# design 1

<file path="src/rtl/div_scheduler_pkg.sv">
// Shared definitions for div_scheduler.
// Holds the FSM state encoding and the divider watchdog limit (N+4 RUN cycles).
package div_scheduler_pkg;

    typedef enum logic [2:0] {
        ST_IDLE   = 3'd0,
        ST_LOAD   = 3'd1,
        ST_RUN    = 3'd2,
        ST_REPORT = 3'd3,
        ST_ERR    = 3'd4
    } state_t;

    // Watchdog fires after this many RUN cycles beyond the operand width.
    localparam int WD_MARGIN = 4;

    function automatic int wd_limit(input int n);
        return n + WD_MARGIN;
    endfunction

endpackage

</file>
<file path="src/rtl/div_scheduler_rr_arbiter.sv">
// rr_arbiter: round-robin grant among NREQ requesters.
// Ports: i_req   - request vector
//        i_ptr   - index with highest priority this cycle
//        o_grant - one-hot grant (all zero when no request)
module rr_arbiter #(
    parameter int NREQ = 4,
    parameter int PW   = 2
) (
    input  logic [NREQ-1:0] i_req,
    input  logic [PW-1:0]   i_ptr,
    output logic [NREQ-1:0] o_grant
);

    logic w_found;
    int   w_idx;

    // Scan from i_ptr upward with wrap; first requester found wins.
    always_comb begin
        o_grant = '0;
        w_found = 1'b0;
        w_idx   = 0;
        for (int k = 0; k < NREQ; k++) begin
            w_idx = int'(i_ptr) + k;
            if (w_idx >= NREQ) w_idx = w_idx - NREQ;
            if (!w_found && i_req[w_idx[PW-1:0]]) begin
                o_grant[w_idx[PW-1:0]] = 1'b1;
                w_found                = 1'b1;
            end
        end
    end

endmodule

</file>
<file path="src/rtl/div_scheduler.sv">
// div_scheduler: shares one external serial divider among NREQ requesters.
// Ports: i_mclk/i_rst           - clock, synchronous active-high reset
//        i_req, i_req_dividend,
//        i_req_divisor          - per-requester level request and packed operands
//        o_ack, o_done          - one-hot pulses: operands latched / result valid
//        o_quotient, o_remainder, o_div_err - last result, held until next done
//        o_busy                 - FSM not in IDLE
//        o_div_en, o_div_dividend, o_div_divisor - drive the divider
//        i_div_quotient, i_div_remainder, i_div_zero, i_div_sync - divider results
module div_scheduler
    import div_scheduler_pkg::*;
#(
    parameter int N    = 16,
    parameter int NREQ = 4
) (
    input  logic              i_mclk,
    input  logic              i_rst,
    input  logic [NREQ-1:0]   i_req,
    input  logic [NREQ*N-1:0] i_req_dividend,
    input  logic [NREQ*N-1:0] i_req_divisor,
    output logic [NREQ-1:0]   o_ack,
    output logic [NREQ-1:0]   o_done,
    output logic [N-1:0]      o_quotient,
    output logic [N-1:0]      o_remainder,
    output logic              o_div_err,
    output logic              o_busy,
    output logic              o_div_en,
    output logic [N-1:0]      o_div_dividend,
    output logic [N-1:0]      o_div_divisor,
    input  logic [N-1:0]      i_div_quotient,
    input  logic [N-1:0]      i_div_remainder,
    input  logic              i_div_zero,
    input  logic              i_div_sync
);

    localparam int PW = (NREQ > 1) ? $clog2(NREQ) : 1;
    localparam int WD = wd_limit(N);
    localparam int CW = $clog2(WD + 1);

    state_t            r_state, w_next;
    logic [PW-1:0]     r_ptr;
    logic [NREQ-1:0]   r_gnt;
    logic [N-1:0]      r_dvd, r_dvs;
    logic [CW-1:0]     r_cnt;
    logic [NREQ-1:0]   r_ack, r_done;
    logic [N-1:0]      r_q, r_r;
    logic              r_err;

    logic [NREQ-1:0]   w_grant;
    logic [PW-1:0]     w_gidx;
    logic [N-1:0]      w_gdvd, w_gdvs;
    logic              w_timeout;

    rr_arbiter #(.NREQ(NREQ), .PW(PW)) u_arb (
        .i_req   (i_req),
        .i_ptr   (r_ptr),
        .o_grant (w_grant)
    );

    // Winner index and its operands.
    always_comb begin
        w_gidx = '0;
        w_gdvd = '0;
        w_gdvs = '0;
        for (int i = 0; i < NREQ; i++) begin
            if (w_grant[i]) begin
                w_gidx = PW'(i);
                w_gdvd = i_req_dividend[i*N +: N];
                w_gdvs = i_req_divisor[i*N +: N];
            end
        end
    end

    assign w_timeout = (r_cnt == CW'(WD));

    // State register
    always_ff @(posedge i_mclk) begin
        if (i_rst) r_state <= ST_IDLE;
        else       r_state <= w_next;
    end

    // Next-state logic
    always_comb begin
        w_next = r_state;
        case (r_state)
            ST_IDLE:   if (|i_req) w_next = (w_gdvs == '0) ? ST_ERR : ST_LOAD;
            ST_LOAD:   w_next = ST_RUN;
            ST_RUN:    if (i_div_sync || i_div_zero || w_timeout) w_next = ST_REPORT;
            ST_REPORT: w_next = ST_IDLE;
            ST_ERR:    w_next = ST_IDLE;
            default:   w_next = ST_IDLE;
        endcase
    end

    // Outputs decoded from state
    always_comb begin
        o_busy   = (r_state != ST_IDLE);
        o_div_en = (r_state == ST_RUN);
    end

    // Datapath: grant bookkeeping, watchdog counter, result capture.
    // ack/done are registered so they are clean single-cycle pulses.
    always_ff @(posedge i_mclk) begin
        if (i_rst) begin
            r_ptr  <= '0;
            r_gnt  <= '0;
            r_dvd  <= '0;
            r_dvs  <= '0;
            r_cnt  <= '0;
            r_ack  <= '0;
            r_done <= '0;
            r_q    <= '0;
            r_r    <= '0;
            r_err  <= 1'b0;
        end else begin
            r_ack  <= '0;
            r_done <= '0;
            case (r_state)
                ST_IDLE: begin
                    if (|i_req) begin
                        r_ack <= w_grant;
                        r_gnt <= w_grant;
                        r_dvd <= w_gdvd;
                        r_dvs <= w_gdvs;
                        r_ptr <= (w_gidx == PW'(NREQ - 1)) ? '0 : w_gidx + PW'(1);
                    end
                end
                ST_LOAD: r_cnt <= '0;
                ST_RUN: begin
                    r_cnt <= r_cnt + CW'(1);
                    // A real completion wins over a same-cycle watchdog expiry.
                    if (i_div_sync) begin
                        r_done <= r_gnt;
                        r_q    <= i_div_quotient;
                        r_r    <= i_div_remainder;
                        r_err  <= 1'b0;
                    end else if (i_div_zero || w_timeout) begin
                        r_done <= r_gnt;
                        r_q    <= '0;
                        r_r    <= '0;
                        r_err  <= 1'b1;
                    end
                end
                ST_ERR: begin
                    r_done <= r_gnt;
                    r_q    <= '1;
                    r_r    <= r_dvd;
                    r_err  <= 1'b1;
                end
                default: ;
            endcase
        end
    end

    assign o_ack          = r_ack;
    assign o_done         = r_done;
    assign o_quotient     = r_q;
    assign o_remainder    = r_r;
    assign o_div_err      = r_err;
    assign o_div_dividend = r_dvd;
    assign o_div_divisor  = r_dvs;

endmodule
</file>
<file path="config.mk">
export PLATFORM = sky130hd
export DESIGN_NAME = div_scheduler
export DESIGN_NICKNAME = d
export VERILOG_FILES = /design/src/rtl/div_scheduler_pkg.sv /design/src/rtl/div_scheduler_rr_arbiter.sv /design/src/rtl/div_scheduler.sv
export SDC_FILE = /design/constraint.sdc
export NUM_CORES = 1
export LEC_CHECK = 0
export CORE_UTILIZATION = 55
export CTS_CLUSTER_SIZE = 30
export DETAILED_ROUTE_END_ITERATION = 6
export DONT_BUFFER_PORTS = 1
export PLACE_DENSITY = 0.7
export SYNTH_ARGS = -nofsm -noshare
export SYNTH_HDL_FRONTEND = slang
export SYNTH_SLANG_ARGS = --single-unit
</file>
<file path="constraint.sdc">
create_clock -name i_mclk -period 9.9 [get_ports i_mclk]
set_input_delay 2.97 -clock i_mclk [delete_from_list [all_inputs] [get_ports i_mclk]]
set_output_delay 2.97 -clock i_mclk [all_outputs]
set_load 0.1 [all_outputs]
</file>
design_1/route_heat.png
Scale bar: 20 um. The die is cut into 19 by 19 equal tiles; dark blue is low, red is high, scaled to the fullest tile. Values are wire area over tile area, all layers added.
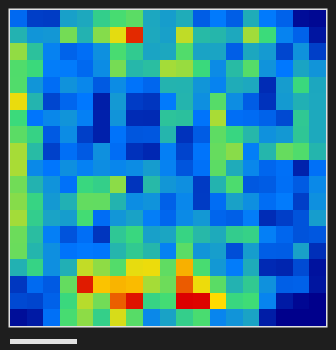
20% of the tiles are over half the peak. 1.7% of the tiles are nearly empty. The mean over all tiles is 0.26.
Routed WL: 13920 um
Routed wire per std cell: 21.05 um

==> results_dict.tcl <==
# flow metrics
set metrics [dict create \
    status "complete, but fails checks" \
    failed_checks "DRC" \
    cts_setup_buffers 0 \
    drc 3 \
    worst-path-buf-inv 0 \
    syn_nets 763 \
    period_needed_ps 6150 \
    wirelength_met1_um 5826 \
    tool_warnings 32 \
    cp_cell_sequence "mux4_2 -> a21oi_1 -> a22o_1 -> nor3_1 -> a221oi_1 -> a21oi_1 -> or4_1 -> o41a_1" \
    seq_area_frac 0.3509 \
    nClkBuffers 9 \
    drive_gt1_frac 0.07014 \
    slew_headroom 0.2149 \
    clkTransAtPathRegs_ps 80 \
    overflow 0 \
    min_to "o_done[1]" \
    grt_first_pass_wirelength_um 20580 \
    dpl-instance-area_um2 4725 \
    core_area_um2 8258 \
    grtUsageMet2 0.4760 \
    fmax_ghz 0.1626 \
    r2r_slack_ps 5040 \
    die_h_um 94.77 \
    inverters 14 \
    tns_ps 0 \
    synth-simple-area-share 0.2398 \
    crit_required_ps 10140 \
    cpLargestDelayFamily "AND-OR/OR-AND gates" \
    maxSlewViolCount 0 \
    insertion_delay_ps 360 \
    synth_top_area_share 0.3680 \
    startpoint "i_req[3]" \
    logic_family "AND-OR/OR-AND gates" \
    rr_worst_depth 11 \
    initCoreUtil 0.5732 \
]
## sequential cells by signal, summed over array words and instances (netlist names)
name,flops
o_quotient,16
o_div_divisor,16
o_done,4
r_cnt,5
o_ack,4
o_div_dividend,16
r_state,3
r_ptr,2
r_gnt,4
o_div_err,1
o_remainder,16
## stage by stage
step / hold slack (ps) / util / worst slack, ps
6_report: 460.8 / 0.6011 / 3750
5_1_grt: 487.1 / 0.6011 / 3503
4_1_cts: 463.0 / 0.6011 / 3809
3_5_place_dp: 443.3 / 0.5721 / 3420
3_3_place_gp: 445.3 / 0.5721 / 3559
2_1_floorplan: 430.5 / - / 4159
## cells in the final DEF (no fill, tap or decap), types with 7 or more instances in the layout
master    count
a211oi_1     10
a21oi_1      47
a221oi_1     20
a222oi_1     15
and2_1       11
clkbuf_8      9
dfxtp_1      87
ha_1          8
inv_1        14
nand2_1      44
nor2_1       75
nor3_1       64
o21ai_0      20
o22ai_1       7
o311a_1      20
## worst reg2reg max path: stages, from the launching register on
cell	delay, ps
dfxtp_1	710
inv_1	220
ha_1	500
mux2_2	440
a221o_1	330
o211ai_1	100
and2_1	690
nand2_1	260
a221oi_1	440
o22ai_1	150
or4_1	550
o41a_1	370

# design 2

--- src/rtl/tristate_bus_arbiter_if.sv ---
// Shared-bus handshake bundle between two requesters and the tri-state bus arbiter.
interface tristate_bus_arbiter_if;
    logic req_0;
    logic req_1;
    logic grant_0;
    logic grant_1;
    logic oe_0;
    logic oe_1;
    logic busy;

    // Requester side: raises requests, observes ownership and drive enables.
    modport master (
        output req_0, req_1,
        input  grant_0, grant_1, oe_0, oe_1, busy
    );

    // Arbiter side.
    modport slave (
        input  req_0, req_1,
        output grant_0, grant_1, oe_0, oe_1, busy
    );
endinterface

--- src/rtl/tristate_bus_arbiter.sv ---
// Two-requester tri-state bus arbiter with burst-limited ownership, round-robin tie
// breaking and a configurable dead (turnaround) gap between owners.
module tristate_bus_arbiter #(
    parameter int unsigned TURN_CYCLES = 1,  // 1..15
    parameter int unsigned MAX_BURST   = 16  // 1..256
) (
    input logic                   clk,
    input logic                   rst_n,
    tristate_bus_arbiter_if.slave bus
);

    typedef enum logic [1:0] {StIdle, StOwn0, StOwn1, StTurn} state_e;

    localparam logic [7:0] BurstLast = 8'(MAX_BURST - 1);
    localparam logic [3:0] TurnLoad  = 4'(TURN_CYCLES - 1);

    state_e     state_q, state_d;
    logic       last_q, last_d;
    logic [7:0] bcnt_q, bcnt_d;
    logic [3:0] tcnt_q, tcnt_d;
    logic       grant_0_q, grant_1_q;
    logic       busy_q;
    logic       own_req, other_req;

    // Next-state, round-robin pointer and burst/turnaround counter updates.
    always_comb begin
        state_d   = state_q;
        last_d    = last_q;
        bcnt_d    = bcnt_q;
        tcnt_d    = tcnt_q;
        own_req   = (state_q == StOwn1) ? bus.req_1 : bus.req_0;
        other_req = (state_q == StOwn1) ? bus.req_0 : bus.req_1;
        case (state_q)
            StIdle: begin
                // On a tie, requester 0 wins only if requester 1 owned last.
                if (bus.req_0 && (!bus.req_1 || last_q)) begin
                    state_d = StOwn0;
                    last_d  = 1'b0;
                    bcnt_d  = 8'd0;
                end else if (bus.req_1) begin
                    state_d = StOwn1;
                    last_d  = 1'b1;
                    bcnt_d  = 8'd0;
                end
            end
            StOwn0, StOwn1: begin
                if (!own_req || (bcnt_q == BurstLast && other_req)) begin
                    state_d = StTurn;
                    tcnt_d  = TurnLoad;
                end else if (bcnt_q == BurstLast) begin
                    // Nobody waiting: start a fresh burst window for the same owner.
                    bcnt_d = 8'd0;
                end else begin
                    bcnt_d = bcnt_q + 8'd1;
                end
            end
            StTurn: begin
                if (tcnt_q == 4'd0) begin
                    state_d = StIdle;
                end else begin
                    tcnt_d = tcnt_q - 4'd1;
                end
            end
            default: state_d = StIdle;
        endcase
    end

    // State and counter registers with synchronous reset.
    always_ff @(posedge clk) begin
        if (!rst_n) begin
            state_q <= StIdle;
            last_q  <= 1'b1;
            bcnt_q  <= 8'd0;
            tcnt_q  <= 4'd0;
        end else begin
            state_q <= state_d;
            last_q  <= last_d;
            bcnt_q  <= bcnt_d;
            tcnt_q  <= tcnt_d;
        end
    end

    // Registered output decodes, so they track state_q exactly and never glitch.
    always_ff @(posedge clk) begin
        if (!rst_n) begin
            grant_0_q <= 1'b0;
            grant_1_q <= 1'b0;
            busy_q    <= 1'b0;
        end else begin
            grant_0_q <= (state_d == StOwn0);
            grant_1_q <= (state_d == StOwn1);
            busy_q    <= (state_d != StIdle);
        end
    end

    assign bus.grant_0 = grant_0_q;
    assign bus.grant_1 = grant_1_q;
    assign bus.oe_0    = grant_0_q;
    assign bus.oe_1    = grant_1_q;
    assign bus.busy    = busy_q;

endmodule

--- src/flat_wrapper.sv ---
// flat-port wrapper written by rule: the top's interface ports become plain ports
module tristate_bus_arbiter_flat 
#(
    parameter int unsigned TURN_CYCLES = 1,          
    parameter int unsigned MAX_BURST   = 16           
)
  (clk, rst_n, bus_req_0, bus_req_1, bus_grant_0, bus_grant_1, bus_oe_0, bus_oe_1, bus_busy);
  tristate_bus_arbiter_if bus_i ();
  input logic clk;
  input logic rst_n;
  input wire logic [$bits(bus_i.req_0)-1:0] bus_req_0;
  input wire logic [$bits(bus_i.req_1)-1:0] bus_req_1;
  output wire logic [$bits(bus_i.grant_0)-1:0] bus_grant_0;
  output wire logic [$bits(bus_i.grant_1)-1:0] bus_grant_1;
  output wire logic [$bits(bus_i.oe_0)-1:0] bus_oe_0;
  output wire logic [$bits(bus_i.oe_1)-1:0] bus_oe_1;
  output wire logic [$bits(bus_i.busy)-1:0] bus_busy;
  assign bus_i.req_0 = bus_req_0;
  assign bus_i.req_1 = bus_req_1;
  assign bus_grant_0 = bus_i.grant_0;
  assign bus_grant_1 = bus_i.grant_1;
  assign bus_oe_0 = bus_i.oe_0;
  assign bus_oe_1 = bus_i.oe_1;
  assign bus_busy = bus_i.busy;
  tristate_bus_arbiter #(.TURN_CYCLES(TURN_CYCLES), .MAX_BURST(MAX_BURST)) u_core (.clk(clk), .rst_n(rst_n), .bus(bus_i));
endmodule
--- config.mk ---
export PLATFORM = sky130hd
export DESIGN_NAME = tristate_bus_arbiter_flat
export DESIGN_NICKNAME = d
export VERILOG_FILES = /design/src/rtl/tristate_bus_arbiter_if.sv /design/src/rtl/tristate_bus_arbiter.sv /design/src/flat_wrapper.sv
export SDC_FILE = /design/constraint.sdc
export NUM_CORES = 1
export LEC_CHECK = 0
export CAP_MARGIN = 10
export CORE_UTILIZATION = 61
export CTS_CLUSTER_SIZE = 10
export DETAILED_ROUTE_END_ITERATION = 16
export GPL_ROUTABILITY_DRIVEN = 0
export PLACE_DENSITY = 0.83
export SYNTH_ARGS = -nofsm -noshare
export SYNTH_HDL_FRONTEND = slang
export SYNTH_SLANG_ARGS = --single-unit
--- constraint.sdc ---
create_clock -name clk -period 4.33 [get_ports clk]
set_clock_uncertainty 0.05 [all_clocks]
set_input_delay 0.6495 -clock clk [delete_from_list [all_inputs] [get_ports clk]]
set_output_delay 0.6495 -clock clk [all_outputs]
set_load 0.02 [all_outputs]
design_2/m3.png
Scale bar: 10 um.
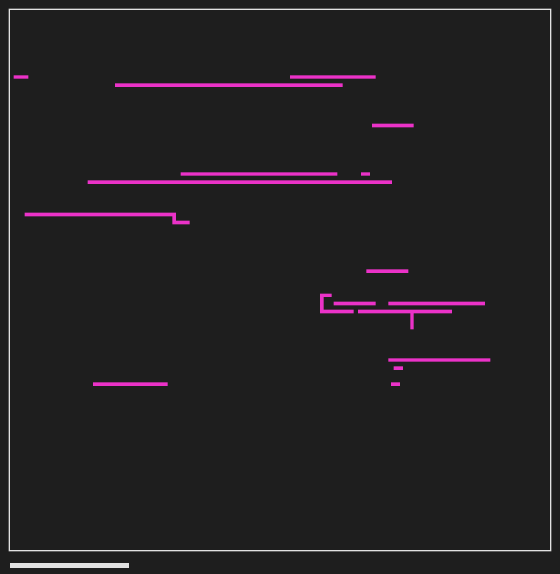
The longest straight run is 25.3 um. The wires run mostly horizontal. 11 nets have wire on it.

design_2/class_map.png
Fill, decap, tap and diode cells in gray.
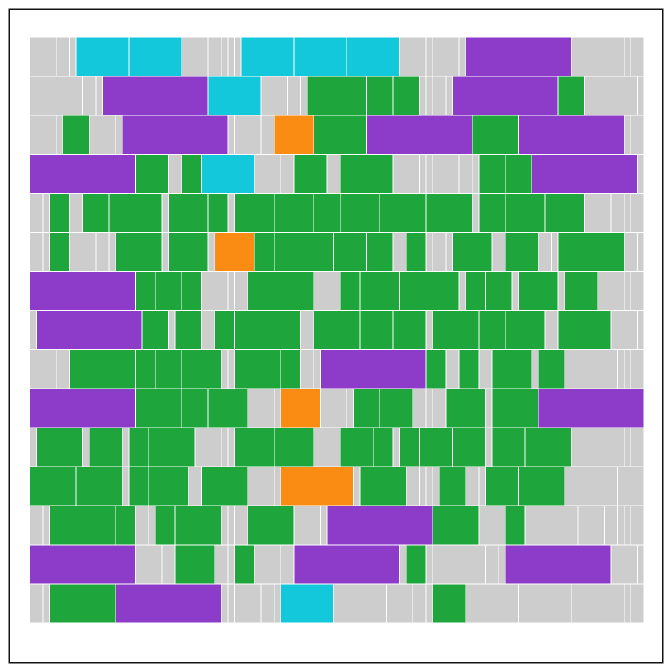
remaining logic cells: marked green, cells 111, share of their area 61%. clock drivers and dummy loads: marked orange, cells 4, share of their area 3.0%. remaining buffers and delay cells: marked cyan, cells 8, share of their area 6.5%. registers: marked purple, cells 18, share of their area 29%.
std cell rows: 15
Seq area share: 0.2863
design area: 1259 um^2

==> results_dict.tcl <==
# flow metrics
set metrics [dict create \
    finalSetupViolCount 0 \
    pwr-share-clk 0.163 \
    comb_area_um2 724.4 \
    seq_power_share 0.339 \
    dp_hpwl_um 1816 \
    lay_top_cells "dfxtp_1, nand2_1, o21ai_0, clkdlybuf4s50_1" \
    drc 0 \
    vias 1095 \
    cts.sinks 18 \
    die_area_um2 2063 \
    tool_warnings 29 \
    fin_util 0.7211 \
    dr.pass1.iters 4 \
    maxCapViolations 0 \
    comb.multi_input.count 104 \
    crit_required_ps 4470 \
    first_global_vias 963 \
    cts_root_buffer "clkbuf_4" \
    core_area_um2 1745 \
    ys_seq_frac 0.3134 \
    internal-power_mw 0.3643 \
    leakage_nw 0.4375 \
    wl_met2_um 1244 \
    top_usage_layer "met2" \
    worst-path-buf-inv 2 \
    p_per_area_nw_per_um2 489.7 \
    nets 152 \
    synth-compound-area-share 0.2971 \
    hold_violations 0 \
    r2r_slack_ps 1760 \
    die_w_um 45.42 \
    wire_per_inst_um 15.15 \
    dominant_cells "multi-input combinational cells" \
    status "finished clean" \
    grt_max_degree 17 \
    die_h_um 45.42 \
    grtUsageMet2 0.4486 \
    dr.max_layer_used "met4" \
    logic_family "AND-OR/OR-AND gates" \
    crit_fanout 13 \
    swShare 0.4090 \
    cp-start-kind "register" \
    p_switching_mw 0.2521 \
    signal_buffer_area_fraction 0.06362 \
]
[per-stage QoR]
step / instances / total power [mW] / area (um^2) / hold WS (ps) / setup WS, ps
2_1_floorplan: 137 / 0.4416 / 1150 / 412.0 / 2341
3_3_place_gp: 162 / 0.5067 / 1222 / 436.6 / 1791
3_5_place_dp: 162 / 0.5150 / 1222 / 446.5 / 1695
4_1_cts: 166 / 0.6179 / 1259 / 461.6 / 1858
5_1_grt: 166 / 0.6616 / 1259 / 475.9 / 1505
6_report: 166 / 0.6164 / 1259 / 461.5 / 1762
[flip-flops by register name, summed over array words and instances, names as in the netlist]
register	flops
u_core.bus.busy	1
u_core.state_q	2
u_core.bus.grant_1	1
u_core.tcnt_q	4
u_core.bus.grant_0	1
u_core.bcnt_q	8
u_core.last_q	1
[synthesized netlist by cell type (4+ instances only)]
cell,number,area [um^2]
a21oi_1,7,35.03
clkbuf_1,5,18.77
dfxtp_1,18,360.4
ha_1,6,75.07
inv_1,7,26.28
nand2_1,12,45.04
nand4b_1,4,35.03
nor2_1,5,18.77
o211ai_1,4,30.03
o21ai_0,8,40.04
o32ai_1,6,52.55

# design 3

design_3/clock_nets.png
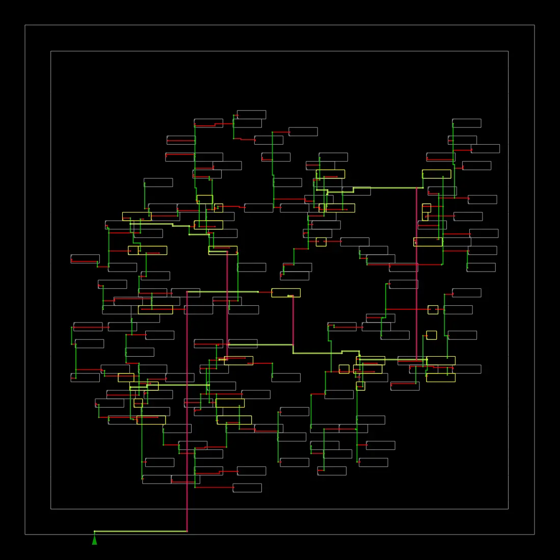
[src/rtl/bias_loader_pkg.sv]
// bias_loader_pkg: shared state encoding, default sizes and a counter-width
// helper for the bias loader slice.
package bias_loader_pkg;

  typedef enum logic [1:0] {
    IDLE,
    SHIFT_LO,
    SHIFT_HI,
    LATCH
  } bias_ld_state_t;

  localparam int NUM_BIASES_DEF = 4;
  localparam int BIAS_WIDTH_DEF = 24;
  localparam int CLK_DIV_DEF    = 4;

  localparam int TB        = NUM_BIASES_DEF * BIAS_WIDTH_DEF;
  localparam int DIV_CNT_W = $clog2(CLK_DIV_DEF);
  localparam int BIT_CNT_W = $clog2(TB);

  // Counter width that never collapses to zero bits when n is 1.
  function automatic int cnt_width(input int n);
    return (n > 1) ? $clog2(n) : 1;
  endfunction

endpackage

[src/rtl/bias_loader_if.sv]
// bias_loader_if: bias bus from the regfile plus the serial chain pins.
// Defining BIAS_LOADER_READBACK_EN adds the chain tail input (bias_sdi)
// and the sticky readback error flag.
interface bias_loader_if
  import bias_loader_pkg::*;
#(
  parameter int NUM_BIASES = NUM_BIASES_DEF,
  parameter int BIAS_WIDTH = BIAS_WIDTH_DEF
);

  logic [NUM_BIASES-1:0][BIAS_WIDTH-1:0] biases;
  logic                                  load_req;
  logic                                  busy;
  logic                                  bias_sck;
  logic                                  bias_sdo;
  logic                                  bias_latch;
  logic                                  load_done;
  logic [7:0]                            load_count;

`ifdef BIAS_LOADER_READBACK_EN
  logic bias_sdi;
  logic readback_err;

  modport master (
    output biases, load_req, bias_sdi,
    input  busy, bias_sck, bias_sdo, bias_latch, load_done, load_count,
           readback_err
  );

  modport slave (
    input  biases, load_req, bias_sdi,
    output busy, bias_sck, bias_sdo, bias_latch, load_done, load_count,
           readback_err
  );
`else
  modport master (
    output biases, load_req,
    input  busy, bias_sck, bias_sdo, bias_latch, load_done, load_count
  );

  modport slave (
    input  biases, load_req,
    output busy, bias_sck, bias_sdo, bias_latch, load_done, load_count
  );
`endif

endinterface

[src/rtl/bias_tick_gen.sv]
// bias_tick_gen: one-cycle tick every CLK_DIV enabled cycles; the divide
// counter sits at zero while disabled so each FSM state starts a full period.
module bias_tick_gen
  import bias_loader_pkg::*;
#(
  parameter int CLK_DIV = CLK_DIV_DEF
) (
  input  logic clk,
  input  logic rst,
  input  logic en,
  output logic tick
);

  localparam int CNT_W = cnt_width(CLK_DIV);

  logic [CNT_W-1:0] div_cnt;

  assign tick = en && (div_cnt == CNT_W'(CLK_DIV - 1));

  // Divide counter: restarts on every tick and is parked at zero when idle.
  always_ff @(posedge clk or posedge rst) begin
    if (rst) begin
      div_cnt <= '0;
    end else if (!en || tick) begin
      div_cnt <= '0;
    end else begin
      div_cnt <= div_cnt + 1'b1;
    end
  end

endmodule

[src/rtl/bias_loader.sv]
// bias_loader: snapshots the bias bus whenever it changes (or on load_req)
// and shifts the snapshot MSB-first, top word first, into the analog bias
// chain, finishing with a latch strobe.
// Optional chain readback check: define BIAS_LOADER_READBACK_EN.
module bias_loader
  import bias_loader_pkg::*;
#(
  parameter int NUM_BIASES = NUM_BIASES_DEF,
  parameter int BIAS_WIDTH = BIAS_WIDTH_DEF,
  parameter int CLK_DIV    = CLK_DIV_DEF
) (
  input logic          clk,
  input logic          rst,
  bias_loader_if.slave bus
);

  localparam int TOT_BITS = NUM_BIASES * BIAS_WIDTH;
  localparam int BIT_W    = cnt_width(TOT_BITS);

  bias_ld_state_t      state, state_n;
  logic [TOT_BITS-1:0] biases_flat;
  logic [TOT_BITS-1:0] shadow;
  logic [BIT_W-1:0]    bit_cnt, bit_cnt_n, next_idx;
  logic                pending, capture, tick, last_bit, bias_diff;
  logic                busy_q, sck_q, sdo_q, latch_q, done_q;
  logic                busy_n, sck_n, sdo_n, latch_n, done_n;
  logic [7:0]          count_q;

  assign biases_flat = bus.biases;
  assign bias_diff   = (biases_flat != shadow);
  assign last_bit    = (bit_cnt == BIT_W'(TOT_BITS - 1));
  assign next_idx    = BIT_W'(TOT_BITS - 2) - bit_cnt;

  assign bus.busy       = busy_q;
  assign bus.bias_sck   = sck_q;
  assign bus.bias_sdo   = sdo_q;
  assign bus.bias_latch = latch_q;
  assign bus.load_done  = done_q;
  assign bus.load_count = count_q;

  bias_tick_gen #(
    .CLK_DIV (CLK_DIV)
  ) u_tick_gen (
    .clk  (clk),
    .rst  (rst),
    .en   (state != IDLE),
    .tick (tick)
  );

  // Next-state and next-output decode; every state change waits for a tick.
  always_comb begin
    state_n   = state;
    bit_cnt_n = bit_cnt;
    capture   = 1'b0;
    busy_n    = busy_q;
    sck_n     = sck_q;
    sdo_n     = sdo_q;
    latch_n   = latch_q;
    done_n    = 1'b0;
    case (state)
      IDLE: begin
        if (pending) begin
          capture   = 1'b1;
          state_n   = SHIFT_LO;
          bit_cnt_n = '0;
          busy_n    = 1'b1;
          sck_n     = 1'b0;
          sdo_n     = biases_flat[TOT_BITS-1];
        end
      end
      SHIFT_LO: begin
        if (tick) begin
          state_n = SHIFT_HI;
          sck_n   = 1'b1;
        end
      end
      SHIFT_HI: begin
        if (tick) begin
          sck_n = 1'b0;
          if (last_bit) begin
            state_n = LATCH;
            sdo_n   = 1'b0;
            latch_n = 1'b1;
          end else begin
            state_n   = SHIFT_LO;
            bit_cnt_n = bit_cnt + 1'b1;
            sdo_n     = shadow[next_idx];
          end
        end
      end
      LATCH: begin
        if (tick) begin
          state_n = IDLE;
          latch_n = 1'b0;
          busy_n  = 1'b0;
          done_n  = 1'b1;
        end
      end
      default: state_n = IDLE;
    endcase
  end

  // State, snapshot, pending flag and registered outputs.
  always_ff @(posedge clk or posedge rst) begin
    if (rst) begin
      state   <= IDLE;
      bit_cnt <= '0;
      shadow  <= '0;
      pending <= 1'b1;
      busy_q  <= 1'b0;
      sck_q   <= 1'b0;
      sdo_q   <= 1'b0;
      latch_q <= 1'b0;
      done_q  <= 1'b0;
      count_q <= '0;
    end else begin
      state   <= state_n;
      bit_cnt <= bit_cnt_n;
      busy_q  <= busy_n;
      sck_q   <= sck_n;
      sdo_q   <= sdo_n;
      latch_q <= latch_n;
      done_q  <= done_n;
      if (capture) begin
        shadow <= biases_flat;
      end
      // A difference seen in the capture cycle is absorbed by that snapshot.
      pending <= bus.load_req || (bias_diff && !capture) || (pending && !capture);
      if (done_n) begin
        count_q <= count_q + 1'b1;
      end
    end
  end

`ifdef BIAS_LOADER_READBACK_EN
  logic [TOT_BITS-1:0] rb_shift;
  logic [TOT_BITS-1:0] prev_shadow;
  logic                rb_valid;
  logic                rb_err;

  assign bus.readback_err = rb_err;

  // The chain tail returns the previous frame; compare it on entry to LATCH.
  always_ff @(posedge clk or posedge rst) begin
    if (rst) begin
      rb_shift    <= '0;
      prev_shadow <= '0;
      rb_valid    <= 1'b0;
      rb_err      <= 1'b0;
    end else begin
      if (capture) begin
        prev_shadow <= shadow;
      end
      if (state == SHIFT_LO && tick) begin
        rb_shift <= {rb_shift[TOT_BITS-2:0], bus.bias_sdi};
      end
      if (state == SHIFT_HI && tick && last_bit && rb_valid &&
          (rb_shift != prev_shadow)) begin
        rb_err <= 1'b1;
      end
      if (done_n) begin
        rb_valid <= 1'b1;
      end
    end
  end
`endif

endmodule

[src/flat_wrapper.sv]
// flat-port wrapper written by rule: the top's interface ports become plain ports
module bias_loader_flat import bias_loader_pkg::*;
#(
  parameter int NUM_BIASES = NUM_BIASES_DEF,
  parameter int BIAS_WIDTH = BIAS_WIDTH_DEF,
  parameter int CLK_DIV    = CLK_DIV_DEF
)
  (clk, rst, bus_biases, bus_load_req, bus_busy, bus_bias_sck, bus_bias_sdo, bus_bias_latch, bus_load_done, bus_load_count);
  bias_loader_if #(.NUM_BIASES(NUM_BIASES), .BIAS_WIDTH(BIAS_WIDTH)) bus_i ();
  input logic clk;
  input logic rst;
  input wire logic [$bits(bus_i.biases)-1:0] bus_biases;
  input wire logic [$bits(bus_i.load_req)-1:0] bus_load_req;
  output wire logic [$bits(bus_i.busy)-1:0] bus_busy;
  output wire logic [$bits(bus_i.bias_sck)-1:0] bus_bias_sck;
  output wire logic [$bits(bus_i.bias_sdo)-1:0] bus_bias_sdo;
  output wire logic [$bits(bus_i.bias_latch)-1:0] bus_bias_latch;
  output wire logic [$bits(bus_i.load_done)-1:0] bus_load_done;
  output wire logic [$bits(bus_i.load_count)-1:0] bus_load_count;
  assign bus_i.biases = bus_biases;
  assign bus_i.load_req = bus_load_req;
  assign bus_busy = bus_i.busy;
  assign bus_bias_sck = bus_i.bias_sck;
  assign bus_bias_sdo = bus_i.bias_sdo;
  assign bus_bias_latch = bus_i.bias_latch;
  assign bus_load_done = bus_i.load_done;
  assign bus_load_count = bus_i.load_count;
  bias_loader #(.NUM_BIASES(NUM_BIASES), .BIAS_WIDTH(BIAS_WIDTH), .CLK_DIV(CLK_DIV)) u_core (.clk(clk), .rst(rst), .bus(bus_i));
endmodule
[config.mk]
export PLATFORM = sky130hd
export DESIGN_NAME = bias_loader_flat
export DESIGN_NICKNAME = d
export VERILOG_FILES = /design/src/rtl/bias_loader_pkg.sv /design/src/rtl/bias_loader_if.sv /design/src/rtl/bias_tick_gen.sv /design/src/rtl/bias_loader.sv /design/src/flat_wrapper.sv
export SDC_FILE = /design/constraint.sdc
export NUM_CORES = 1
export LEC_CHECK = 0
export CORE_MARGIN = 8
export CORE_UTILIZATION = 31
export DETAILED_ROUTE_END_ITERATION = 16
export HOLD_SLACK_MARGIN = 0.05
export SYNTH_ARGS = -nofsm -noshare
export SYNTH_HDL_FRONTEND = slang
export SYNTH_SLANG_ARGS = --single-unit
[constraint.sdc]
create_clock -name clk -period 4.7 [get_ports clk]
set_clock_uncertainty 0.1 [all_clocks]
set_input_delay 0.705 -clock clk [delete_from_list [all_inputs] [get_ports clk]]
set_output_delay 0.705 -clock clk [all_outputs]
set_load 0.01 [all_outputs]
==> results_dict.tcl <==
# flow metrics
set metrics [dict create \
    clkTransAtPathRegs_ps 60 \
    status "finished clean" \
    core_area_um2 21550 \
    fa_ha_area_frac 0.005571 \
    drc 0 \
    vdd_drop_max_mv 0.2307 \
    r2r_slack_ps 1710 \
    worstMarginPinSlew_ps 827.9 \
    rows 54 \
    lay_top_cells "dfrtp_1, clkdlybuf4s50_1, mux2_2" \
    met1_usage 0.1968 \
    internal-power_mw 2.061 \
    drive_gt1_frac 0.2059 \
    top_cells_by_area "dfrtp_1, mux2_2, xnor2_1, mux4_2, xor2_1" \
    dp_cells 928 \
    rr_worst_depth 8 \
    top_usage_layer "met2" \
    critPathMaxStageDelay_ps 670 \
    rsz0062_at_grt "no" \
    wl_met2_um 9659 \
]
About design_3/clock_nets.png:
Seq cells: 121
CTS Buf Count: 17
Clk. pwr: 1.32 mW
CTS sink cnt: 121
clkbuf count: 19

[layout make-up]
class                           instances  share of cell area
Clock buffer                           19             0.05205
Clock inverter                         13             0.01653
Inverter                               39             0.01711
Multi-Input combinational cell        373              0.3919
Sequential cell                       121              0.3481
Tap cell                              280             0.04026
Timing Repair Buffer                  115              0.1340
[synthesized netlist by cell type (2+ instances only)]
| cell | count |
|---|---|
| nand3_1 | 6 |
| dfrtp_1 | 120 |
| nand4_1 | 16 |
| nor3b_1 | 3 |
| mux4_1 | 9 |
| nor3_1 | 6 |
| nor4_1 | 14 |
| a221oi_1 | 5 |
| o2bb2ai_1 | 3 |
| buf_6 | 3 |
| xor2_1 | 33 |
| mux2i_1 | 11 |
| nor2_1 | 18 |
| mux2_2 | 79 |
| o22ai_1 | 15 |
| inv_1 | 39 |
| clkbuf_1 | 15 |
| mux4_2 | 17 |
| and3_1 | 2 |
| nand2_1 | 31 |
| clkbuf_8 | 2 |
| o21ai_0 | 23 |
| a21oi_1 | 2 |
| a211oi_1 | 3 |
| a22o_1 | 7 |
| xnor2_1 | 45 |
| ha_1 | 3 |
| clkdlybuf4s50_2 | 2 |
| a31oi_1 | 3 |

# design 4

design_4/m1.png
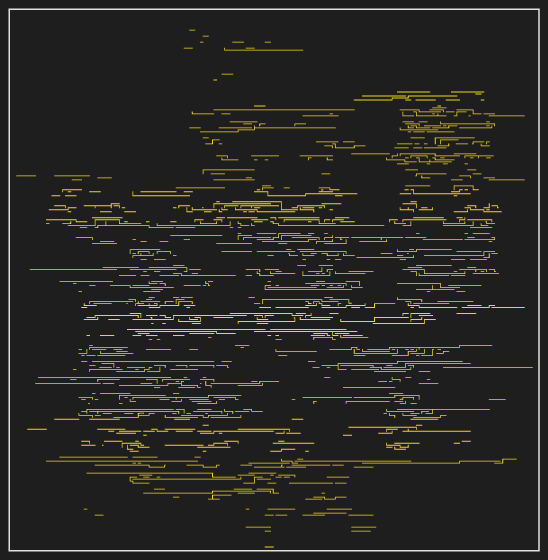
design_4/m3.png
Scale bar: 20 um.
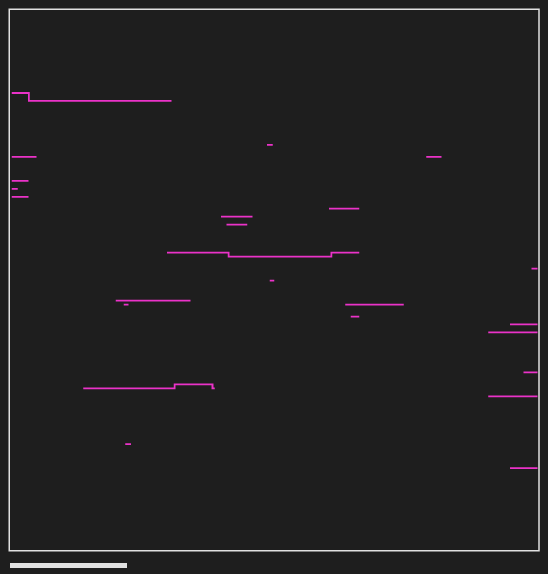
<file path="src/rtl/intra16_pred_ctrl_pkg.sv">
// Shared definitions for the Intra16x16 luma predictor sequencer: load-strobe
// codes, residual handshake state codes, prediction mode codes, neighbour group
// indices and the load-list builder used when a macroblock starts.
package intra16_pred_ctrl_pkg;

  // Neighbour groups: 0-3 left column (4 rows each), 4-7 top row, 8 corner.
  localparam int         NUM_GRP    = 9;
  localparam logic [3:0] GRP_LEFT0  = 4'd0;
  localparam logic [3:0] GRP_TOP0   = 4'd4;
  localparam logic [3:0] GRP_CORNER = 4'd8;

  typedef enum logic [1:0] {
    Intra16x16_V     = 2'd0,
    Intra16x16_H     = 2'd1,
    Intra16x16_DC    = 2'd2,
    Intra16x16_Plane = 2'd3
  } i16_mode_e;

  // Predictor load strobe codes; a read of group g lands as code g+1.
  typedef enum logic [3:0] {
    intra16r_rst = 4'd0,
    intra16r_v0  = 4'd1,
    intra16r_v1  = 4'd2,
    intra16r_v2  = 4'd3,
    intra16r_v3  = 4'd4,
    intra16r_h0  = 4'd5,
    intra16r_h1  = 4'd6,
    intra16r_h2  = 4'd7,
    intra16r_h3  = 4'd8,
    intra16r_pl  = 4'd9
  } state16_e;

  typedef enum logic [2:0] {
    RES_IDLE = 3'd0,
    RES_PRED = 3'd1,
    RES_WAIT = 3'd2
  } res_state_e;

  typedef enum logic [2:0] {
    ST_IDLE,
    ST_FETCH,
    ST_DRAIN,
    ST_PRED,
    ST_OUT,
    ST_DONE
  } ctrl_state_e;

  // One bit per neighbour group that must be loaded for this mode and
  // availability. Plane always needs the full neighbourhood.
  function automatic logic [NUM_GRP-1:0] load_mask(input logic [1:0] mode,
                                                   input logic       avail_left,
                                                   input logic       avail_top);
    logic [NUM_GRP-1:0] m;
    m = '0;
    case (mode)
      Intra16x16_V: begin
        if (avail_top) m[GRP_TOP0 +: 4] = 4'hF;
      end
      Intra16x16_H: begin
        if (avail_left) m[GRP_LEFT0 +: 4] = 4'hF;
      end
      Intra16x16_DC: begin
        if (avail_left) m[GRP_LEFT0 +: 4] = 4'hF;
        if (avail_top)  m[GRP_TOP0 +: 4]  = 4'hF;
      end
      default: begin
        m[GRP_LEFT0 +: 4] = 4'hF;
        m[GRP_TOP0 +: 4]  = 4'hF;
        m[GRP_CORNER]     = 1'b1;
      end
    endcase
    return m;
  endfunction

  function automatic logic [3:0] grp_code(input logic [3:0] grp);
    return grp + 4'd1;
  endfunction

endpackage

</file>
<file path="src/rtl/intra16_pred_ctrl_nb_fetch.sv">
// Neighbour fetch: builds the group load list on load_i, issues one
// neighbour-buffer read per cycle (lowest group first = left, top, corner) and
// delays each read by NB_LAT cycles to form the predictor load strobe state16_o.
// Latency: first read one cycle after load_i; strobe NB_LAT cycles after read.
// No backpressure: the buffer accepts a read every cycle; flush_i drops all.
// Ports: clk/reset_n; flush_i abort; load_i start with mode_i/avail_*_i;
//   empty_o list empty for current inputs; last_o final read issuing now;
//   nb_rd_en_o/nb_rd_grp_o read strobe/group; state16_o load strobe code.
module intra16_nb_fetch
  import intra16_pred_ctrl_pkg::*;
#(
  parameter int NB_LAT = 1
) (
  input  logic       clk,
  input  logic       reset_n,
  input  logic       flush_i,
  input  logic       load_i,
  input  logic [1:0] mode_i,
  input  logic       avail_left_i,
  input  logic       avail_top_i,
  output logic       empty_o,
  output logic       last_o,
  output logic       nb_rd_en_o,
  output logic [3:0] nb_rd_grp_o,
  output logic [3:0] state16_o
);

  logic [NUM_GRP-1:0] new_mask;
  logic [NUM_GRP-1:0] src_mask;
  logic [NUM_GRP-1:0] mask_q;
  logic               rd_en_q;
  logic [3:0]         grp_q;
  logic [3:0]         pick;
  logic               pick_vld;
  logic [3:0]         dly_q [NB_LAT];

  assign new_mask = load_mask(mode_i, avail_left_i, avail_top_i);
  // On the load cycle the list comes straight from the inputs so the first
  // read is issued on the very next cycle.
  assign src_mask = load_i ? new_mask : mask_q;

  always_comb begin
    pick     = '0;
    pick_vld = 1'b0;
    for (int i = NUM_GRP - 1; i >= 0; i--) begin
      if (src_mask[i]) begin
        pick     = 4'(i);
        pick_vld = 1'b1;
      end
    end
  end

  always_ff @(posedge clk or negedge reset_n) begin
    if (!reset_n) begin
      mask_q  <= '0;
      rd_en_q <= 1'b0;
      grp_q   <= '0;
      for (int k = 0; k < NB_LAT; k++) dly_q[k] <= intra16r_rst;
    end else if (flush_i) begin
      mask_q  <= '0;
      rd_en_q <= 1'b0;
      grp_q   <= '0;
      for (int k = 0; k < NB_LAT; k++) dly_q[k] <= intra16r_rst;
    end else begin
      rd_en_q  <= pick_vld;
      grp_q    <= pick_vld ? pick : 4'd0;
      mask_q   <= src_mask & ~(9'd1 << pick);
      dly_q[0] <= rd_en_q ? grp_code(grp_q) : intra16r_rst;
      for (int k = 1; k < NB_LAT; k++) dly_q[k] <= dly_q[k-1];
    end
  end

  assign empty_o     = (new_mask == '0);
  assign last_o      = rd_en_q && (mask_q == '0);
  assign nb_rd_en_o  = rd_en_q;
  assign nb_rd_grp_o = grp_q;
  assign state16_o   = dly_q[NB_LAT-1];

endmodule

</file>
<file path="src/rtl/intra16_pred_ctrl.sv">
// Intra16x16 luma predictor sequencer: one macroblock per mb_start; loads the
// needed neighbours, then steps the 16 4x4 blocks through PRED/OUT.
// Latency: first blk_valid loads+NB_LAT+2 cycles after mb_start (2 if no loads).
// Backpressure: blk_valid holds until blk_ack; abort flushes to IDLE next cycle.
// Ports: clk/reset_n; mb_start, pred_mode, avail_left/top sampled on start;
//   abort flush; blk_ack consumer accept; nb_rd_en/nb_rd_grp buffer read;
//   state16 load strobe; intra16_pred_num block index; residual_intra16_state
//   handshake phase; blk_valid block ready; mb_done end pulse; busy not IDLE.
module intra16_pred_ctrl
  import intra16_pred_ctrl_pkg::*;
#(
  parameter int NB_LAT   = 1,
  parameter int BLK_LAST = 15
) (
  input  logic       clk,
  input  logic       reset_n,
  input  logic       mb_start,
  input  logic [1:0] pred_mode,
  input  logic       avail_left,
  input  logic       avail_top,
  input  logic       abort,
  input  logic       blk_ack,
  output logic       nb_rd_en,
  output logic [3:0] nb_rd_grp,
  output logic [3:0] state16,
  output logic [4:0] intra16_pred_num,
  output logic [2:0] residual_intra16_state,
  output logic       blk_valid,
  output logic       mb_done,
  output logic       busy
);

  ctrl_state_e state_q;
  logic [4:0]  num_q;
  logic [7:0]  drain_q;
  logic        blk_valid_q;
  logic        mb_done_q;
  logic        busy_q;
  logic [2:0]  res_q;
  logic        load;
  logic        list_empty;
  logic        fetch_last;

  // mb_start counts only in IDLE; abort wins over a coincident start.
  assign load = (state_q == ST_IDLE) && mb_start && !abort;

  intra16_nb_fetch #(
    .NB_LAT(NB_LAT)
  ) u_fetch (
    .clk         (clk),
    .reset_n     (reset_n),
    .flush_i     (abort),
    .load_i      (load),
    .mode_i      (pred_mode),
    .avail_left_i(avail_left),
    .avail_top_i (avail_top),
    .empty_o     (list_empty),
    .last_o      (fetch_last),
    .nb_rd_en_o  (nb_rd_en),
    .nb_rd_grp_o (nb_rd_grp),
    .state16_o   (state16)
  );

  always_ff @(posedge clk or negedge reset_n) begin
    if (!reset_n) begin
      state_q     <= ST_IDLE;
      num_q       <= '0;
      drain_q     <= '0;
      blk_valid_q <= 1'b0;
      mb_done_q   <= 1'b0;
      busy_q      <= 1'b0;
      res_q       <= RES_IDLE;
    end else if (abort) begin
      state_q     <= ST_IDLE;
      num_q       <= '0;
      drain_q     <= '0;
      blk_valid_q <= 1'b0;
      mb_done_q   <= 1'b0;
      busy_q      <= 1'b0;
      res_q       <= RES_IDLE;
    end else begin
      unique case (state_q)
        ST_IDLE: begin
          if (load) begin
            busy_q <= 1'b1;
            // Nothing to load (e.g. DC without neighbours): predict at once.
            if (list_empty) begin
              state_q <= ST_PRED;
              res_q   <= RES_PRED;
            end else begin
              state_q <= ST_FETCH;
            end
          end
        end
        ST_FETCH: begin
          if (fetch_last) begin
            state_q <= ST_DRAIN;
            drain_q <= '0;
          end
        end
        ST_DRAIN: begin
          // Covers the buffer latency so the final strobe lands before PRED.
          if (drain_q == 8'(NB_LAT - 1)) begin
            state_q <= ST_PRED;
            res_q   <= RES_PRED;
          end else begin
            drain_q <= drain_q + 8'd1;
          end
        end
        ST_PRED: begin
          state_q     <= ST_OUT;
          res_q       <= RES_WAIT;
          blk_valid_q <= 1'b1;
        end
        ST_OUT: begin
          if (blk_ack) begin
            blk_valid_q <= 1'b0;
            if (num_q == 5'(BLK_LAST)) begin
              state_q   <= ST_DONE;
              res_q     <= RES_IDLE;
              mb_done_q <= 1'b1;
              num_q     <= '0;
            end else begin
              state_q <= ST_PRED;
              res_q   <= RES_PRED;
              num_q   <= num_q + 5'd1;
            end
          end
        end
        ST_DONE: begin
          state_q   <= ST_IDLE;
          mb_done_q <= 1'b0;
          busy_q    <= 1'b0;
        end
        default: begin
          state_q <= ST_IDLE;
        end
      endcase
    end
  end

  assign intra16_pred_num       = num_q;
  assign residual_intra16_state = res_q;
  assign blk_valid              = blk_valid_q;
  assign mb_done                = mb_done_q;
  assign busy                   = busy_q;

endmodule

</file>
<file path="config.mk">
export PLATFORM = sky130hd
export DESIGN_NAME = intra16_pred_ctrl
export DESIGN_NICKNAME = d
export VERILOG_FILES = /design/src/rtl/intra16_pred_ctrl_pkg.sv /design/src/rtl/intra16_pred_ctrl_nb_fetch.sv /design/src/rtl/intra16_pred_ctrl.sv
export SDC_FILE = /design/constraint.sdc
export NUM_CORES = 1
export LEC_CHECK = 0
export ABC_AREA = 1
export CAP_MARGIN = 15
export CORE_AREA = 2 2 88 90
export DETAILED_ROUTE_END_ITERATION = 8
export DIE_AREA = 0 0 90 92
export HOLD_SLACK_MARGIN = 0.12
export MAX_ROUTING_LAYER = met4
export PLACE_DENSITY = 0.56
export SYNTH_ARGS = -nofsm -noshare
export SYNTH_HDL_FRONTEND = slang
export SYNTH_HIERARCHICAL = 1
export SYNTH_SLANG_ARGS = --single-unit
</file>
<file path="constraint.sdc">
create_clock -name clk -period 2.3 [get_ports clk]
set_clock_uncertainty 0.1 [all_clocks]
set_input_delay 0.46 -clock clk [delete_from_list [all_inputs] [get_ports clk]]
set_output_delay 0.46 -clock clk [all_outputs]
set_load 0.02 [all_outputs]
</file>
==> results_dict.tcl <==
# flow metrics
set metrics [dict create \
    status "finished clean" \
    wl_met2_um 2848 \
    period_needed_ps 2191 \
    signal_buffer_area_fraction 0.1440 \
    vdd_drop_max_mv 0.2126 \
    syn_nets 351 \
    internal-power_mw 1.279 \
    sh_comb_area 0.4091 \
    cpLargestDelayFamily "buffers and inverters" \
    avgViaCountPerCell 4.585 \
    hold_path.class "in -> async" \
    cts_hold_buf 0 \
    tool_warnings 29 \
    final_antenna_net_count 0 \
    nets 404 \
    rows 32 \
    lay_top_cells "nand2_1, inv_1, dfrtp_1" \
    critPathMaxStageDelay_ps 490 \
    dr.max_layer_used "met4" \
    crit_required_ps 2390 \
    layout.cells.non_filler 492 \
    cts.sinks 39 \
    crit_fanout 5 \
    drc 0 \
    fmax_ghz 0.4565 \
    pwr-share-clk 0.223 \
    synth_top_area_share 0.3951 \
    p_total_mw 2.073 \
    die_h_um 92 \
    path_class "in -> reg" \
    io_buffers 27 \
    comb.multi_input.count 240 \
    leakage_nw 1.670 \
    htree_levels 2 \
    seq_power_share 0.385 \
    synth-seq-cells 39 \
    edf_count 0 \
    r2r_slack_ps 210 \
    comb_area_um2 1272 \
    met1_usage 0.1911 \
    syn_area_per_cell_um2 7.351 \
    ys_seq_frac 0.3951 \
    ys_area_um2 2470 \
    synth.most_common_cell "nand2_1" \
    cts_resized 0 \
]
About design_4/m1.png:
The layer carries 2740 um of wire. 373 nets have wire on it. The wires run mostly horizontal.

About design_4/m3.png:
The longest straight run is 24.1 um. 20 nets have wire on it.
via count: 2256
met3 Use GR: 0.03205

==> power by group through the flow <==
stage,Sequential (mW),Combinational [mW],Clock [mW]
after floorplan,0.857,0.470,0
after global placement,0.812,0.807,0
after detailed placement,0.812,0.806,0
after CTS,0.799,0.809,0.483
after global routing,0.808,0.907,0.512
final,0.798,0.814,0.462
==> final timing paths <==
kind	from	end	cells past startpoint
max reg2reg	state_q[2]	u_fetch/mask_q[3]	13
min in group clk	residual_intra16_state[1]	residual_intra16_state[1]	2
max	pred_mode[0]	u_fetch/mask_q[7]	13
max in group asynchronous	reset_n	busy	2
min	reset_n	u_fetch/state16_o[3]	2
min reg2reg	residual_intra16_state[1]	residual_intra16_state[1]	2
==> kinds of logic after synthesis <==
logic type               after synthesis  synth area share
AND/OR/NAND/NOR                      202            0.3997
buffers and inverters                 57           0.09675
flip-flops                            39            0.3951
AND-OR/OR-AND                         28           0.06737
adder cells (fa/ha/maj)                6           0.03039
other                                  2          0.003041
XOR/XNOR                               1          0.003547
multiplexers                           1          0.004053

# design 5

design_5/m3.png
Scale bar: 50 um.
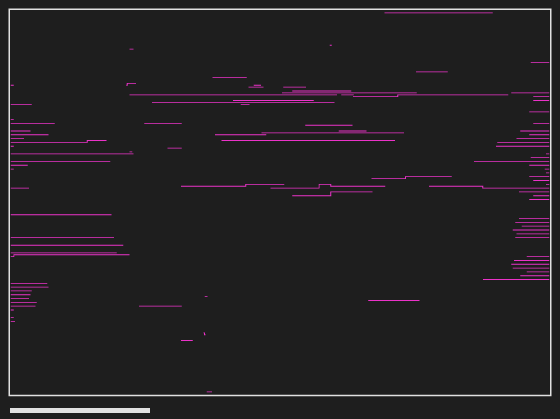
design_5/class_map.png
Fill, decap, tap and diode cells in gray.
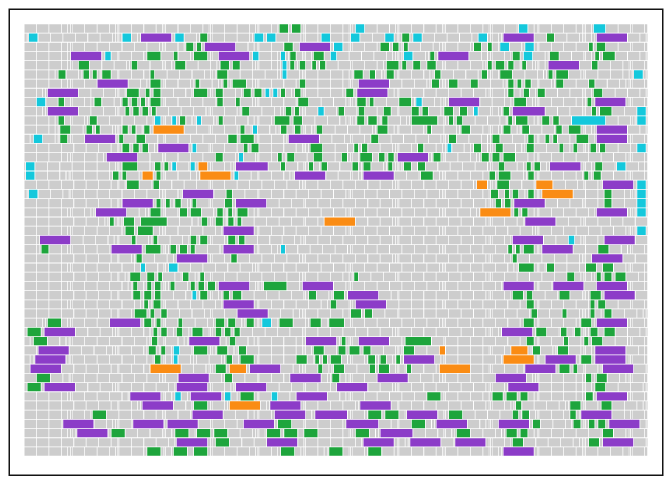
design_5/route_heat.png
Scale bar: 50 um. The die is cut into 39 by 27 equal tiles; dark blue is low, red is high, scaled to the fullest tile. Values are wire area over tile area, all layers added.
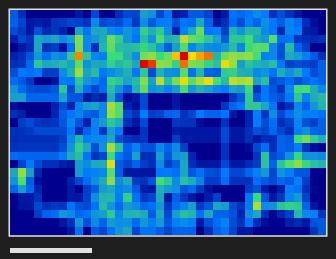
--- src/rtl/core_pkg.sv ---
// rtl/core_pkg.sv - shared sequencer state, trap cause and write-source encodings
package core_pkg;

  typedef enum logic [2:0] {
    ST_IDLE   = 3'd0,
    ST_FETCH  = 3'd1,
    ST_DECODE = 3'd2,
    ST_MEM    = 3'd3,
    ST_WB     = 3'd4,
    ST_TRAP   = 3'd5
  } seq_state_e;

  typedef enum logic [1:0] {
    TRAP_NONE     = 2'd0,
    TRAP_ILLEGAL  = 2'd1,
    TRAP_MISALIGN = 2'd2,
    TRAP_TIMEOUT  = 2'd3
  } trap_cause_e;

  // Write-back source select shared with the instruction control decoder.
  typedef enum logic [1:0] {
    WSRC_ALU = 2'd0,
    WSRC_REG = 2'd1,
    WSRC_XMM = 2'd2,
    WSRC_MEM = 2'd3
  } wb_src_e;

  localparam logic [31:0] NOP_INSTR_WORD = 32'h0000_0013;

  function automatic logic [31:0] next_pc(input logic [31:0] cur_pc,
                                          input logic        take,
                                          input logic [31:0] target);
    return take ? target : cur_pc + 32'd4;
  endfunction

endpackage

--- src/rtl/instr_sequencer_if.sv ---
// rtl/instr_sequencer_if.sv - instruction and data memory handshake bundle
interface instr_sequencer_if;
  logic        imem_req;
  logic [31:0] imem_addr;
  logic        imem_ack;
  logic [31:0] imem_rdata;
  logic        dmem_req;
  logic        dmem_we;
  logic        dmem_ack;

  modport master (
    output imem_req, imem_addr, dmem_req, dmem_we,
    input  imem_ack, imem_rdata, dmem_ack
  );

  modport slave (
    input  imem_req, imem_addr, dmem_req, dmem_we,
    output imem_ack, imem_rdata, dmem_ack
  );
endinterface

--- src/rtl/bus_wait_timer.sv ---
// rtl/bus_wait_timer.sv - 8-bit bus wait counter with clear, enable and timeout flag
module bus_wait_timer #(
  parameter logic [7:0] LIMIT = 8'd255
) (
  input  logic clk,
  input  logic reset_n,
  input  logic clr,
  input  logic en,
  output logic timeout
);

  logic [7:0] count_q;
  logic [7:0] count_d;

  always_comb begin
    count_d = count_q;
    if (clr) begin
      count_d = 8'd0;
    end else if (en) begin
      count_d = count_q + 8'd1;
    end
  end

  // Fires on the cycle whose increment would bring the count to LIMIT.
  assign timeout = en && (count_q == (LIMIT - 8'd1));

  always_ff @(posedge clk or negedge reset_n) begin
    if (!reset_n) begin
      count_q <= 8'd0;
    end else begin
      count_q <= count_d;
    end
  end

endmodule

--- src/rtl/instr_sequencer.sv ---
// rtl/instr_sequencer.sv - multi-cycle fetch/decode/mem/write-back controller
module instr_sequencer
  import core_pkg::*;
#(
  parameter logic [31:0] RESET_PC    = 32'h0000_0000,
  parameter logic [7:0]  MEM_TIMEOUT = 8'd255,
  parameter logic [31:0] NOP_INSTR   = NOP_INSTR_WORD
) (
  input  logic               clk,
  input  logic               reset_n,
  input  logic               run,
  instr_sequencer_if.master  bus,
  output logic [31:0]        ir,
  input  logic               dec_read_mem,
  input  logic               dec_write_mem,
  input  logic               dec_write_reg,
  input  logic               dec_write_xmm,
  input  logic               illegal_instr,
  input  logic               take_branch,
  input  logic [31:0]        branch_target,
  output logic               reg_we,
  output logic               xmm_we,
  output logic [31:0]        pc,
  output logic [31:0]        instret,
  output logic               halted,
  output logic [1:0]         trap_cause
);

  seq_state_e  state_q, state_d;
  logic [31:0] pc_q, pc_d;
  logic [31:0] ir_q, ir_d;
  logic [31:0] instret_q, instret_d;
  logic        halted_q, halted_d;
  trap_cause_e cause_q, cause_d;

  logic imem_req_s;
  logic dmem_req_s;
  logic timer_en;
  logic timer_clr;
  logic bus_timeout;
  logic wb_misalign;

  // Every state leading into FETCH or MEM holds the counter at zero.
  assign timer_clr = !((state_q == ST_FETCH) || (state_q == ST_MEM));
  assign timer_en  = ((state_q == ST_FETCH) && !bus.imem_ack) ||
                     ((state_q == ST_MEM)   && !bus.dmem_ack);

  bus_wait_timer #(
    .LIMIT (MEM_TIMEOUT)
  ) u_wait_timer (
    .clk     (clk),
    .reset_n (reset_n),
    .clr     (timer_clr),
    .en      (timer_en),
    .timeout (bus_timeout)
  );

  assign wb_misalign = take_branch && (branch_target[1:0] != 2'b00);

  always_comb begin
    state_d    = state_q;
    pc_d       = pc_q;
    ir_d       = ir_q;
    instret_d  = instret_q;
    halted_d   = halted_q;
    cause_d    = cause_q;
    imem_req_s = 1'b0;
    dmem_req_s = 1'b0;
    reg_we     = 1'b0;
    xmm_we     = 1'b0;

    case (state_q)
      ST_IDLE: begin
        if (run) begin
          state_d = ST_FETCH;
        end
      end
      ST_FETCH: begin
        imem_req_s = 1'b1;
        if (bus.imem_ack) begin
          ir_d    = bus.imem_rdata;
          state_d = ST_DECODE;
        end else if (bus_timeout) begin
          state_d  = ST_TRAP;
          halted_d = 1'b1;
          cause_d  = TRAP_TIMEOUT;
        end
      end
      ST_DECODE: begin
        if (illegal_instr || (dec_read_mem && dec_write_mem)) begin
          state_d  = ST_TRAP;
          halted_d = 1'b1;
          cause_d  = TRAP_ILLEGAL;
        end else if (dec_read_mem || dec_write_mem) begin
          state_d = ST_MEM;
        end else begin
          state_d = ST_WB;
        end
      end
      ST_MEM: begin
        dmem_req_s = 1'b1;
        if (bus.dmem_ack) begin
          state_d = ST_WB;
        end else if (bus_timeout) begin
          state_d  = ST_TRAP;
          halted_d = 1'b1;
          cause_d  = TRAP_TIMEOUT;
        end
      end
      ST_WB: begin
        if (wb_misalign) begin
          state_d  = ST_TRAP;
          halted_d = 1'b1;
          cause_d  = TRAP_MISALIGN;
        end else begin
          reg_we    = dec_write_reg;
          xmm_we    = dec_write_xmm;
          pc_d      = next_pc(pc_q, take_branch, branch_target);
          instret_d = instret_q + 32'd1;
          state_d   = run ? ST_FETCH : ST_IDLE;
        end
      end
      ST_TRAP: begin
        state_d = ST_TRAP;
      end
      default: begin
        state_d = ST_IDLE;
      end
    endcase
  end

  always_ff @(posedge clk or negedge reset_n) begin
    if (!reset_n) begin
      state_q   <= ST_IDLE;
      pc_q      <= RESET_PC;
      ir_q      <= NOP_INSTR;
      instret_q <= 32'd0;
      halted_q  <= 1'b0;
      cause_q   <= TRAP_NONE;
    end else begin
      state_q   <= state_d;
      pc_q      <= pc_d;
      ir_q      <= ir_d;
      instret_q <= instret_d;
      halted_q  <= halted_d;
      cause_q   <= cause_d;
    end
  end

  assign bus.imem_req  = imem_req_s;
  assign bus.imem_addr = pc_q;
  assign bus.dmem_req  = dmem_req_s;
  assign bus.dmem_we   = dmem_req_s && dec_write_mem;

  assign ir         = ir_q;
  assign pc         = pc_q;
  assign instret    = instret_q;
  assign halted     = halted_q;
  assign trap_cause = cause_q;

endmodule
--- src/flat_wrapper.sv ---
// flat-port wrapper written by rule: the top's interface ports become plain ports
module instr_sequencer_flat import core_pkg::*;
#(
  parameter logic [31:0] RESET_PC    = 32'h0000_0000,
  parameter logic [7:0]  MEM_TIMEOUT = 8'd255,
  parameter logic [31:0] NOP_INSTR   = NOP_INSTR_WORD
)
  (clk, reset_n, run, ir, dec_read_mem, dec_write_mem, dec_write_reg, dec_write_xmm, illegal_instr, take_branch, branch_target, reg_we, xmm_we, pc, instret, halted, trap_cause, bus_imem_req, bus_imem_addr, bus_dmem_req, bus_dmem_we, bus_imem_ack, bus_imem_rdata, bus_dmem_ack);
  instr_sequencer_if bus_i ();
  input  logic clk;
  input  logic reset_n;
  input  logic run;
  output logic [31:0] ir;
  input  logic dec_read_mem;
  input  logic dec_write_mem;
  input  logic dec_write_reg;
  input  logic dec_write_xmm;
  input  logic illegal_instr;
  input  logic take_branch;
  input  logic [31:0] branch_target;
  output logic reg_we;
  output logic xmm_we;
  output logic [31:0] pc;
  output logic [31:0] instret;
  output logic halted;
  output logic [1:0] trap_cause;
  output wire logic [$bits(bus_i.imem_req)-1:0] bus_imem_req;
  output wire logic [$bits(bus_i.imem_addr)-1:0] bus_imem_addr;
  output wire logic [$bits(bus_i.dmem_req)-1:0] bus_dmem_req;
  output wire logic [$bits(bus_i.dmem_we)-1:0] bus_dmem_we;
  input wire logic [$bits(bus_i.imem_ack)-1:0] bus_imem_ack;
  input wire logic [$bits(bus_i.imem_rdata)-1:0] bus_imem_rdata;
  input wire logic [$bits(bus_i.dmem_ack)-1:0] bus_dmem_ack;
  assign bus_imem_req = bus_i.imem_req;
  assign bus_imem_addr = bus_i.imem_addr;
  assign bus_dmem_req = bus_i.dmem_req;
  assign bus_dmem_we = bus_i.dmem_we;
  assign bus_i.imem_ack = bus_imem_ack;
  assign bus_i.imem_rdata = bus_imem_rdata;
  assign bus_i.dmem_ack = bus_dmem_ack;
  instr_sequencer #(.RESET_PC(RESET_PC), .MEM_TIMEOUT(MEM_TIMEOUT), .NOP_INSTR(NOP_INSTR)) u_core (.clk(clk), .reset_n(reset_n), .run(run), .bus(bus_i), .ir(ir), .dec_read_mem(dec_read_mem), .dec_write_mem(dec_write_mem), .dec_write_reg(dec_write_reg), .dec_write_xmm(dec_write_xmm), .illegal_instr(illegal_instr), .take_branch(take_branch), .branch_target(branch_target), .reg_we(reg_we), .xmm_we(xmm_we), .pc(pc), .instret(instret), .halted(halted), .trap_cause(trap_cause));
endmodule
--- config.mk ---
export PLATFORM = sky130hd
export DESIGN_NAME = instr_sequencer_flat
export DESIGN_NICKNAME = d
export VERILOG_FILES = /design/src/rtl/core_pkg.sv /design/src/rtl/instr_sequencer_if.sv /design/src/rtl/bus_wait_timer.sv /design/src/rtl/instr_sequencer.sv /design/src/flat_wrapper.sv
export SDC_FILE = /design/constraint.sdc
export NUM_CORES = 1
export LEC_CHECK = 0
export ABC_CLOCK_PERIOD_IN_PS = 3800
export CELL_PAD_IN_SITES_DETAIL_PLACEMENT = 1
export CELL_PAD_IN_SITES_GLOBAL_PLACEMENT = 1
export CORE_ASPECT_RATIO = 0.7
export CORE_MARGIN = 4
export CORE_UTILIZATION = 25
export DETAILED_ROUTE_END_ITERATION = 8
export DONT_BUFFER_PORTS = 1
export GPL_TIMING_DRIVEN = 0
export HOLD_SLACK_MARGIN = 0.03
export PLACE_DENSITY_LB_ADDON = 0.1
export SLEW_MARGIN = 20
export SYNTH_ARGS = -nofsm -noshare
export SYNTH_HDL_FRONTEND = slang
export SYNTH_HIERARCHICAL = 1
export SYNTH_SLANG_ARGS = --single-unit
--- constraint.sdc ---
create_clock -name clk -period 3.8 [get_ports clk]
set_input_delay 0.57 -clock clk [delete_from_list [all_inputs] [get_ports clk]]
set_output_delay 0.57 -clock clk [all_outputs]
set_load 0.1 [all_outputs]
==> results_dict.tcl <==
# flow metrics
set metrics [dict create \
    seq_area_um2 2759 \
    r2r_slack_ps 490 \
    numCtsBuffers 9 \
    synth_top_cell_by_area "dfrtp_1" \
    grt_max_degree 108 \
    nClkBuffers 12 \
    top_usage_layer "met2" \
    synth-async-reset-ratio 1.000 \
    io_buffers 0 \
    finalSetupViolCount 0 \
    top_cells_by_area "dfrtp_1, mux2_1, buf_4, xnor2_1, nand3_1" \
    period_needed_ps 3549 \
    slew_headroom 0.2303 \
    seq_cell_count 110 \
    nets 695 \
    fin_util 0.2851 \
    inverters 6 \
    syn_inst 603 \
    synth.cell_area_um2 5978 \
    filler_cell_count 2714 \
    dpl-instance-area_um2 6384 \
    flop_cell "dfrtp_1" \
    worstMarginPinSlew_ps 1155 \
    cts_root_buffer "clkbuf_16" \
    edf_count 0 \
    status "finished clean" \
]
## Picture notes: design_5/m3.png
The wires run mostly horizontal. The layer holds 7.4% of the routed length.

## Picture notes: design_5/class_map.png
registers: marked purple, cells 110, share of their area 44%. remaining buffers and delay cells: marked cyan, cells 66, share of their area 6.6%. remaining logic cells: marked green, cells 429, share of their area 45%. clock drivers and dummy loads: marked orange, cells 16, share of their area 4.7%.

## Picture notes: design_5/route_heat.png
13% of the tiles are nearly empty. The mean over all tiles is 0.13. 6.6% of the tiles are over half the peak. The fullest tile reaches 0.56. The densest ninth of the die: top center. The emptiest ninth of the die: center.
Routed wire per std cell: 22.23 um
Routed WL: 20900 um
total track usage: 0.1554

[final timing paths]
path,end,cells past startpoint,start
max in group asynchronous,u_core/ir[0],1,reset_n
min in group clk,u_core/ir[23],1,bus_imem_rdata[23]
hold reg to reg,u_core/u_wait_timer/count_q[7],2,u_core/u_wait_timer/count_q[7]
hold / removal,u_core/bus.imem_addr[16],1,reset_n
setup reg to reg,u_core/bus.imem_addr[31],6,u_core/bus.imem_addr[8]
setup / recovery,xmm_we,5,u_core/state_q[1]
[worst max-delay path, cell delays in order (launching register included)]
cell	delay [ps]
dfrtp_1	380
buf_2	210
nor3b_4	340
clkbuf_1	540
clkbuf_1	510
and3_2	630
[state kept, by name, summed over array words and instances, names as in the netlist]
register	flops
u_core/u_wait_timer/count_q	8
u_core/bus.imem_addr	32
u_core/state_q	3
u_core/halted	1
u_core/ir	32
u_core/instret	32
u_core/trap_cause	2
[power by group]
part / switching, mW / internal, mW / total, mW
Combinational: 1.06 / 0.450 / 1.51
Sequential: 2.18 / 1.42 / 3.60
Clock: 0.466 / 0.501 / 0.967
[timing repair]
item / 4_1_cts / 5_1_grt
resized: 2 / 0
hold buffers: 2 / 0
endpoints found under the setup margin: 2 / 0
endpoints found under the hold margin: 107 / 0

# design 6

**config.mk**
```make
export PLATFORM = sky130hd
export DESIGN_NAME = mem_arbiter
export DESIGN_NICKNAME = d
export VERILOG_FILES = /design/src/rtl/mem_arb_pkg.sv /design/src/rtl/rr_pick2.sv /design/src/rtl/mem_arbiter.sv
export SDC_FILE = /design/constraint.sdc
export NUM_CORES = 1
export LEC_CHECK = 0
export CAP_MARGIN = 25
export CORE_MARGIN = 10
export CORE_UTILIZATION = 33
export DETAILED_ROUTE_END_ITERATION = 10
export MAX_ROUTING_LAYER = met4
export PLACE_DENSITY = 0.95
export SLEW_MARGIN = 20
export SYNTH_ARGS = -nofsm -noshare
export SYNTH_HDL_FRONTEND = slang
export SYNTH_SLANG_ARGS = --single-unit
```
**constraint.sdc**
```tcl
create_clock -name clk -period 6 [get_ports clk]
set_clock_uncertainty 0.15 [all_clocks]
set_input_delay 1.2 -clock clk [delete_from_list [all_inputs] [get_ports clk]]
set_output_delay 1.2 -clock clk [all_outputs]
set_load 0.02 [all_outputs]
```
**src/rtl/mem_arb_pkg.sv**
```systemverilog
//==============================================================================
// Module      : mem_arb_pkg
// Description : Shared constants for the two-port memory arbiter: FSM state
//               encodings, requester port identifiers and arbitration modes.
// Revision    : 1.0 - initial release
//==============================================================================
`default_nettype none

package mem_arb_pkg;

   // FSM state encodings
   localparam logic [0:0] ST_IDLE    = 1'b0;
   localparam logic [0:0] ST_RD_WAIT = 1'b1;

   // Requester port identifiers
   localparam logic PORT_CORE = 1'b0;
   localparam logic PORT_AUX  = 1'b1;

   // Arbitration modes
   localparam int PRIO_RR    = 0;
   localparam int PRIO_FIXED = 1;

endpackage

`default_nettype wire

```
**src/rtl/rr_pick2.sv**
```systemverilog
//==============================================================================
// Module      : rr_pick2
// Description : Combinational two-way request picker. Supports round-robin
//               (alternate on contention) and fixed priority (port 0 wins).
// Revision    : 1.0 - initial release
//==============================================================================
`default_nettype none

module rr_pick2
   import mem_arb_pkg::*;
(
   input  logic [1:0] req,
   input  logic       last_grant,
   input  logic       prio_mode,
   output logic       winner,
   output logic       any_req
);

   // Select the winning port; with no request the result is don't-care (core)
   always_comb begin
      any_req = req[0] | req[1];
      if (req[0] && req[1]) begin
         winner = prio_mode ? PORT_CORE : ~last_grant;
      end else if (req[1]) begin
         winner = PORT_AUX;
      end else begin
         winner = PORT_CORE;
      end
   end

endmodule

`default_nettype wire

```
**src/rtl/mem_arbiter.sv**
```systemverilog
//==============================================================================
// Module      : mem_arbiter
// Description : Two-requester arbiter in front of a single-port word memory.
//               Issues one memory transaction per grant and returns read data
//               with a one-cycle valid pulse. One read outstanding at a time.
// Revision    : 1.0 - initial release
//==============================================================================
`default_nettype none

module mem_arbiter
   import mem_arb_pkg::*;
#(
   parameter int ADDR_W    = 32,
   parameter int DATA_W    = 32,
   parameter int READ_LAT  = 1,
   parameter int PRIO_MODE = 0
)
(
   input  logic              clk,
   input  logic              reset,
   input  logic              m0_req,
   input  logic              m0_we,
   input  logic [ADDR_W-1:0] m0_addr,
   input  logic [DATA_W-1:0] m0_wdata,
   output logic              m0_gnt,
   output logic              m0_rvalid,
   output logic [DATA_W-1:0] m0_rdata,
   input  logic              m1_req,
   input  logic              m1_we,
   input  logic [ADDR_W-1:0] m1_addr,
   input  logic [DATA_W-1:0] m1_wdata,
   output logic              m1_gnt,
   output logic              m1_rvalid,
   output logic [DATA_W-1:0] m1_rdata,
   output logic [ADDR_W-1:0] mem_address,
   output logic [DATA_W-1:0] mem_data_out,
   output logic              mem_we,
   input  logic [DATA_W-1:0] mem_data_in
);

   // Wait-counter load value; only meaningful when READ_LAT > 0
   localparam int         LAT_M1   = (READ_LAT > 0) ? READ_LAT - 1 : 0;
   localparam logic [1:0] LAT_INIT = LAT_M1[1:0];

   logic [0:0]        state;
   logic              owner;
   logic              last_grant;
   logic [1:0]        lat_cnt;
   logic [ADDR_W-1:0] rd_addr;

   logic              winner;
   logic              any_req;
   logic              win_we;
   logic [ADDR_W-1:0] win_addr;
   logic [DATA_W-1:0] win_wdata;
   logic              issue;
   logic              rd_done;
   logic              ret_valid;
   logic              ret_port;

   rr_pick2 u_pick (
      .req        ({m1_req, m0_req}),
      .last_grant (last_grant),
      .prio_mode  (PRIO_MODE == PRIO_FIXED),
      .winner     (winner),
      .any_req    (any_req)
   );

   // Winner request mux and cycle qualifiers; reset masks everything so the
   // outputs show reset values while reset is held
   always_comb begin
      win_we    = (winner == PORT_AUX) ? m1_we    : m0_we;
      win_addr  = (winner == PORT_AUX) ? m1_addr  : m0_addr;
      win_wdata = (winner == PORT_AUX) ? m1_wdata : m0_wdata;
      issue     = !reset && (state == ST_IDLE) && any_req;
      rd_done   = !reset && (state == ST_RD_WAIT) && (lat_cnt == 2'd0);
      ret_valid = 1'b0;
      ret_port  = owner;
      if (issue && !win_we && (READ_LAT == 0)) begin
         // zero-latency memory: data comes back in the issue cycle
         ret_valid = 1'b1;
         ret_port  = winner;
      end else if (rd_done) begin
         ret_valid = 1'b1;
         ret_port  = owner;
      end
   end

   // Memory bus, grant and read-return outputs
   always_comb begin
      mem_address  = '0;
      mem_data_out = '0;
      mem_we       = 1'b0;
      m0_gnt       = 1'b0;
      m1_gnt       = 1'b0;
      m0_rvalid    = 1'b0;
      m1_rvalid    = 1'b0;
      m0_rdata     = '0;
      m1_rdata     = '0;
      if (issue) begin
         mem_address  = win_addr;
         mem_we       = win_we;
         mem_data_out = win_we ? win_wdata : '0;
         if (winner == PORT_AUX) begin
            m1_gnt = 1'b1;
         end else begin
            m0_gnt = 1'b1;
         end
      end else if (!reset && (state == ST_RD_WAIT)) begin
         mem_address = rd_addr;
      end
      if (ret_valid) begin
         if (ret_port == PORT_AUX) begin
            m1_rvalid = 1'b1;
            m1_rdata  = mem_data_in;
         end else begin
            m0_rvalid = 1'b1;
            m0_rdata  = mem_data_in;
         end
      end
   end

   // Arbitration state, ownership tracking and read-latency countdown
   always_ff @(posedge clk) begin
      if (reset) begin
         state      <= ST_IDLE;
         owner      <= PORT_CORE;
         last_grant <= PORT_AUX;
         lat_cnt    <= 2'd0;
         rd_addr    <= '0;
      end else begin
         case (state)
            ST_IDLE: begin
               if (any_req) begin
                  last_grant <= winner;
                  owner      <= winner;
                  if (!win_we && (READ_LAT != 0)) begin
                     state   <= ST_RD_WAIT;
                     lat_cnt <= LAT_INIT;
                     rd_addr <= win_addr;
                  end
               end
            end
            ST_RD_WAIT: begin
               if (lat_cnt == 2'd0) begin
                  state <= ST_IDLE;
               end else begin
                  lat_cnt <= lat_cnt - 2'd1;
               end
            end
            default: state <= ST_IDLE;
         endcase
      end
   end

endmodule

`default_nettype wire

```
==> results_dict.tcl <==
# flow metrics
set metrics [dict create \
    n_antenna_cell 0 \
    clockBufferDepth 2 \
    grt_max_degree 73 \
    regMostFlops "rd_addr" \
    first_global_vias 4411 \
    edf_count 0 \
    num_io_pins 299 \
    cts_root_buffer "clkbuf_8" \
    synthMuxAreaShare 0.1042 \
    synth-async-reset-ratio 0 \
    vias 4428 \
    worstMarginPinSlew_ps 952.7 \
    layout.cells.non_filler 850 \
    status "finished clean" \
    synth-seq-cells 37 \
]
layout make-up:
cell class                 instances  area (um^2)  area share
clock buffer                       5        68.82     0.01118
clock inverter                     3        21.27    0.003455
inverter                           5        18.77    0.003049
multi-input combinational        382         2116      0.3437
sequential                        37        742.0      0.1205
tap                              111        138.9     0.02256
timing repair buffer             307         3050      0.4955
layout by cell type, fill, tap and decap left out, drive strengths merged:
| cell type | n |
|---|---|
| clkinvlp | 1 |
| nor3 | 1 |
| and2 | 64 |
| nor2b | 3 |
| a22oi | 1 |
| nor2 | 5 |
| clkdlybuf4s50 | 298 |
| o32a | 1 |
| clkinv | 1 |
| o211ai | 2 |
| a21bo | 1 |
| nand2 | 100 |
| a21boi | 1 |
| a21o | 1 |
| nand2b | 2 |
| or2 | 1 |
| a21oi | 66 |
| o21ai | 66 |
| a221o | 1 |
| dfxtp | 37 |
| or3 | 32 |
| inv | 6 |
| buf | 9 |
| and3 | 1 |
| ha | 1 |
| mux2i | 32 |
| clkbuf | 5 |
critical path, stage by stage:
cell and delay [ps]:
clkdlybuf4s50_1 620, nor2_1 270, o21ai_2 100, a21o_1 490, a21oi_1 290, clkdlybuf4s50_1 660
design_6/clock_nets.png
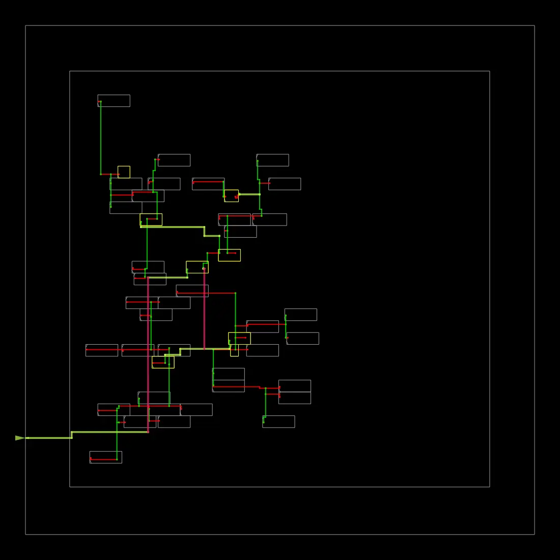
clkbuf count: 5
CTS sink cnt: 37
Late-Pin Clk Latency: 280 ps
Clk. pwr: 0.176 mW
CTS Buf Count: 5


# design 7

$ cat config.mk
export PLATFORM = sky130hd
export DESIGN_NAME = audio_play_ctrl
export DESIGN_NICKNAME = d
export VERILOG_FILES = /design/src/rtl/audio_pkg.sv /design/src/rtl/audio_frame_timer.sv /design/src/rtl/audio_play_ctrl.sv
export SDC_FILE = /design/constraint.sdc
export NUM_CORES = 1
export LEC_CHECK = 0
export ABC_AREA = 1
export CAP_MARGIN = 0
export CELL_PAD_IN_SITES_DETAIL_PLACEMENT = 1
export CELL_PAD_IN_SITES_GLOBAL_PLACEMENT = 2
export CORE_MARGIN = 2
export CORE_UTILIZATION = 30
export DETAILED_ROUTE_END_ITERATION = 8
export PLACE_DENSITY = 0.83
export SETUP_SLACK_MARGIN = 0.5
export SLEW_MARGIN = 20
export SYNTH_ARGS = -nofsm -noshare
export SYNTH_HDL_FRONTEND = slang
export SYNTH_HIERARCHICAL = 1
export SYNTH_SLANG_ARGS = --single-unit
$ cat constraint.sdc
create_clock -name clk -period 3.4 [get_ports clk]
set_clock_uncertainty 0.2 [all_clocks]
set_input_delay 1.02 -clock clk [delete_from_list [all_inputs] [get_ports clk]]
set_output_delay 1.02 -clock clk [all_outputs]
set_load 0.005 [all_outputs]
$ cat src/rtl/audio_pkg.sv
// Shared types and defaults for the audio playback path: the play controller,
// the PWM output stage and the filter engine all import this package.
package audio_pkg;

    localparam int SAMPLE_W       = 16;
    localparam int DEF_PWM_PERIOD = 512;

    typedef enum logic [1:0] {
        IDLE   = 2'd0,
        FILTER = 2'd1,
        PRIME  = 2'd2,
        PLAY   = 2'd3
    } play_state_t;

endpackage

$ cat src/rtl/audio_frame_timer.sv
// PWM frame counter: counts 0..PWM_PERIOD-1 while enabled and flags the
// sample-load cycle (cnt==1) and the last clock of each frame.
module audio_frame_timer
    import audio_pkg::*;
#(
    parameter  int PWM_PERIOD = DEF_PWM_PERIOD,
    localparam int CNT_W      = $clog2(PWM_PERIOD)
) (
    input  logic             clk,
    input  logic             rst,
    input  logic             clr,
    input  logic             en,
    output logic [CNT_W-1:0] cnt,
    output logic             load_strobe,
    output logic             sample_tick
);

    logic last;

    assign last = (cnt == CNT_W'(PWM_PERIOD - 1));

    // NOTE: sequential state is assigned with <= only, so every register samples
    // pre-edge values of its neighbours regardless of statement order.
    always_ff @(posedge clk or posedge rst) begin
        if (rst) begin
            cnt <= '0;
        end else if (clr) begin
            cnt <= '0;
        end else if (en) begin
            cnt <= last ? '0 : cnt + CNT_W'(1);
        end
    end

    // A clear in the same cycle suppresses both strobes, so a stop never emits a tick.
    assign load_strobe = en & ~clr & (cnt == CNT_W'(1));
    assign sample_tick = en & ~clr & last;

endmodule

$ cat src/rtl/audio_play_ctrl.sv
// Playback sequencer: optional filter pass, one priming cycle for RAM latency,
// then one sample per PWM frame presented as the PWM threshold.
module audio_play_ctrl
    import audio_pkg::*;
#(
    parameter int                ADDR_W       = 16,
    parameter int                PWM_PERIOD   = DEF_PWM_PERIOD,
    parameter logic [ADDR_W-1:0] LAST_ADDR    = '1,
    parameter int                FILT_TIMEOUT = 1048576
) (
    input  logic                clk,
    input  logic                rst,
    input  logic                btn_start,
    input  logic                btn_stop,
    input  logic                sw_play,
    input  logic                sw_loop,
    output logic                filt_start,
    input  logic                filt_done,
    output logic [ADDR_W-1:0]   ram_addr,
    input  logic [SAMPLE_W-1:0] ram_org_din,
    input  logic [SAMPLE_W-1:0] ram_filt_din,
    output logic [SAMPLE_W-1:0] pcm_thresh,
    output logic                sample_tick,
    output logic                busy,
    output logic [1:0]          state_o,
    output logic                filt_err
);

    localparam int WAIT_W = (FILT_TIMEOUT > 1) ? $clog2(FILT_TIMEOUT) : 1;
    localparam int CNT_W  = $clog2(PWM_PERIOD);

    play_state_t       state_q, state_d;
    logic [WAIT_W-1:0] wait_cnt;
    logic              filt_start_d, err_set, err_clr;
    logic              stop, run_end, frame_tick, load_strobe;
    logic              timer_clr, timer_en;
    logic [CNT_W-1:0]  unused_frame_cnt;

    assign stop      = btn_stop & (state_q != IDLE);
    assign timer_en  = (state_q == PLAY);
    assign timer_clr = (state_q != PLAY) | btn_stop;
    assign run_end   = frame_tick & (ram_addr == LAST_ADDR) & ~sw_loop;

    audio_frame_timer #(
        .PWM_PERIOD (PWM_PERIOD)
    ) u_frame_timer (
        .clk         (clk),
        .rst         (rst),
        .clr         (timer_clr),
        .en          (timer_en),
        .cnt         (unused_frame_cnt),
        .load_strobe (load_strobe),
        .sample_tick (frame_tick)
    );

    // NOTE: every always_comb output gets a default first; a missed branch
    // would otherwise infer a latch.
    always_comb begin
        state_d      = state_q;
        filt_start_d = 1'b0;
        err_set      = 1'b0;
        err_clr      = 1'b0;
        case (state_q)
            IDLE: begin
                if (btn_start) begin
                    if (sw_play) begin
                        state_d      = FILTER;
                        filt_start_d = 1'b1;
                        err_clr      = 1'b1;
                    end else begin
                        state_d = PRIME;
                    end
                end
            end
            FILTER: begin
                if (btn_stop) begin
                    state_d = IDLE;
                end else if (filt_done) begin
                    state_d = PRIME;
                end else if (wait_cnt == WAIT_W'(FILT_TIMEOUT - 1)) begin
                    state_d = IDLE;
                    err_set = 1'b1;
                end
            end
            PRIME: begin
                state_d = btn_stop ? IDLE : PLAY;
            end
            PLAY: begin
                if (btn_stop || run_end) begin
                    state_d = IDLE;
                end
            end
            default: state_d = IDLE;
        endcase
    end

    // NOTE: asynchronous reset asserts immediately; release is expected to be
    // synchronised to clk upstream.
    always_ff @(posedge clk or posedge rst) begin
        if (rst) begin
            state_q    <= IDLE;
            filt_start <= 1'b0;
        end else begin
            state_q    <= state_d;
            filt_start <= filt_start_d;
        end
    end

    always_ff @(posedge clk or posedge rst) begin
        if (rst) begin
            wait_cnt   <= '0;
            ram_addr   <= '0;
            pcm_thresh <= '0;
            filt_err   <= 1'b0;
        end else begin
            wait_cnt <= (state_q == FILTER) ? wait_cnt + WAIT_W'(1) : '0;

            // Address is parked at 0 outside PLAY so PRIME always fetches sample 0.
            if (state_q != PLAY || btn_stop) begin
                ram_addr <= '0;
            end else if (frame_tick) begin
                ram_addr <= (ram_addr == LAST_ADDR) ? '0 : ram_addr + ADDR_W'(1);
            end

            if (stop || run_end) begin
                pcm_thresh <= '0;
            end else if (load_strobe) begin
                pcm_thresh <= sw_play ? ram_filt_din : ram_org_din;
            end

            if (err_clr) begin
                filt_err <= 1'b0;
            end else if (err_set) begin
                filt_err <= 1'b1;
            end
        end
    end

    assign sample_tick = frame_tick;
    assign busy        = (state_q != IDLE);
    assign state_o     = state_q;

endmodule

design_7/m1.png
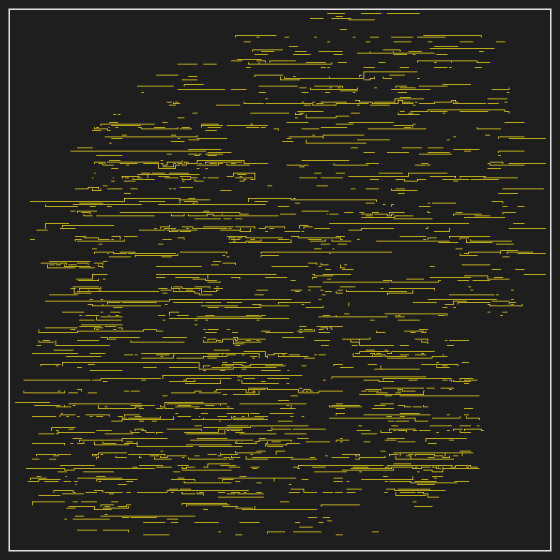
594 nets have wire on it. The layer holds 43% of the routed length. The wires run mostly horizontal. The longest straight run is 29.9 um. The layer carries 4900 um of wire.
Routed WL: 11280 um
GR Util met1: 0.2078
via count: 3619

==> results_dict.tcl <==
# flow metrics
set metrics [dict create \
    reg2reg_from "u_frame_timer/cnt[1]" \
    area_growth_pct 47.18 \
    hold_path_depth 1 \
    cts.sinks 65 \
    rsz0062_at_grt "yes" \
    seq_area_frac 0.2927 \
    taps 168 \
    n_antenna_cell 0 \
    startpoint "u_frame_timer/cnt[1]" \
    lay_top_cells "nand2_1, clkdlybuf4s50_1, dfrtp_1" \
    fa_ha_area_frac 0.01657 \
    synthMuxAreaShare 0.04341 \
    synth-async-reset-ratio 1.000 \
    insertion_delay_ps 330 \
    min_to "wait_cnt[0]" \
    maxSlewViolCount 0 \
    htree_levels 3 \
    seq_area_um2 1627 \
    grt.total_usage 0.1733 \
    top_cells_by_area "dfrtp_1, nand2_1, nor2_1, inv_1, nor2_4" \
    cts_hold_buf 0 \
    r2r_slack_ps 340 \
    hp-start "wait_cnt[0]" \
    yosysCellCount 481 \
    logic_family "simple AND/OR/NAND/NOR gates" \
    fmax_ghz 0.3267 \
    final.setup.worst_slack_ps 339.3 \
    cts_setup_buffers 22 \
    cts_resized 38 \
    worstMarginPinSlew_ps 544.1 \
    cts_root_buffer "clkbuf_16" \
    maxCapViolations 0 \
    inverters 66 \
    synth-simple-area-share 0.3496 \
    layout_top_cell "nand2_1" \
    status "finished clean" \
]
==> routing by layer <==
metal | global-route usage | vias up | routed length [um]
met5 | 0 | - | 0
met4 | 0.06270 | 0 | 168
met3 | 0.02647 | 13 | 313
met2 | 0.3150 | 47 | 5899
met1 | 0.2078 | 1785 | 4895
li1 | - | 1774 | -
==> sequential cells by signal (all words and copies together), names as in the netlist <==
| register | cells |
|---|---|
| u_frame_timer/cnt | 9 |
| filt_err | 1 |
| pcm_thresh | 16 |
| state_o | 2 |
| filt_start | 1 |
| wait_cnt | 20 |
| ram_addr | 16 |
==> critical path: stages (launching register included) <==
cell      delay [ps]
dfrtp_1          390
ha_4             170
nand2_4           60
nor2_4           120
nand3_2           80
nor2_2            90
ha_2             190
inv_2             50
nor2_4           120
buf_6            100
buf_6             80
buf_6             80
buf_6             80
buf_6             80
buf_6             80
buf_6             80
buf_6             80
buf_6            110
inv_8             40
nand2_8           80
clkinv_8          80
nor2_4           200
nand3_2           90
nand2_1          100
inv_1             70
nor2_1           100
==> power by group <==
part	internal (mW)	leakage (nW)	switching, mW
registers	0.796	0.904	0.0288
logic	0.216	1.31	0.283
clock network	0.627	0.153	0.332
total	1.64	2.37	0.644

# design 8

design_8/m3.png
Scale bar: 20 um.
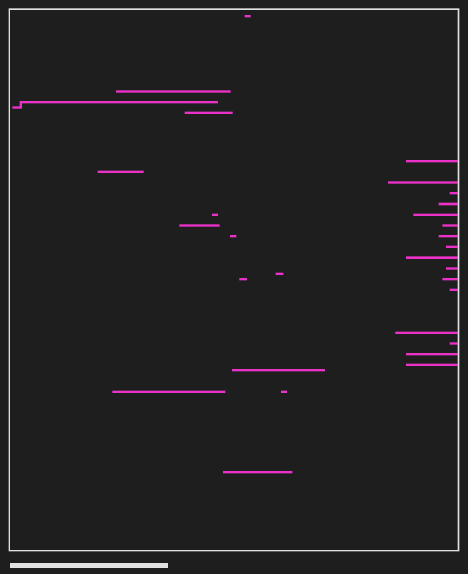
design_8/m1.png
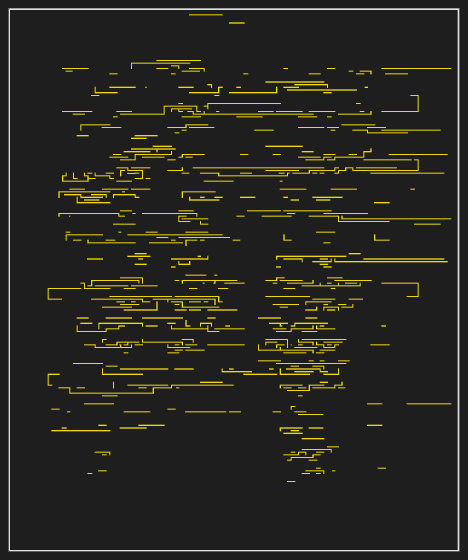
[src/rtl/seg_pkg.sv]
// seg_pkg: shared constants for the 7-segment display driver
package seg_pkg;
  localparam logic [7:0] SEG_OFF = 8'hFF;
  localparam logic [3:0] AN_OFF = 4'hF;
  localparam logic [6:0] SEG_0 = 7'h40;
  localparam logic [6:0] SEG_1 = 7'h79;
  localparam logic [6:0] SEG_2 = 7'h24;
  localparam logic [6:0] SEG_3 = 7'h30;
  localparam logic [6:0] SEG_4 = 7'h19;
  localparam logic [6:0] SEG_5 = 7'h12;
  localparam logic [6:0] SEG_6 = 7'h02;
  localparam logic [6:0] SEG_7 = 7'h78;
  localparam logic [6:0] SEG_8 = 7'h00;
  localparam logic [6:0] SEG_9 = 7'h10;
  localparam logic [6:0] SEG_A = 7'h08;
  localparam logic [6:0] SEG_B = 7'h03;
  localparam logic [6:0] SEG_C = 7'h46;
  localparam logic [6:0] SEG_D = 7'h21;
  localparam logic [6:0] SEG_E = 7'h06;
  localparam logic [6:0] SEG_F = 7'h0E;
  localparam logic [6:0] SEG_TABLE [16] = '{SEG_0, SEG_1, SEG_2, SEG_3, SEG_4, SEG_5, SEG_6, SEG_7,
                                            SEG_8, SEG_9, SEG_A, SEG_B, SEG_C, SEG_D, SEG_E, SEG_F};
endpackage

[src/rtl/seg4_display_hex_to_sseg.sv]
// hex_to_sseg: combinational hex nibble to active-low {g..a} segment decoder
module hex_to_sseg
  import seg_pkg::*;
(
  input  logic [3:0] hex_i,
  output logic [6:0] seg_o
);
  assign seg_o = SEG_TABLE[hex_i];
endmodule

[src/rtl/seg4_display.sv]
// seg4_display: time-multiplexed 4-digit common-anode 7-segment driver
module seg4_display
  import seg_pkg::*;
#(
  parameter int REFRESH_BITS = 18
) (
  input  logic       clk,
  input  logic       rst_n,
  input  logic [3:0] hex0,
  input  logic [3:0] hex1,
  input  logic [3:0] hex2,
  input  logic [3:0] hex3,
  input  logic [3:0] dp_in,
  output logic [3:0] an,
  output logic [7:0] sseg
);
  logic [REFRESH_BITS-1:0] cnt_q, cnt_d;
  logic [1:0] sel;
  logic [3:0] hex_sel, an_q, an_d;
  logic [6:0] seg;
  logic [7:0] sseg_q, sseg_d;
  assign cnt_d = cnt_q + REFRESH_BITS'(1);
  assign sel = cnt_q[REFRESH_BITS-1 -: 2];
  assign hex_sel = sel == 2'd0 ? hex0 : sel == 2'd1 ? hex1 : sel == 2'd2 ? hex2 : hex3;
  assign an_d = ~(4'b0001 << sel);
  assign sseg_d = {~dp_in[sel], seg};
  hex_to_sseg u_dec (.hex_i(hex_sel), .seg_o(seg));
  // rst_n is active-high despite its name
  always_ff @(posedge clk) begin
    if (rst_n) begin
      cnt_q <= '0;
      an_q <= AN_OFF;
      sseg_q <= SEG_OFF;
    end else begin
      cnt_q <= cnt_d;
      an_q <= an_d;
      sseg_q <= sseg_d;
    end
  end
  assign an = an_q;
  assign sseg = sseg_q;
endmodule

[config.mk]
export PLATFORM = sky130hd
export DESIGN_NAME = seg4_display
export DESIGN_NICKNAME = d
export VERILOG_FILES = /design/src/rtl/seg_pkg.sv /design/src/rtl/seg4_display_hex_to_sseg.sv /design/src/rtl/seg4_display.sv
export SDC_FILE = /design/constraint.sdc
export NUM_CORES = 1
export LEC_CHECK = 0
export ABC_AREA = 0
export CORE_ASPECT_RATIO = 1.25
export CORE_MARGIN = 5
export CORE_UTILIZATION = 52
export DETAILED_ROUTE_END_ITERATION = 7
export PLACE_DENSITY = 0.93
export SKIP_CTS_REPAIR_TIMING = 1
export SYNTH_ARGS = -nofsm -noshare
export SYNTH_HDL_FRONTEND = slang
export SYNTH_SLANG_ARGS = --single-unit
[constraint.sdc]
create_clock -name clk -period 6.1 [get_ports clk]
set_clock_uncertainty 0.2 [all_clocks]
set_input_delay 0.915 -clock clk [delete_from_list [all_inputs] [get_ports clk]]
set_output_delay 0.915 -clock clk [all_outputs]
set_load 0.02 [all_outputs]
==> results_dict.tcl <==
# flow metrics
set metrics [dict create \
    status "finished clean" \
    logic_family "simple AND/OR/NAND/NOR gates" \
    dpl-instance-area_um2 1759 \
    maxSlewViolCount 0 \
    top_cells_by_area "dfxtp_1, mux4_2, ha_1, nor2_1, xnor2_1" \
    dr.pass1.iters 4 \
    rows 21 \
    die_area_um2 3886 \
    power_leader "sequential cells" \
    die_w_um 56.76 \
    ys_area_um2 1421 \
    p_switching_mw 0.09560 \
    path_class "in -> reg" \
    syn_area_per_cell_um2 9.290 \
    drc 0 \
    cp-start-kind "input port" \
    yosysWarnings 0 \
    slew_headroom 0.4260 \
    startpoint "hex3[1]" \
    wirelength_met1_um 1155 \
    cp.arrival_ps 2580 \
    die_h_um 68.46 \
    yosysCellCount 153 \
    wl_met3_um 151 \
    cpLargestDelayFamily "multiplexers" \
    layout.cells.non_filler 220 \
    n_antenna_cell 0 \
    htree_levels 2 \
    rr_worst_depth 5 \
]
Notes on design_8/m3.png above:
The layer holds 4.8% of the routed length. 23 nets have wire on it.
Routed WL: 3171 um
via count: 1187

Notes on design_8/m1.png above:
The layer carries 1160 um of wire. The wires run mostly horizontal. The layer holds 36% of the routed length. The longest straight run is 16.6 um. 192 nets have wire on it.
GR Util met1: 0.1614

[cells in the final DEF, fill, tap and decap left out, types with 2 or more instances in the layout]
master / instances
or3_1: 2
nand2b_1: 2
xnor2_1: 7
xor2_1: 4
a21oi_1: 6
mux4_2: 5
o21ai_0: 5
nor2_1: 18
mux2_2: 3
inv_1: 8
nor2b_1: 2
ha_1: 7
clkdlybuf4s50_1: 33
a31oi_1: 2
or4_1: 2
clkbuf_4: 5
nor4_1: 3
nand3_1: 6
o211ai_1: 3
o31ai_1: 2
dfxtp_1: 30
nor3_1: 4
nand2_1: 14
[through the flow]
step / utilization / setup slack (ps) / total power [mW]
finish: 0.6869 / 3513 / 0.3818
global route: 0.6869 / 3473 / 0.4023
CTS: 0.6869 / 3526 / 0.3880
detailed placement: 0.6629 / 3163 / 0.2624
global placement: 0.6629 / 3215 / 0.2602
floorplan: - / 3710 / 0.2353
[area by class of cell]
cell class                      count  area (um^2)
Multi-Input combinational cell    107        755.7
Clock buffer                        6        51.30
Clock inverter                      2        12.51
Tap cell                           34        42.54
Sequential cell                    30        600.6
Fill cell                         218        830.8
Inverter                            8        30.03
Timing Repair Buffer               33        330.3

# design 9

design_9/m3.png
Scale bar: 20 um.
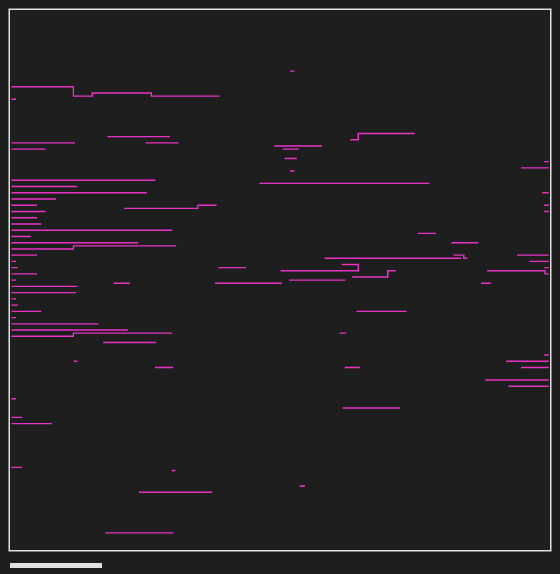
<file path="config.mk">
export PLATFORM = sky130hd
export DESIGN_NAME = local_port_ni
export DESIGN_NICKNAME = d
export VERILOG_FILES = /design/src/rtl/local_port_ni.sv
export SDC_FILE = /design/constraint.sdc
export NUM_CORES = 1
export LEC_CHECK = 0
export CAP_MARGIN = 20
export CORE_MARGIN = 2
export CORE_UTILIZATION = 50
export CTS_CLUSTER_DIAMETER = 50
export DETAILED_ROUTE_END_ITERATION = 6
export PLACE_DENSITY = 0.75
export SLEW_MARGIN = 20
export SYNTH_ARGS = -nofsm -noshare
export SYNTH_HDL_FRONTEND = slang
export SYNTH_SLANG_ARGS = --single-unit
</file>
<file path="constraint.sdc">
create_clock -name clk -period 2.5 [get_ports clk]
set_input_delay 0.375 -clock clk [delete_from_list [all_inputs] [get_ports clk]]
set_output_delay 0.375 -clock clk [all_outputs]
set_load 0.02 [all_outputs]
</file>
<file path="src/rtl/local_port_ni.sv">
// Local-port network interface: injection FIFO plus one-entry launch register toward the router,
// and a first-word-fall-through ejection FIFO with almost-full backpressure, overflow flag and flit counters.
module local_port_ni #(
  parameter int DATA_W       = 8,
  parameter int NODE_PER_ROW = 4,
  parameter int NODE_PER_COL = 4,
  parameter int INJ_DEPTH    = 4,
  parameter int EJ_DEPTH     = 8,
  parameter int OFF_SLACK    = 2,
  parameter int CNT_W        = 16,
  localparam int DIM0_W      = $clog2(NODE_PER_ROW),
  localparam int DIM1_W      = $clog2(NODE_PER_COL),
  localparam int DEST_W      = DIM0_W + DIM1_W,
  localparam int PAY_W       = DATA_W - DEST_W
) (
  input  logic              clk,
  input  logic              rst,
  input  logic              inj_valid_i,
  input  logic [DEST_W-1:0] inj_dest_i,
  input  logic [PAY_W-1:0]  inj_payload_i,
  output logic              inj_ready_o,
  output logic              rtr_valid_o,
  output logic [DATA_W-1:0] rtr_data_o,
  input  logic              rtr_off_i,
  input  logic              rtr_valid_i,
  input  logic [DATA_W-1:0] rtr_data_i,
  output logic              rtr_off_o,
  output logic              ej_valid_o,
  output logic [DATA_W-1:0] ej_data_o,
  input  logic              ej_ready_i,
  output logic [CNT_W-1:0]  inj_cnt_o,
  output logic [CNT_W-1:0]  ej_cnt_o,
  output logic              ovf_o
);

  localparam int IA = $clog2(INJ_DEPTH);
  localparam int EA = $clog2(EJ_DEPTH);
  localparam logic [EA:0] EJ_OFF_TH = (EA+1)'(EJ_DEPTH - OFF_SLACK);

  logic [DATA_W-1:0] inj_mem_q [INJ_DEPTH];
  logic [IA:0]       inj_wr_q, inj_wr_d, inj_rd_q, inj_rd_d;
  logic              rtr_valid_q, rtr_valid_d;
  logic [DATA_W-1:0] rtr_data_q, rtr_data_d;
  logic [CNT_W-1:0]  inj_cnt_q, inj_cnt_d;
  logic              inj_full_s, inj_empty_s, inj_ready_s, inj_push_s, inj_pop_s;

  logic [DATA_W-1:0] ej_mem_q [EJ_DEPTH];
  logic [EA:0]       ej_wr_q, ej_wr_d, ej_rd_q, ej_rd_d;
  logic [EA:0]       ej_occ_s, ej_occ_next_s;
  logic [CNT_W-1:0]  ej_cnt_q, ej_cnt_d;
  logic              ovf_q, ovf_d, rtr_off_q, rtr_off_d;
  logic              ej_full_s, ej_empty_s, ej_push_s, ej_pop_s;

  // Injection side: ready comes only from registered pointers, never from a same-cycle launch.
  always_comb begin
    inj_full_s  = (inj_wr_q[IA] != inj_rd_q[IA]) && (inj_wr_q[IA-1:0] == inj_rd_q[IA-1:0]);
    inj_empty_s = (inj_wr_q == inj_rd_q);
    inj_ready_s = !rst && !inj_full_s;
    inj_push_s  = inj_valid_i && inj_ready_s;
    inj_pop_s   = !inj_empty_s && !rtr_off_i;
    inj_wr_d    = inj_wr_q;
    inj_rd_d    = inj_rd_q;
    rtr_valid_d = 1'b0;
    rtr_data_d  = rtr_data_q;
    inj_cnt_d   = inj_cnt_q;
    if (inj_push_s) begin
      inj_wr_d = inj_wr_q + (IA+1)'(1);
    end else begin
      inj_wr_d = inj_wr_q;
    end
    if (inj_pop_s) begin
      inj_rd_d    = inj_rd_q + (IA+1)'(1);
      rtr_valid_d = 1'b1;
      rtr_data_d  = inj_mem_q[inj_rd_q[IA-1:0]];
      inj_cnt_d   = inj_cnt_q + CNT_W'(1);
    end else begin
      rtr_valid_d = 1'b0;
    end
  end

  // Ejection side: a write into a full FIFO is still accepted when the head leaves in the same cycle.
  always_comb begin
    ej_full_s  = (ej_wr_q[EA] != ej_rd_q[EA]) && (ej_wr_q[EA-1:0] == ej_rd_q[EA-1:0]);
    ej_empty_s = (ej_wr_q == ej_rd_q);
    ej_pop_s   = !ej_empty_s && ej_ready_i;
    ej_push_s  = rtr_valid_i && (!ej_full_s || ej_pop_s);
    ej_occ_s   = ej_wr_q - ej_rd_q;
    ej_wr_d    = ej_wr_q;
    ej_rd_d    = ej_rd_q;
    ej_cnt_d   = ej_cnt_q;
    ovf_d      = ovf_q;
    if (ej_push_s) begin
      ej_wr_d  = ej_wr_q + (EA+1)'(1);
      ej_cnt_d = ej_cnt_q + CNT_W'(1);
    end else if (rtr_valid_i) begin
      ovf_d = 1'b1;
    end else begin
      ovf_d = ovf_q;
    end
    if (ej_pop_s) begin
      ej_rd_d = ej_rd_q + (EA+1)'(1);
    end else begin
      ej_rd_d = ej_rd_q;
    end
    if (ej_push_s && !ej_pop_s) begin
      ej_occ_next_s = ej_occ_s + (EA+1)'(1);
    end else if (ej_pop_s && !ej_push_s) begin
      ej_occ_next_s = ej_occ_s - (EA+1)'(1);
    end else begin
      ej_occ_next_s = ej_occ_s;
    end
    rtr_off_d = (ej_occ_next_s >= EJ_OFF_TH);
  end

  // Control state; reset drops every buffered flit by collapsing the pointers.
  always_ff @(posedge clk) begin
    if (rst) begin
      inj_wr_q    <= '0;
      inj_rd_q    <= '0;
      rtr_valid_q <= 1'b0;
      rtr_data_q  <= '0;
      inj_cnt_q   <= '0;
      ej_wr_q     <= '0;
      ej_rd_q     <= '0;
      ej_cnt_q    <= '0;
      ovf_q       <= 1'b0;
      rtr_off_q   <= 1'b0;
    end else begin
      inj_wr_q    <= inj_wr_d;
      inj_rd_q    <= inj_rd_d;
      rtr_valid_q <= rtr_valid_d;
      rtr_data_q  <= rtr_data_d;
      inj_cnt_q   <= inj_cnt_d;
      ej_wr_q     <= ej_wr_d;
      ej_rd_q     <= ej_rd_d;
      ej_cnt_q    <= ej_cnt_d;
      ovf_q       <= ovf_d;
      rtr_off_q   <= rtr_off_d;
    end
  end

  // FIFO storage arrays; contents are meaningless outside the pointer window.
  always_ff @(posedge clk) begin
    if (inj_push_s) begin
      inj_mem_q[inj_wr_q[IA-1:0]] <= {inj_dest_i, inj_payload_i};
    end
    if (ej_push_s) begin
      ej_mem_q[ej_wr_q[EA-1:0]] <= rtr_data_i;
    end
  end

  assign inj_ready_o = inj_ready_s;
  assign rtr_valid_o = rtr_valid_q;
  assign rtr_data_o  = rtr_data_q;
  assign rtr_off_o   = rtr_off_q;
  assign ej_valid_o  = !ej_empty_s;
  assign ej_data_o   = ej_empty_s ? '0 : ej_mem_q[ej_rd_q[EA-1:0]];
  assign inj_cnt_o   = inj_cnt_q;
  assign ej_cnt_o    = ej_cnt_q;
  assign ovf_o       = ovf_q;

endmodule

</file>
==> results_dict.tcl <==
# flow metrics
set metrics [dict create \
    grt_antenna_before_repair 0 \
    critPathMaxStageDelay_ps 520 \
    synth-compound-area-share 0.03039 \
    clock_skew_ps 5.659 \
    vias 3954 \
    crit_required_ps 2830 \
    ys_area_um2 6464 \
    grt_max_degree 55 \
    clockBufferDepth 2 \
    p_per_area_nw_per_um2 823.5 \
    whs_ps 233.9 \
    endpoint_kind "register" \
    seq_cell_count 156 \
    worstMarginPinSlew_ps 606.2 \
    status "finished clean" \
    seq_area_frac 0.4966 \
    cts_hold_buf 0 \
    clkCellAreaFrac 0.07478 \
    cp_slowest_cell "fa_1" \
    ys_seq_frac 0.6318 \
    cts.sinks 156 \
    routabilityCongestion 0.8172 \
    maxCapViolations 0 \
    die_area_um2 13850 \
    io_buffers 74 \
    avgViaCountPerCell 5.216 \
    core_area_um2 12620 \
    syn_inst 465 \
    crit_fanout 3 \
    tool_warnings 30 \
    dr.pass1.iters 5 \
    period_needed_ps 2402 \
    synth-async-reset-ratio 0 \
    area_growth_pct 27.35 \
    drive_gt1_frac 0.1741 \
    fmax_ghz 0.4164 \
]
## Picture notes: design_9/m3.png
The layer holds 6.2% of the routed length. 65 nets have wire on it. The wires run mostly horizontal. The layer carries 788 um of wire.

==> final timing paths <==
kind | startpoint | end | slack, ps | cells past startpoint
setup reg to reg | ej_wr_q[0] | rtr_off_o | 100 | 8
setup / recovery | ej_wr_q[0] | rtr_off_o | 100 | 8
hold reg to reg | ovf_o | ovf_o | 480 | 2
hold / removal | rst | inj_wr_q[0] | 230 | 2
==> Yosys cell counts, types with 7 or more instances <==
master | n | area (um^2)
a21oi_1 | 11 | 55.05
and3_1 | 7 | 43.79
clkbuf_1 | 10 | 37.54
dfxtp_1 | 60 | 1201
edfxtp_1 | 96 | 2883
ha_1 | 14 | 175.2
inv_1 | 17 | 63.81
mux2i_1 | 19 | 190.2
mux4_2 | 24 | 540.5
nand2_1 | 23 | 86.33
nand3_1 | 9 | 45.04
nor2_1 | 60 | 225.2
nor3_1 | 10 | 50.05
o21ai_0 | 8 | 40.04
xnor2_1 | 27 | 236.5
xor2_1 | 16 | 140.1
==> routing by layer <==
layer  part of all wire  global-route usage
met5                  0                   0
met4              0.015             0.07078
met3              0.062             0.06589
met2               0.51              0.3249
met1               0.42              0.2261
==> power by group <==
group	internal (mW)	switching (mW)
Combinational	0.605	0.618
Clock	1.69	0.974
Sequential	2.83	0.0593

# design 10

===== src/rtl/time_string_sender_pkg.sv =====
// Shared definitions for the time string sender: FSM encoding, ASCII
// constants, frame lengths and a digit-to-ASCII helper.
package time_string_sender_pkg;

  typedef enum logic [1:0] {
    ST_IDLE = 2'd0,
    ST_SEND = 2'd1,
    ST_DONE = 2'd2
  } state_t;

  localparam logic [7:0] ASCII_ZERO  = 8'h30;
  localparam logic [7:0] ASCII_COLON = 8'h3A;
  localparam logic [7:0] ASCII_DOT   = 8'h2E;
  localparam logic [7:0] ASCII_CR    = 8'h0D;
  localparam logic [7:0] ASCII_LF    = 8'h0A;

  localparam logic [3:0] FRAME_LEN_BASE = 4'd11;
  localparam logic [3:0] FRAME_LEN_CRLF = 4'd13;

  function automatic logic [7:0] to_ascii(input logic [3:0] digit);
    return ASCII_ZERO + {4'b0000, digit};
  endfunction

endpackage


===== src/rtl/time_string_sender_if.sv =====
// Request/time inputs and TX FIFO write side of the time string sender.
interface time_string_sender_if;
  logic       start;
  logic [6:0] msec;
  logic [5:0] sec;
  logic [5:0] min;
  logic [4:0] hour;
  logic       tx_full;
  logic       push;
  logic [7:0] tx_data;
  logic       busy;
  logic       done;

  modport master (
    output start, msec, sec, min, hour, tx_full,
    input  push, tx_data, busy, done
  );

  modport slave (
    input  start, msec, sec, min, hour, tx_full,
    output push, tx_data, busy, done
  );
endinterface


===== src/rtl/time_string_sender_digit.sv =====
// Binary to two-digit BCD split: ones = v mod 10, tens = (v / 10) mod 10.
module time_digit_split #(
  parameter int unsigned WIDTH = 7
) (
  input  logic [WIDTH-1:0] value,
  output logic [3:0]       tens,
  output logic [3:0]       ones
);
  localparam logic [WIDTH-1:0] TEN = WIDTH'(10);

  assign ones = 4'(value % TEN);
  assign tens = 4'((value / TEN) % TEN);
endmodule


===== src/rtl/time_string_sender.sv =====
// Sends "HH:MM:SS.CC[CR LF]" as ASCII bytes into a TX FIFO, one byte per
// cycle while the FIFO has room, from a snapshot taken at start.
module time_string_sender
  import time_string_sender_pkg::*;
#(
  parameter bit SEND_CRLF = 1'b1
) (
  input logic                 clk,
  input logic                 rst,
  time_string_sender_if.slave bus
);
  localparam logic [3:0] LAST_IDX = SEND_CRLF ? (FRAME_LEN_CRLF - 4'd1)
                                              : (FRAME_LEN_BASE - 4'd1);

  state_t     state;
  logic [3:0] index;
  logic [4:0] snap_hour;
  logic [5:0] snap_min;
  logic [5:0] snap_sec;
  logic [6:0] snap_msec;

  logic [3:0] hour_tens, hour_ones, min_tens, min_ones;
  logic [3:0] sec_tens, sec_ones, msec_tens, msec_ones;
  logic [7:0] frame_byte;
  logic       push_int;

  time_digit_split #(.WIDTH(5)) u_hour (.value(snap_hour), .tens(hour_tens), .ones(hour_ones));
  time_digit_split #(.WIDTH(6)) u_min  (.value(snap_min),  .tens(min_tens),  .ones(min_ones));
  time_digit_split #(.WIDTH(6)) u_sec  (.value(snap_sec),  .tens(sec_tens),  .ones(sec_ones));
  time_digit_split #(.WIDTH(7)) u_msec (.value(snap_msec), .tens(msec_tens), .ones(msec_ones));

  // Push is gated combinationally by tx_full so a full FIFO is never written.
  assign push_int    = (state == ST_SEND) && !bus.tx_full;
  assign bus.push    = push_int;
  assign bus.busy    = (state != ST_IDLE);
  assign bus.done    = (state == ST_DONE);
  // Data is forced to zero outside SEND so reset shows 0x00 rather than '0'.
  assign bus.tx_data = (state == ST_SEND) ? frame_byte : 8'h00;

  // Select the frame byte addressed by the current index.
  always_comb begin
    frame_byte = '0;
    case (index)
      4'd0:    frame_byte = to_ascii(hour_tens);
      4'd1:    frame_byte = to_ascii(hour_ones);
      4'd2:    frame_byte = ASCII_COLON;
      4'd3:    frame_byte = to_ascii(min_tens);
      4'd4:    frame_byte = to_ascii(min_ones);
      4'd5:    frame_byte = ASCII_COLON;
      4'd6:    frame_byte = to_ascii(sec_tens);
      4'd7:    frame_byte = to_ascii(sec_ones);
      4'd8:    frame_byte = ASCII_DOT;
      4'd9:    frame_byte = to_ascii(msec_tens);
      4'd10:   frame_byte = to_ascii(msec_ones);
      4'd11:   frame_byte = ASCII_CR;
      4'd12:   frame_byte = ASCII_LF;
      default: frame_byte = '0;
    endcase
  end

  // Frame sequencer: snapshot on start, step the index on each push.
  always_ff @(posedge clk or posedge rst) begin
    if (rst) begin
      state     <= ST_IDLE;
      index     <= '0;
      snap_hour <= '0;
      snap_min  <= '0;
      snap_sec  <= '0;
      snap_msec <= '0;
    end else begin
      case (state)
        ST_IDLE: begin
          if (bus.start) begin
            snap_hour <= bus.hour;
            snap_min  <= bus.min;
            snap_sec  <= bus.sec;
            snap_msec <= bus.msec;
            index     <= '0;
            state     <= ST_SEND;
          end
        end
        ST_SEND: begin
          if (push_int) begin
            if (index == LAST_IDX) begin
              index <= '0;
              state <= ST_DONE;
            end else begin
              index <= index + 4'd1;
            end
          end
        end
        ST_DONE: state <= ST_IDLE;
        default: state <= ST_IDLE;
      endcase
    end
  end
endmodule


===== src/flat_wrapper.sv =====
// flat-port wrapper written by rule: the top's interface ports become plain ports
module time_string_sender_flat import time_string_sender_pkg::*;
#(
  parameter bit SEND_CRLF = 1'b1
)
  (clk, rst, bus_start, bus_msec, bus_sec, bus_min, bus_hour, bus_tx_full, bus_push, bus_tx_data, bus_busy, bus_done);
  time_string_sender_if bus_i ();
  input logic clk;
  input logic rst;
  input wire logic [$bits(bus_i.start)-1:0] bus_start;
  input wire logic [$bits(bus_i.msec)-1:0] bus_msec;
  input wire logic [$bits(bus_i.sec)-1:0] bus_sec;
  input wire logic [$bits(bus_i.min)-1:0] bus_min;
  input wire logic [$bits(bus_i.hour)-1:0] bus_hour;
  input wire logic [$bits(bus_i.tx_full)-1:0] bus_tx_full;
  output wire logic [$bits(bus_i.push)-1:0] bus_push;
  output wire logic [$bits(bus_i.tx_data)-1:0] bus_tx_data;
  output wire logic [$bits(bus_i.busy)-1:0] bus_busy;
  output wire logic [$bits(bus_i.done)-1:0] bus_done;
  assign bus_i.start = bus_start;
  assign bus_i.msec = bus_msec;
  assign bus_i.sec = bus_sec;
  assign bus_i.min = bus_min;
  assign bus_i.hour = bus_hour;
  assign bus_i.tx_full = bus_tx_full;
  assign bus_push = bus_i.push;
  assign bus_tx_data = bus_i.tx_data;
  assign bus_busy = bus_i.busy;
  assign bus_done = bus_i.done;
  time_string_sender #(.SEND_CRLF(SEND_CRLF)) u_core (.clk(clk), .rst(rst), .bus(bus_i));
endmodule

===== config.mk =====
export PLATFORM = sky130hd
export DESIGN_NAME = time_string_sender_flat
export DESIGN_NICKNAME = d
export VERILOG_FILES = /design/src/rtl/time_string_sender_pkg.sv /design/src/rtl/time_string_sender_if.sv /design/src/rtl/time_string_sender_digit.sv /design/src/rtl/time_string_sender.sv /design/src/flat_wrapper.sv
export SDC_FILE = /design/constraint.sdc
export NUM_CORES = 1
export LEC_CHECK = 0
export ABC_AREA = 1
export CORE_MARGIN = 4
export CORE_UTILIZATION = 32
export CTS_BUF_LIST = sky130_fd_sc_hd__clkbuf_16
export DETAILED_ROUTE_END_ITERATION = 8
export GPL_ROUTABILITY_DRIVEN = 0
export HOLD_SLACK_MARGIN = 0.12
export PLACE_DENSITY = 0.62
export SYNTH_ARGS = -nofsm -noshare
export SYNTH_HDL_FRONTEND = slang
export SYNTH_SLANG_ARGS = --single-unit

===== constraint.sdc =====
create_clock -name clk -period 5.6 [get_ports clk]
set_input_delay 0.84 -clock clk [delete_from_list [all_inputs] [get_ports clk]]
set_output_delay 0.84 -clock clk [all_outputs]
set_load 0.02 [all_outputs]

==> results_dict.tcl <==
# flow metrics
set metrics [dict create \
    dr.pass1.iters 5 \
    io_buffers 36 \
    layout.cells.non_filler 535 \
    htree_levels 2 \
    nets 469 \
    status "finished clean" \
    ys_seq_frac 0.2911 \
    ys_area_um2 2579 \
    numCtsBuffers 5 \
    maxCapViolations 0 \
    synth-seq-cells 30 \
    hold_path.class "reg -> reg" \
    drive_gt1_frac 0.1409 \
    cp.arrival_ps 4260 \
    crit_fanout 8 \
    tritoncts "built" \
]
## flip-flops by register name, indices dropped and copies added, names as in the netlist
name,cells
u_core.index,4
u_core.snap_hour,5
u_core.snap_min,6
u_core.snap_msec,7
u_core.snap_sec,6
u_core.state,2
## worst paths after layout
path,cells after the start,slack (ps),start,endpoint
worst max-delay path,36,500,u_core.index[0],bus_tx_data[1]
worst min-delay path,2,500,u_core.snap_msec[0],u_core.snap_msec[0]
worst max register to register,8,3140,u_core.state[0],u_core.index[3]
worst min register to register,2,500,u_core.snap_msec[0],u_core.snap_msec[0]
max in group asynchronous,3,4370,rst,u_core.state[0]
min in group asynchronous,3,950,rst,u_core.snap_msec[6]
## area by class of cell
cell class | instances | area [um^2] | area share
Clock inverter | 3 | 12.51 | 0.003939
Inverter | 72 | 270.3 | 0.08507
Multi-Input combinational cell | 285 | 1515 | 0.4770
Clock buffer | 5 | 125.1 | 0.03939
Tap cell | 102 | 127.6 | 0.04017
Timing Repair Buffer | 38 | 375.4 | 0.1182
Sequential cell | 30 | 750.7 | 0.2363
## what timing repair did
action                                  CTS  global route
setup buffers                             0             0
resized                                   0             6
endpoints found under the setup margin    0             3
endpoints found under the hold margin     0             0
design_10/m1.png
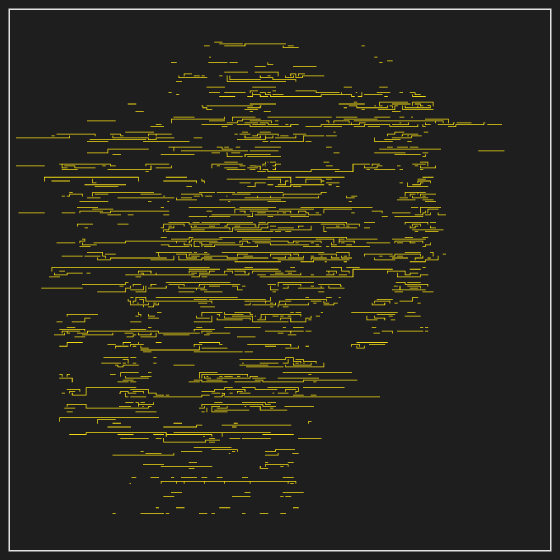
The longest straight run is 28.5 um. The wires run mostly horizontal.
via count: 2582
Routed WL: 6313 um

design_10/m3.png
Scale bar: 20 um.
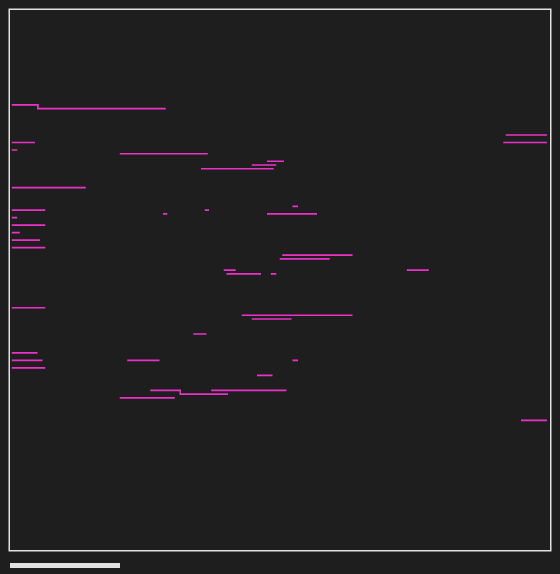
The longest straight run is 23.0 um. The layer carries 264 um of wire. The wires run mostly horizontal.
met3 Use GR: 0.02286

design_10/route_heat.png
Scale bar: 20 um. The die is cut into 20 by 20 equal tiles; dark blue is low, red is high, scaled to the fullest tile. Values are wire area over tile area, all layers added.
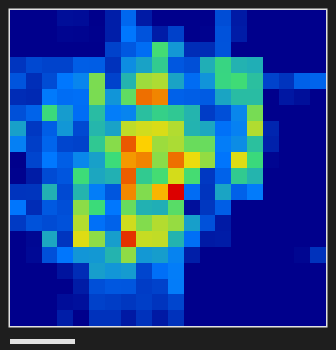
37% of the tiles are nearly empty. The densest ninth of the die: center. 13% of the tiles are over half the peak.
total track usage: 0.1365
Routed wire per std cell: 11.80 um



==> layout pictures side by side <==
Clock routing.
(a)
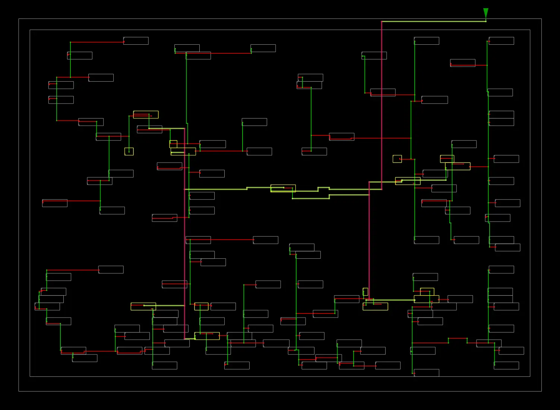
(b)
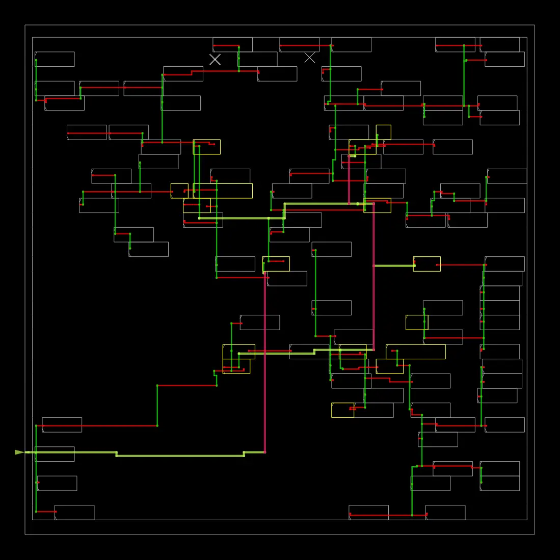
(c)
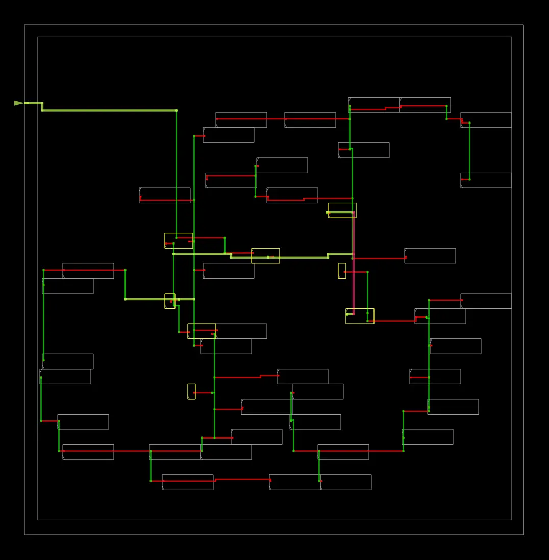
(d)
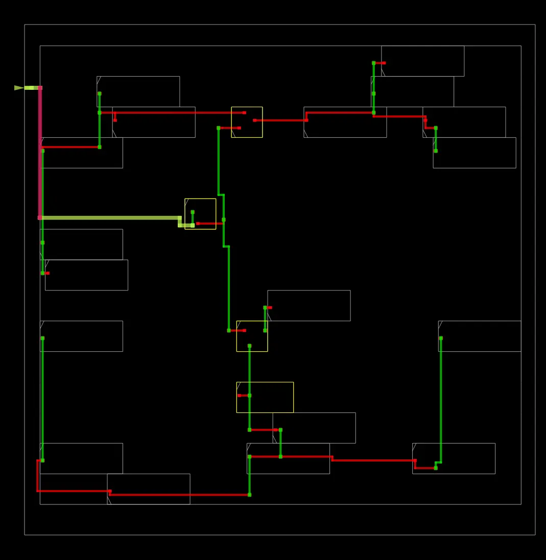
(e)
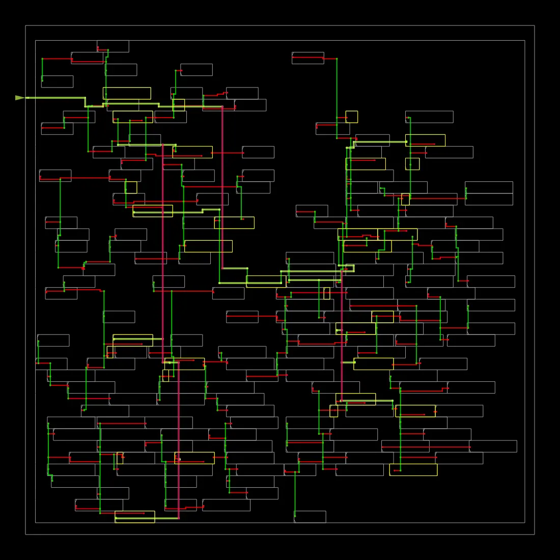
(f)
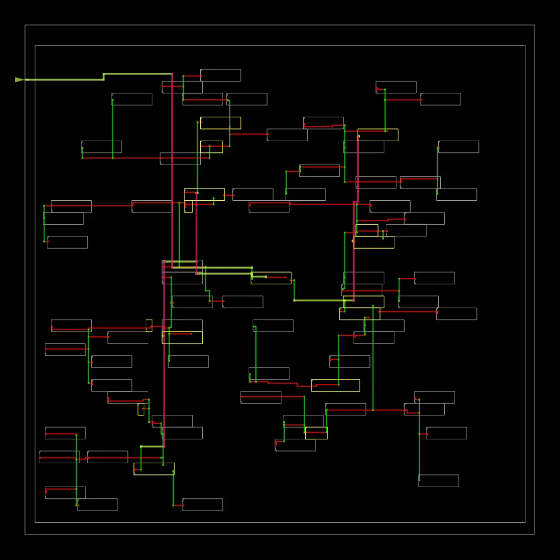
(d) is design 2.
(f) is design 7.
(b) is design 1.
(e) is design 9.
(a) is design 5.
(c) is design 4.
Of these, fewest clock buffers: (d)
Of these, most clock buffers: (e)


==> layout pictures side by side <==
Signal metal coverage by tile.
picture 1
Scale bar: 20 um. The die is cut into 23 by 23 equal tiles; dark blue is low, red is high, scaled to the fullest tile. Values are wire area over tile area, all layers added.
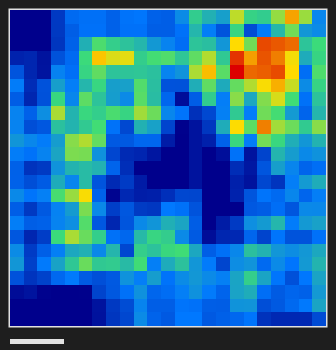
picture 2
Scale bar: 50 um. The die is cut into 33 by 33 equal tiles; dark blue is low, red is high, scaled to the fullest tile. Values are wire area over tile area, all layers added.
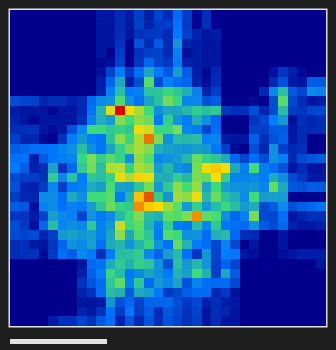
picture 3
Scale bar: 20 um. The die is cut into 23 by 23 equal tiles; dark blue is low, red is high, scaled to the fullest tile. Values are wire area over tile area, all layers added.
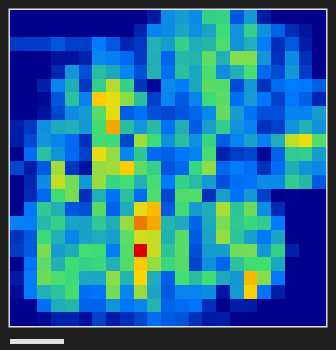
picture 4
Scale bar: 20 um. The die is cut into 11 by 14 equal tiles; dark blue is low, red is high, scaled to the fullest tile. Values are wire area over tile area, all layers added.
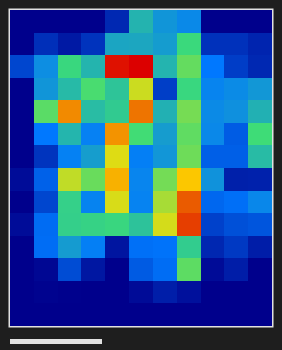
picture 5
Scale bar: 10 um. The die is cut into 9 by 9 equal tiles; dark blue is low, red is high, scaled to the fullest tile. Values are wire area over tile area, all layers added.
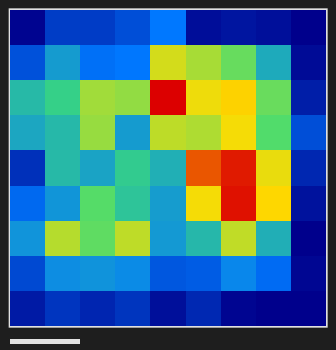
picture 6
Scale bar: 20 um. The die is cut into 18 by 18 equal tiles; dark blue is low, red is high, scaled to the fullest tile. Values are wire area over tile area, all layers added.
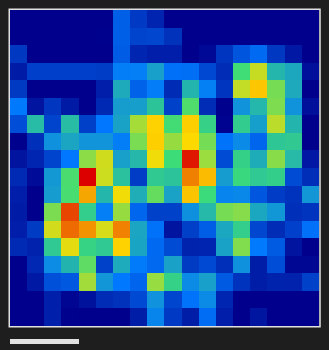
picture 4 -> design 8
picture 6 -> design 4
picture 2 -> design 3
picture 3 -> design 7
picture 5 -> design 2
picture 1 -> design 6
- smallest die: picture 5

No activity file was given, so power comes from the tool's default toggle rates.
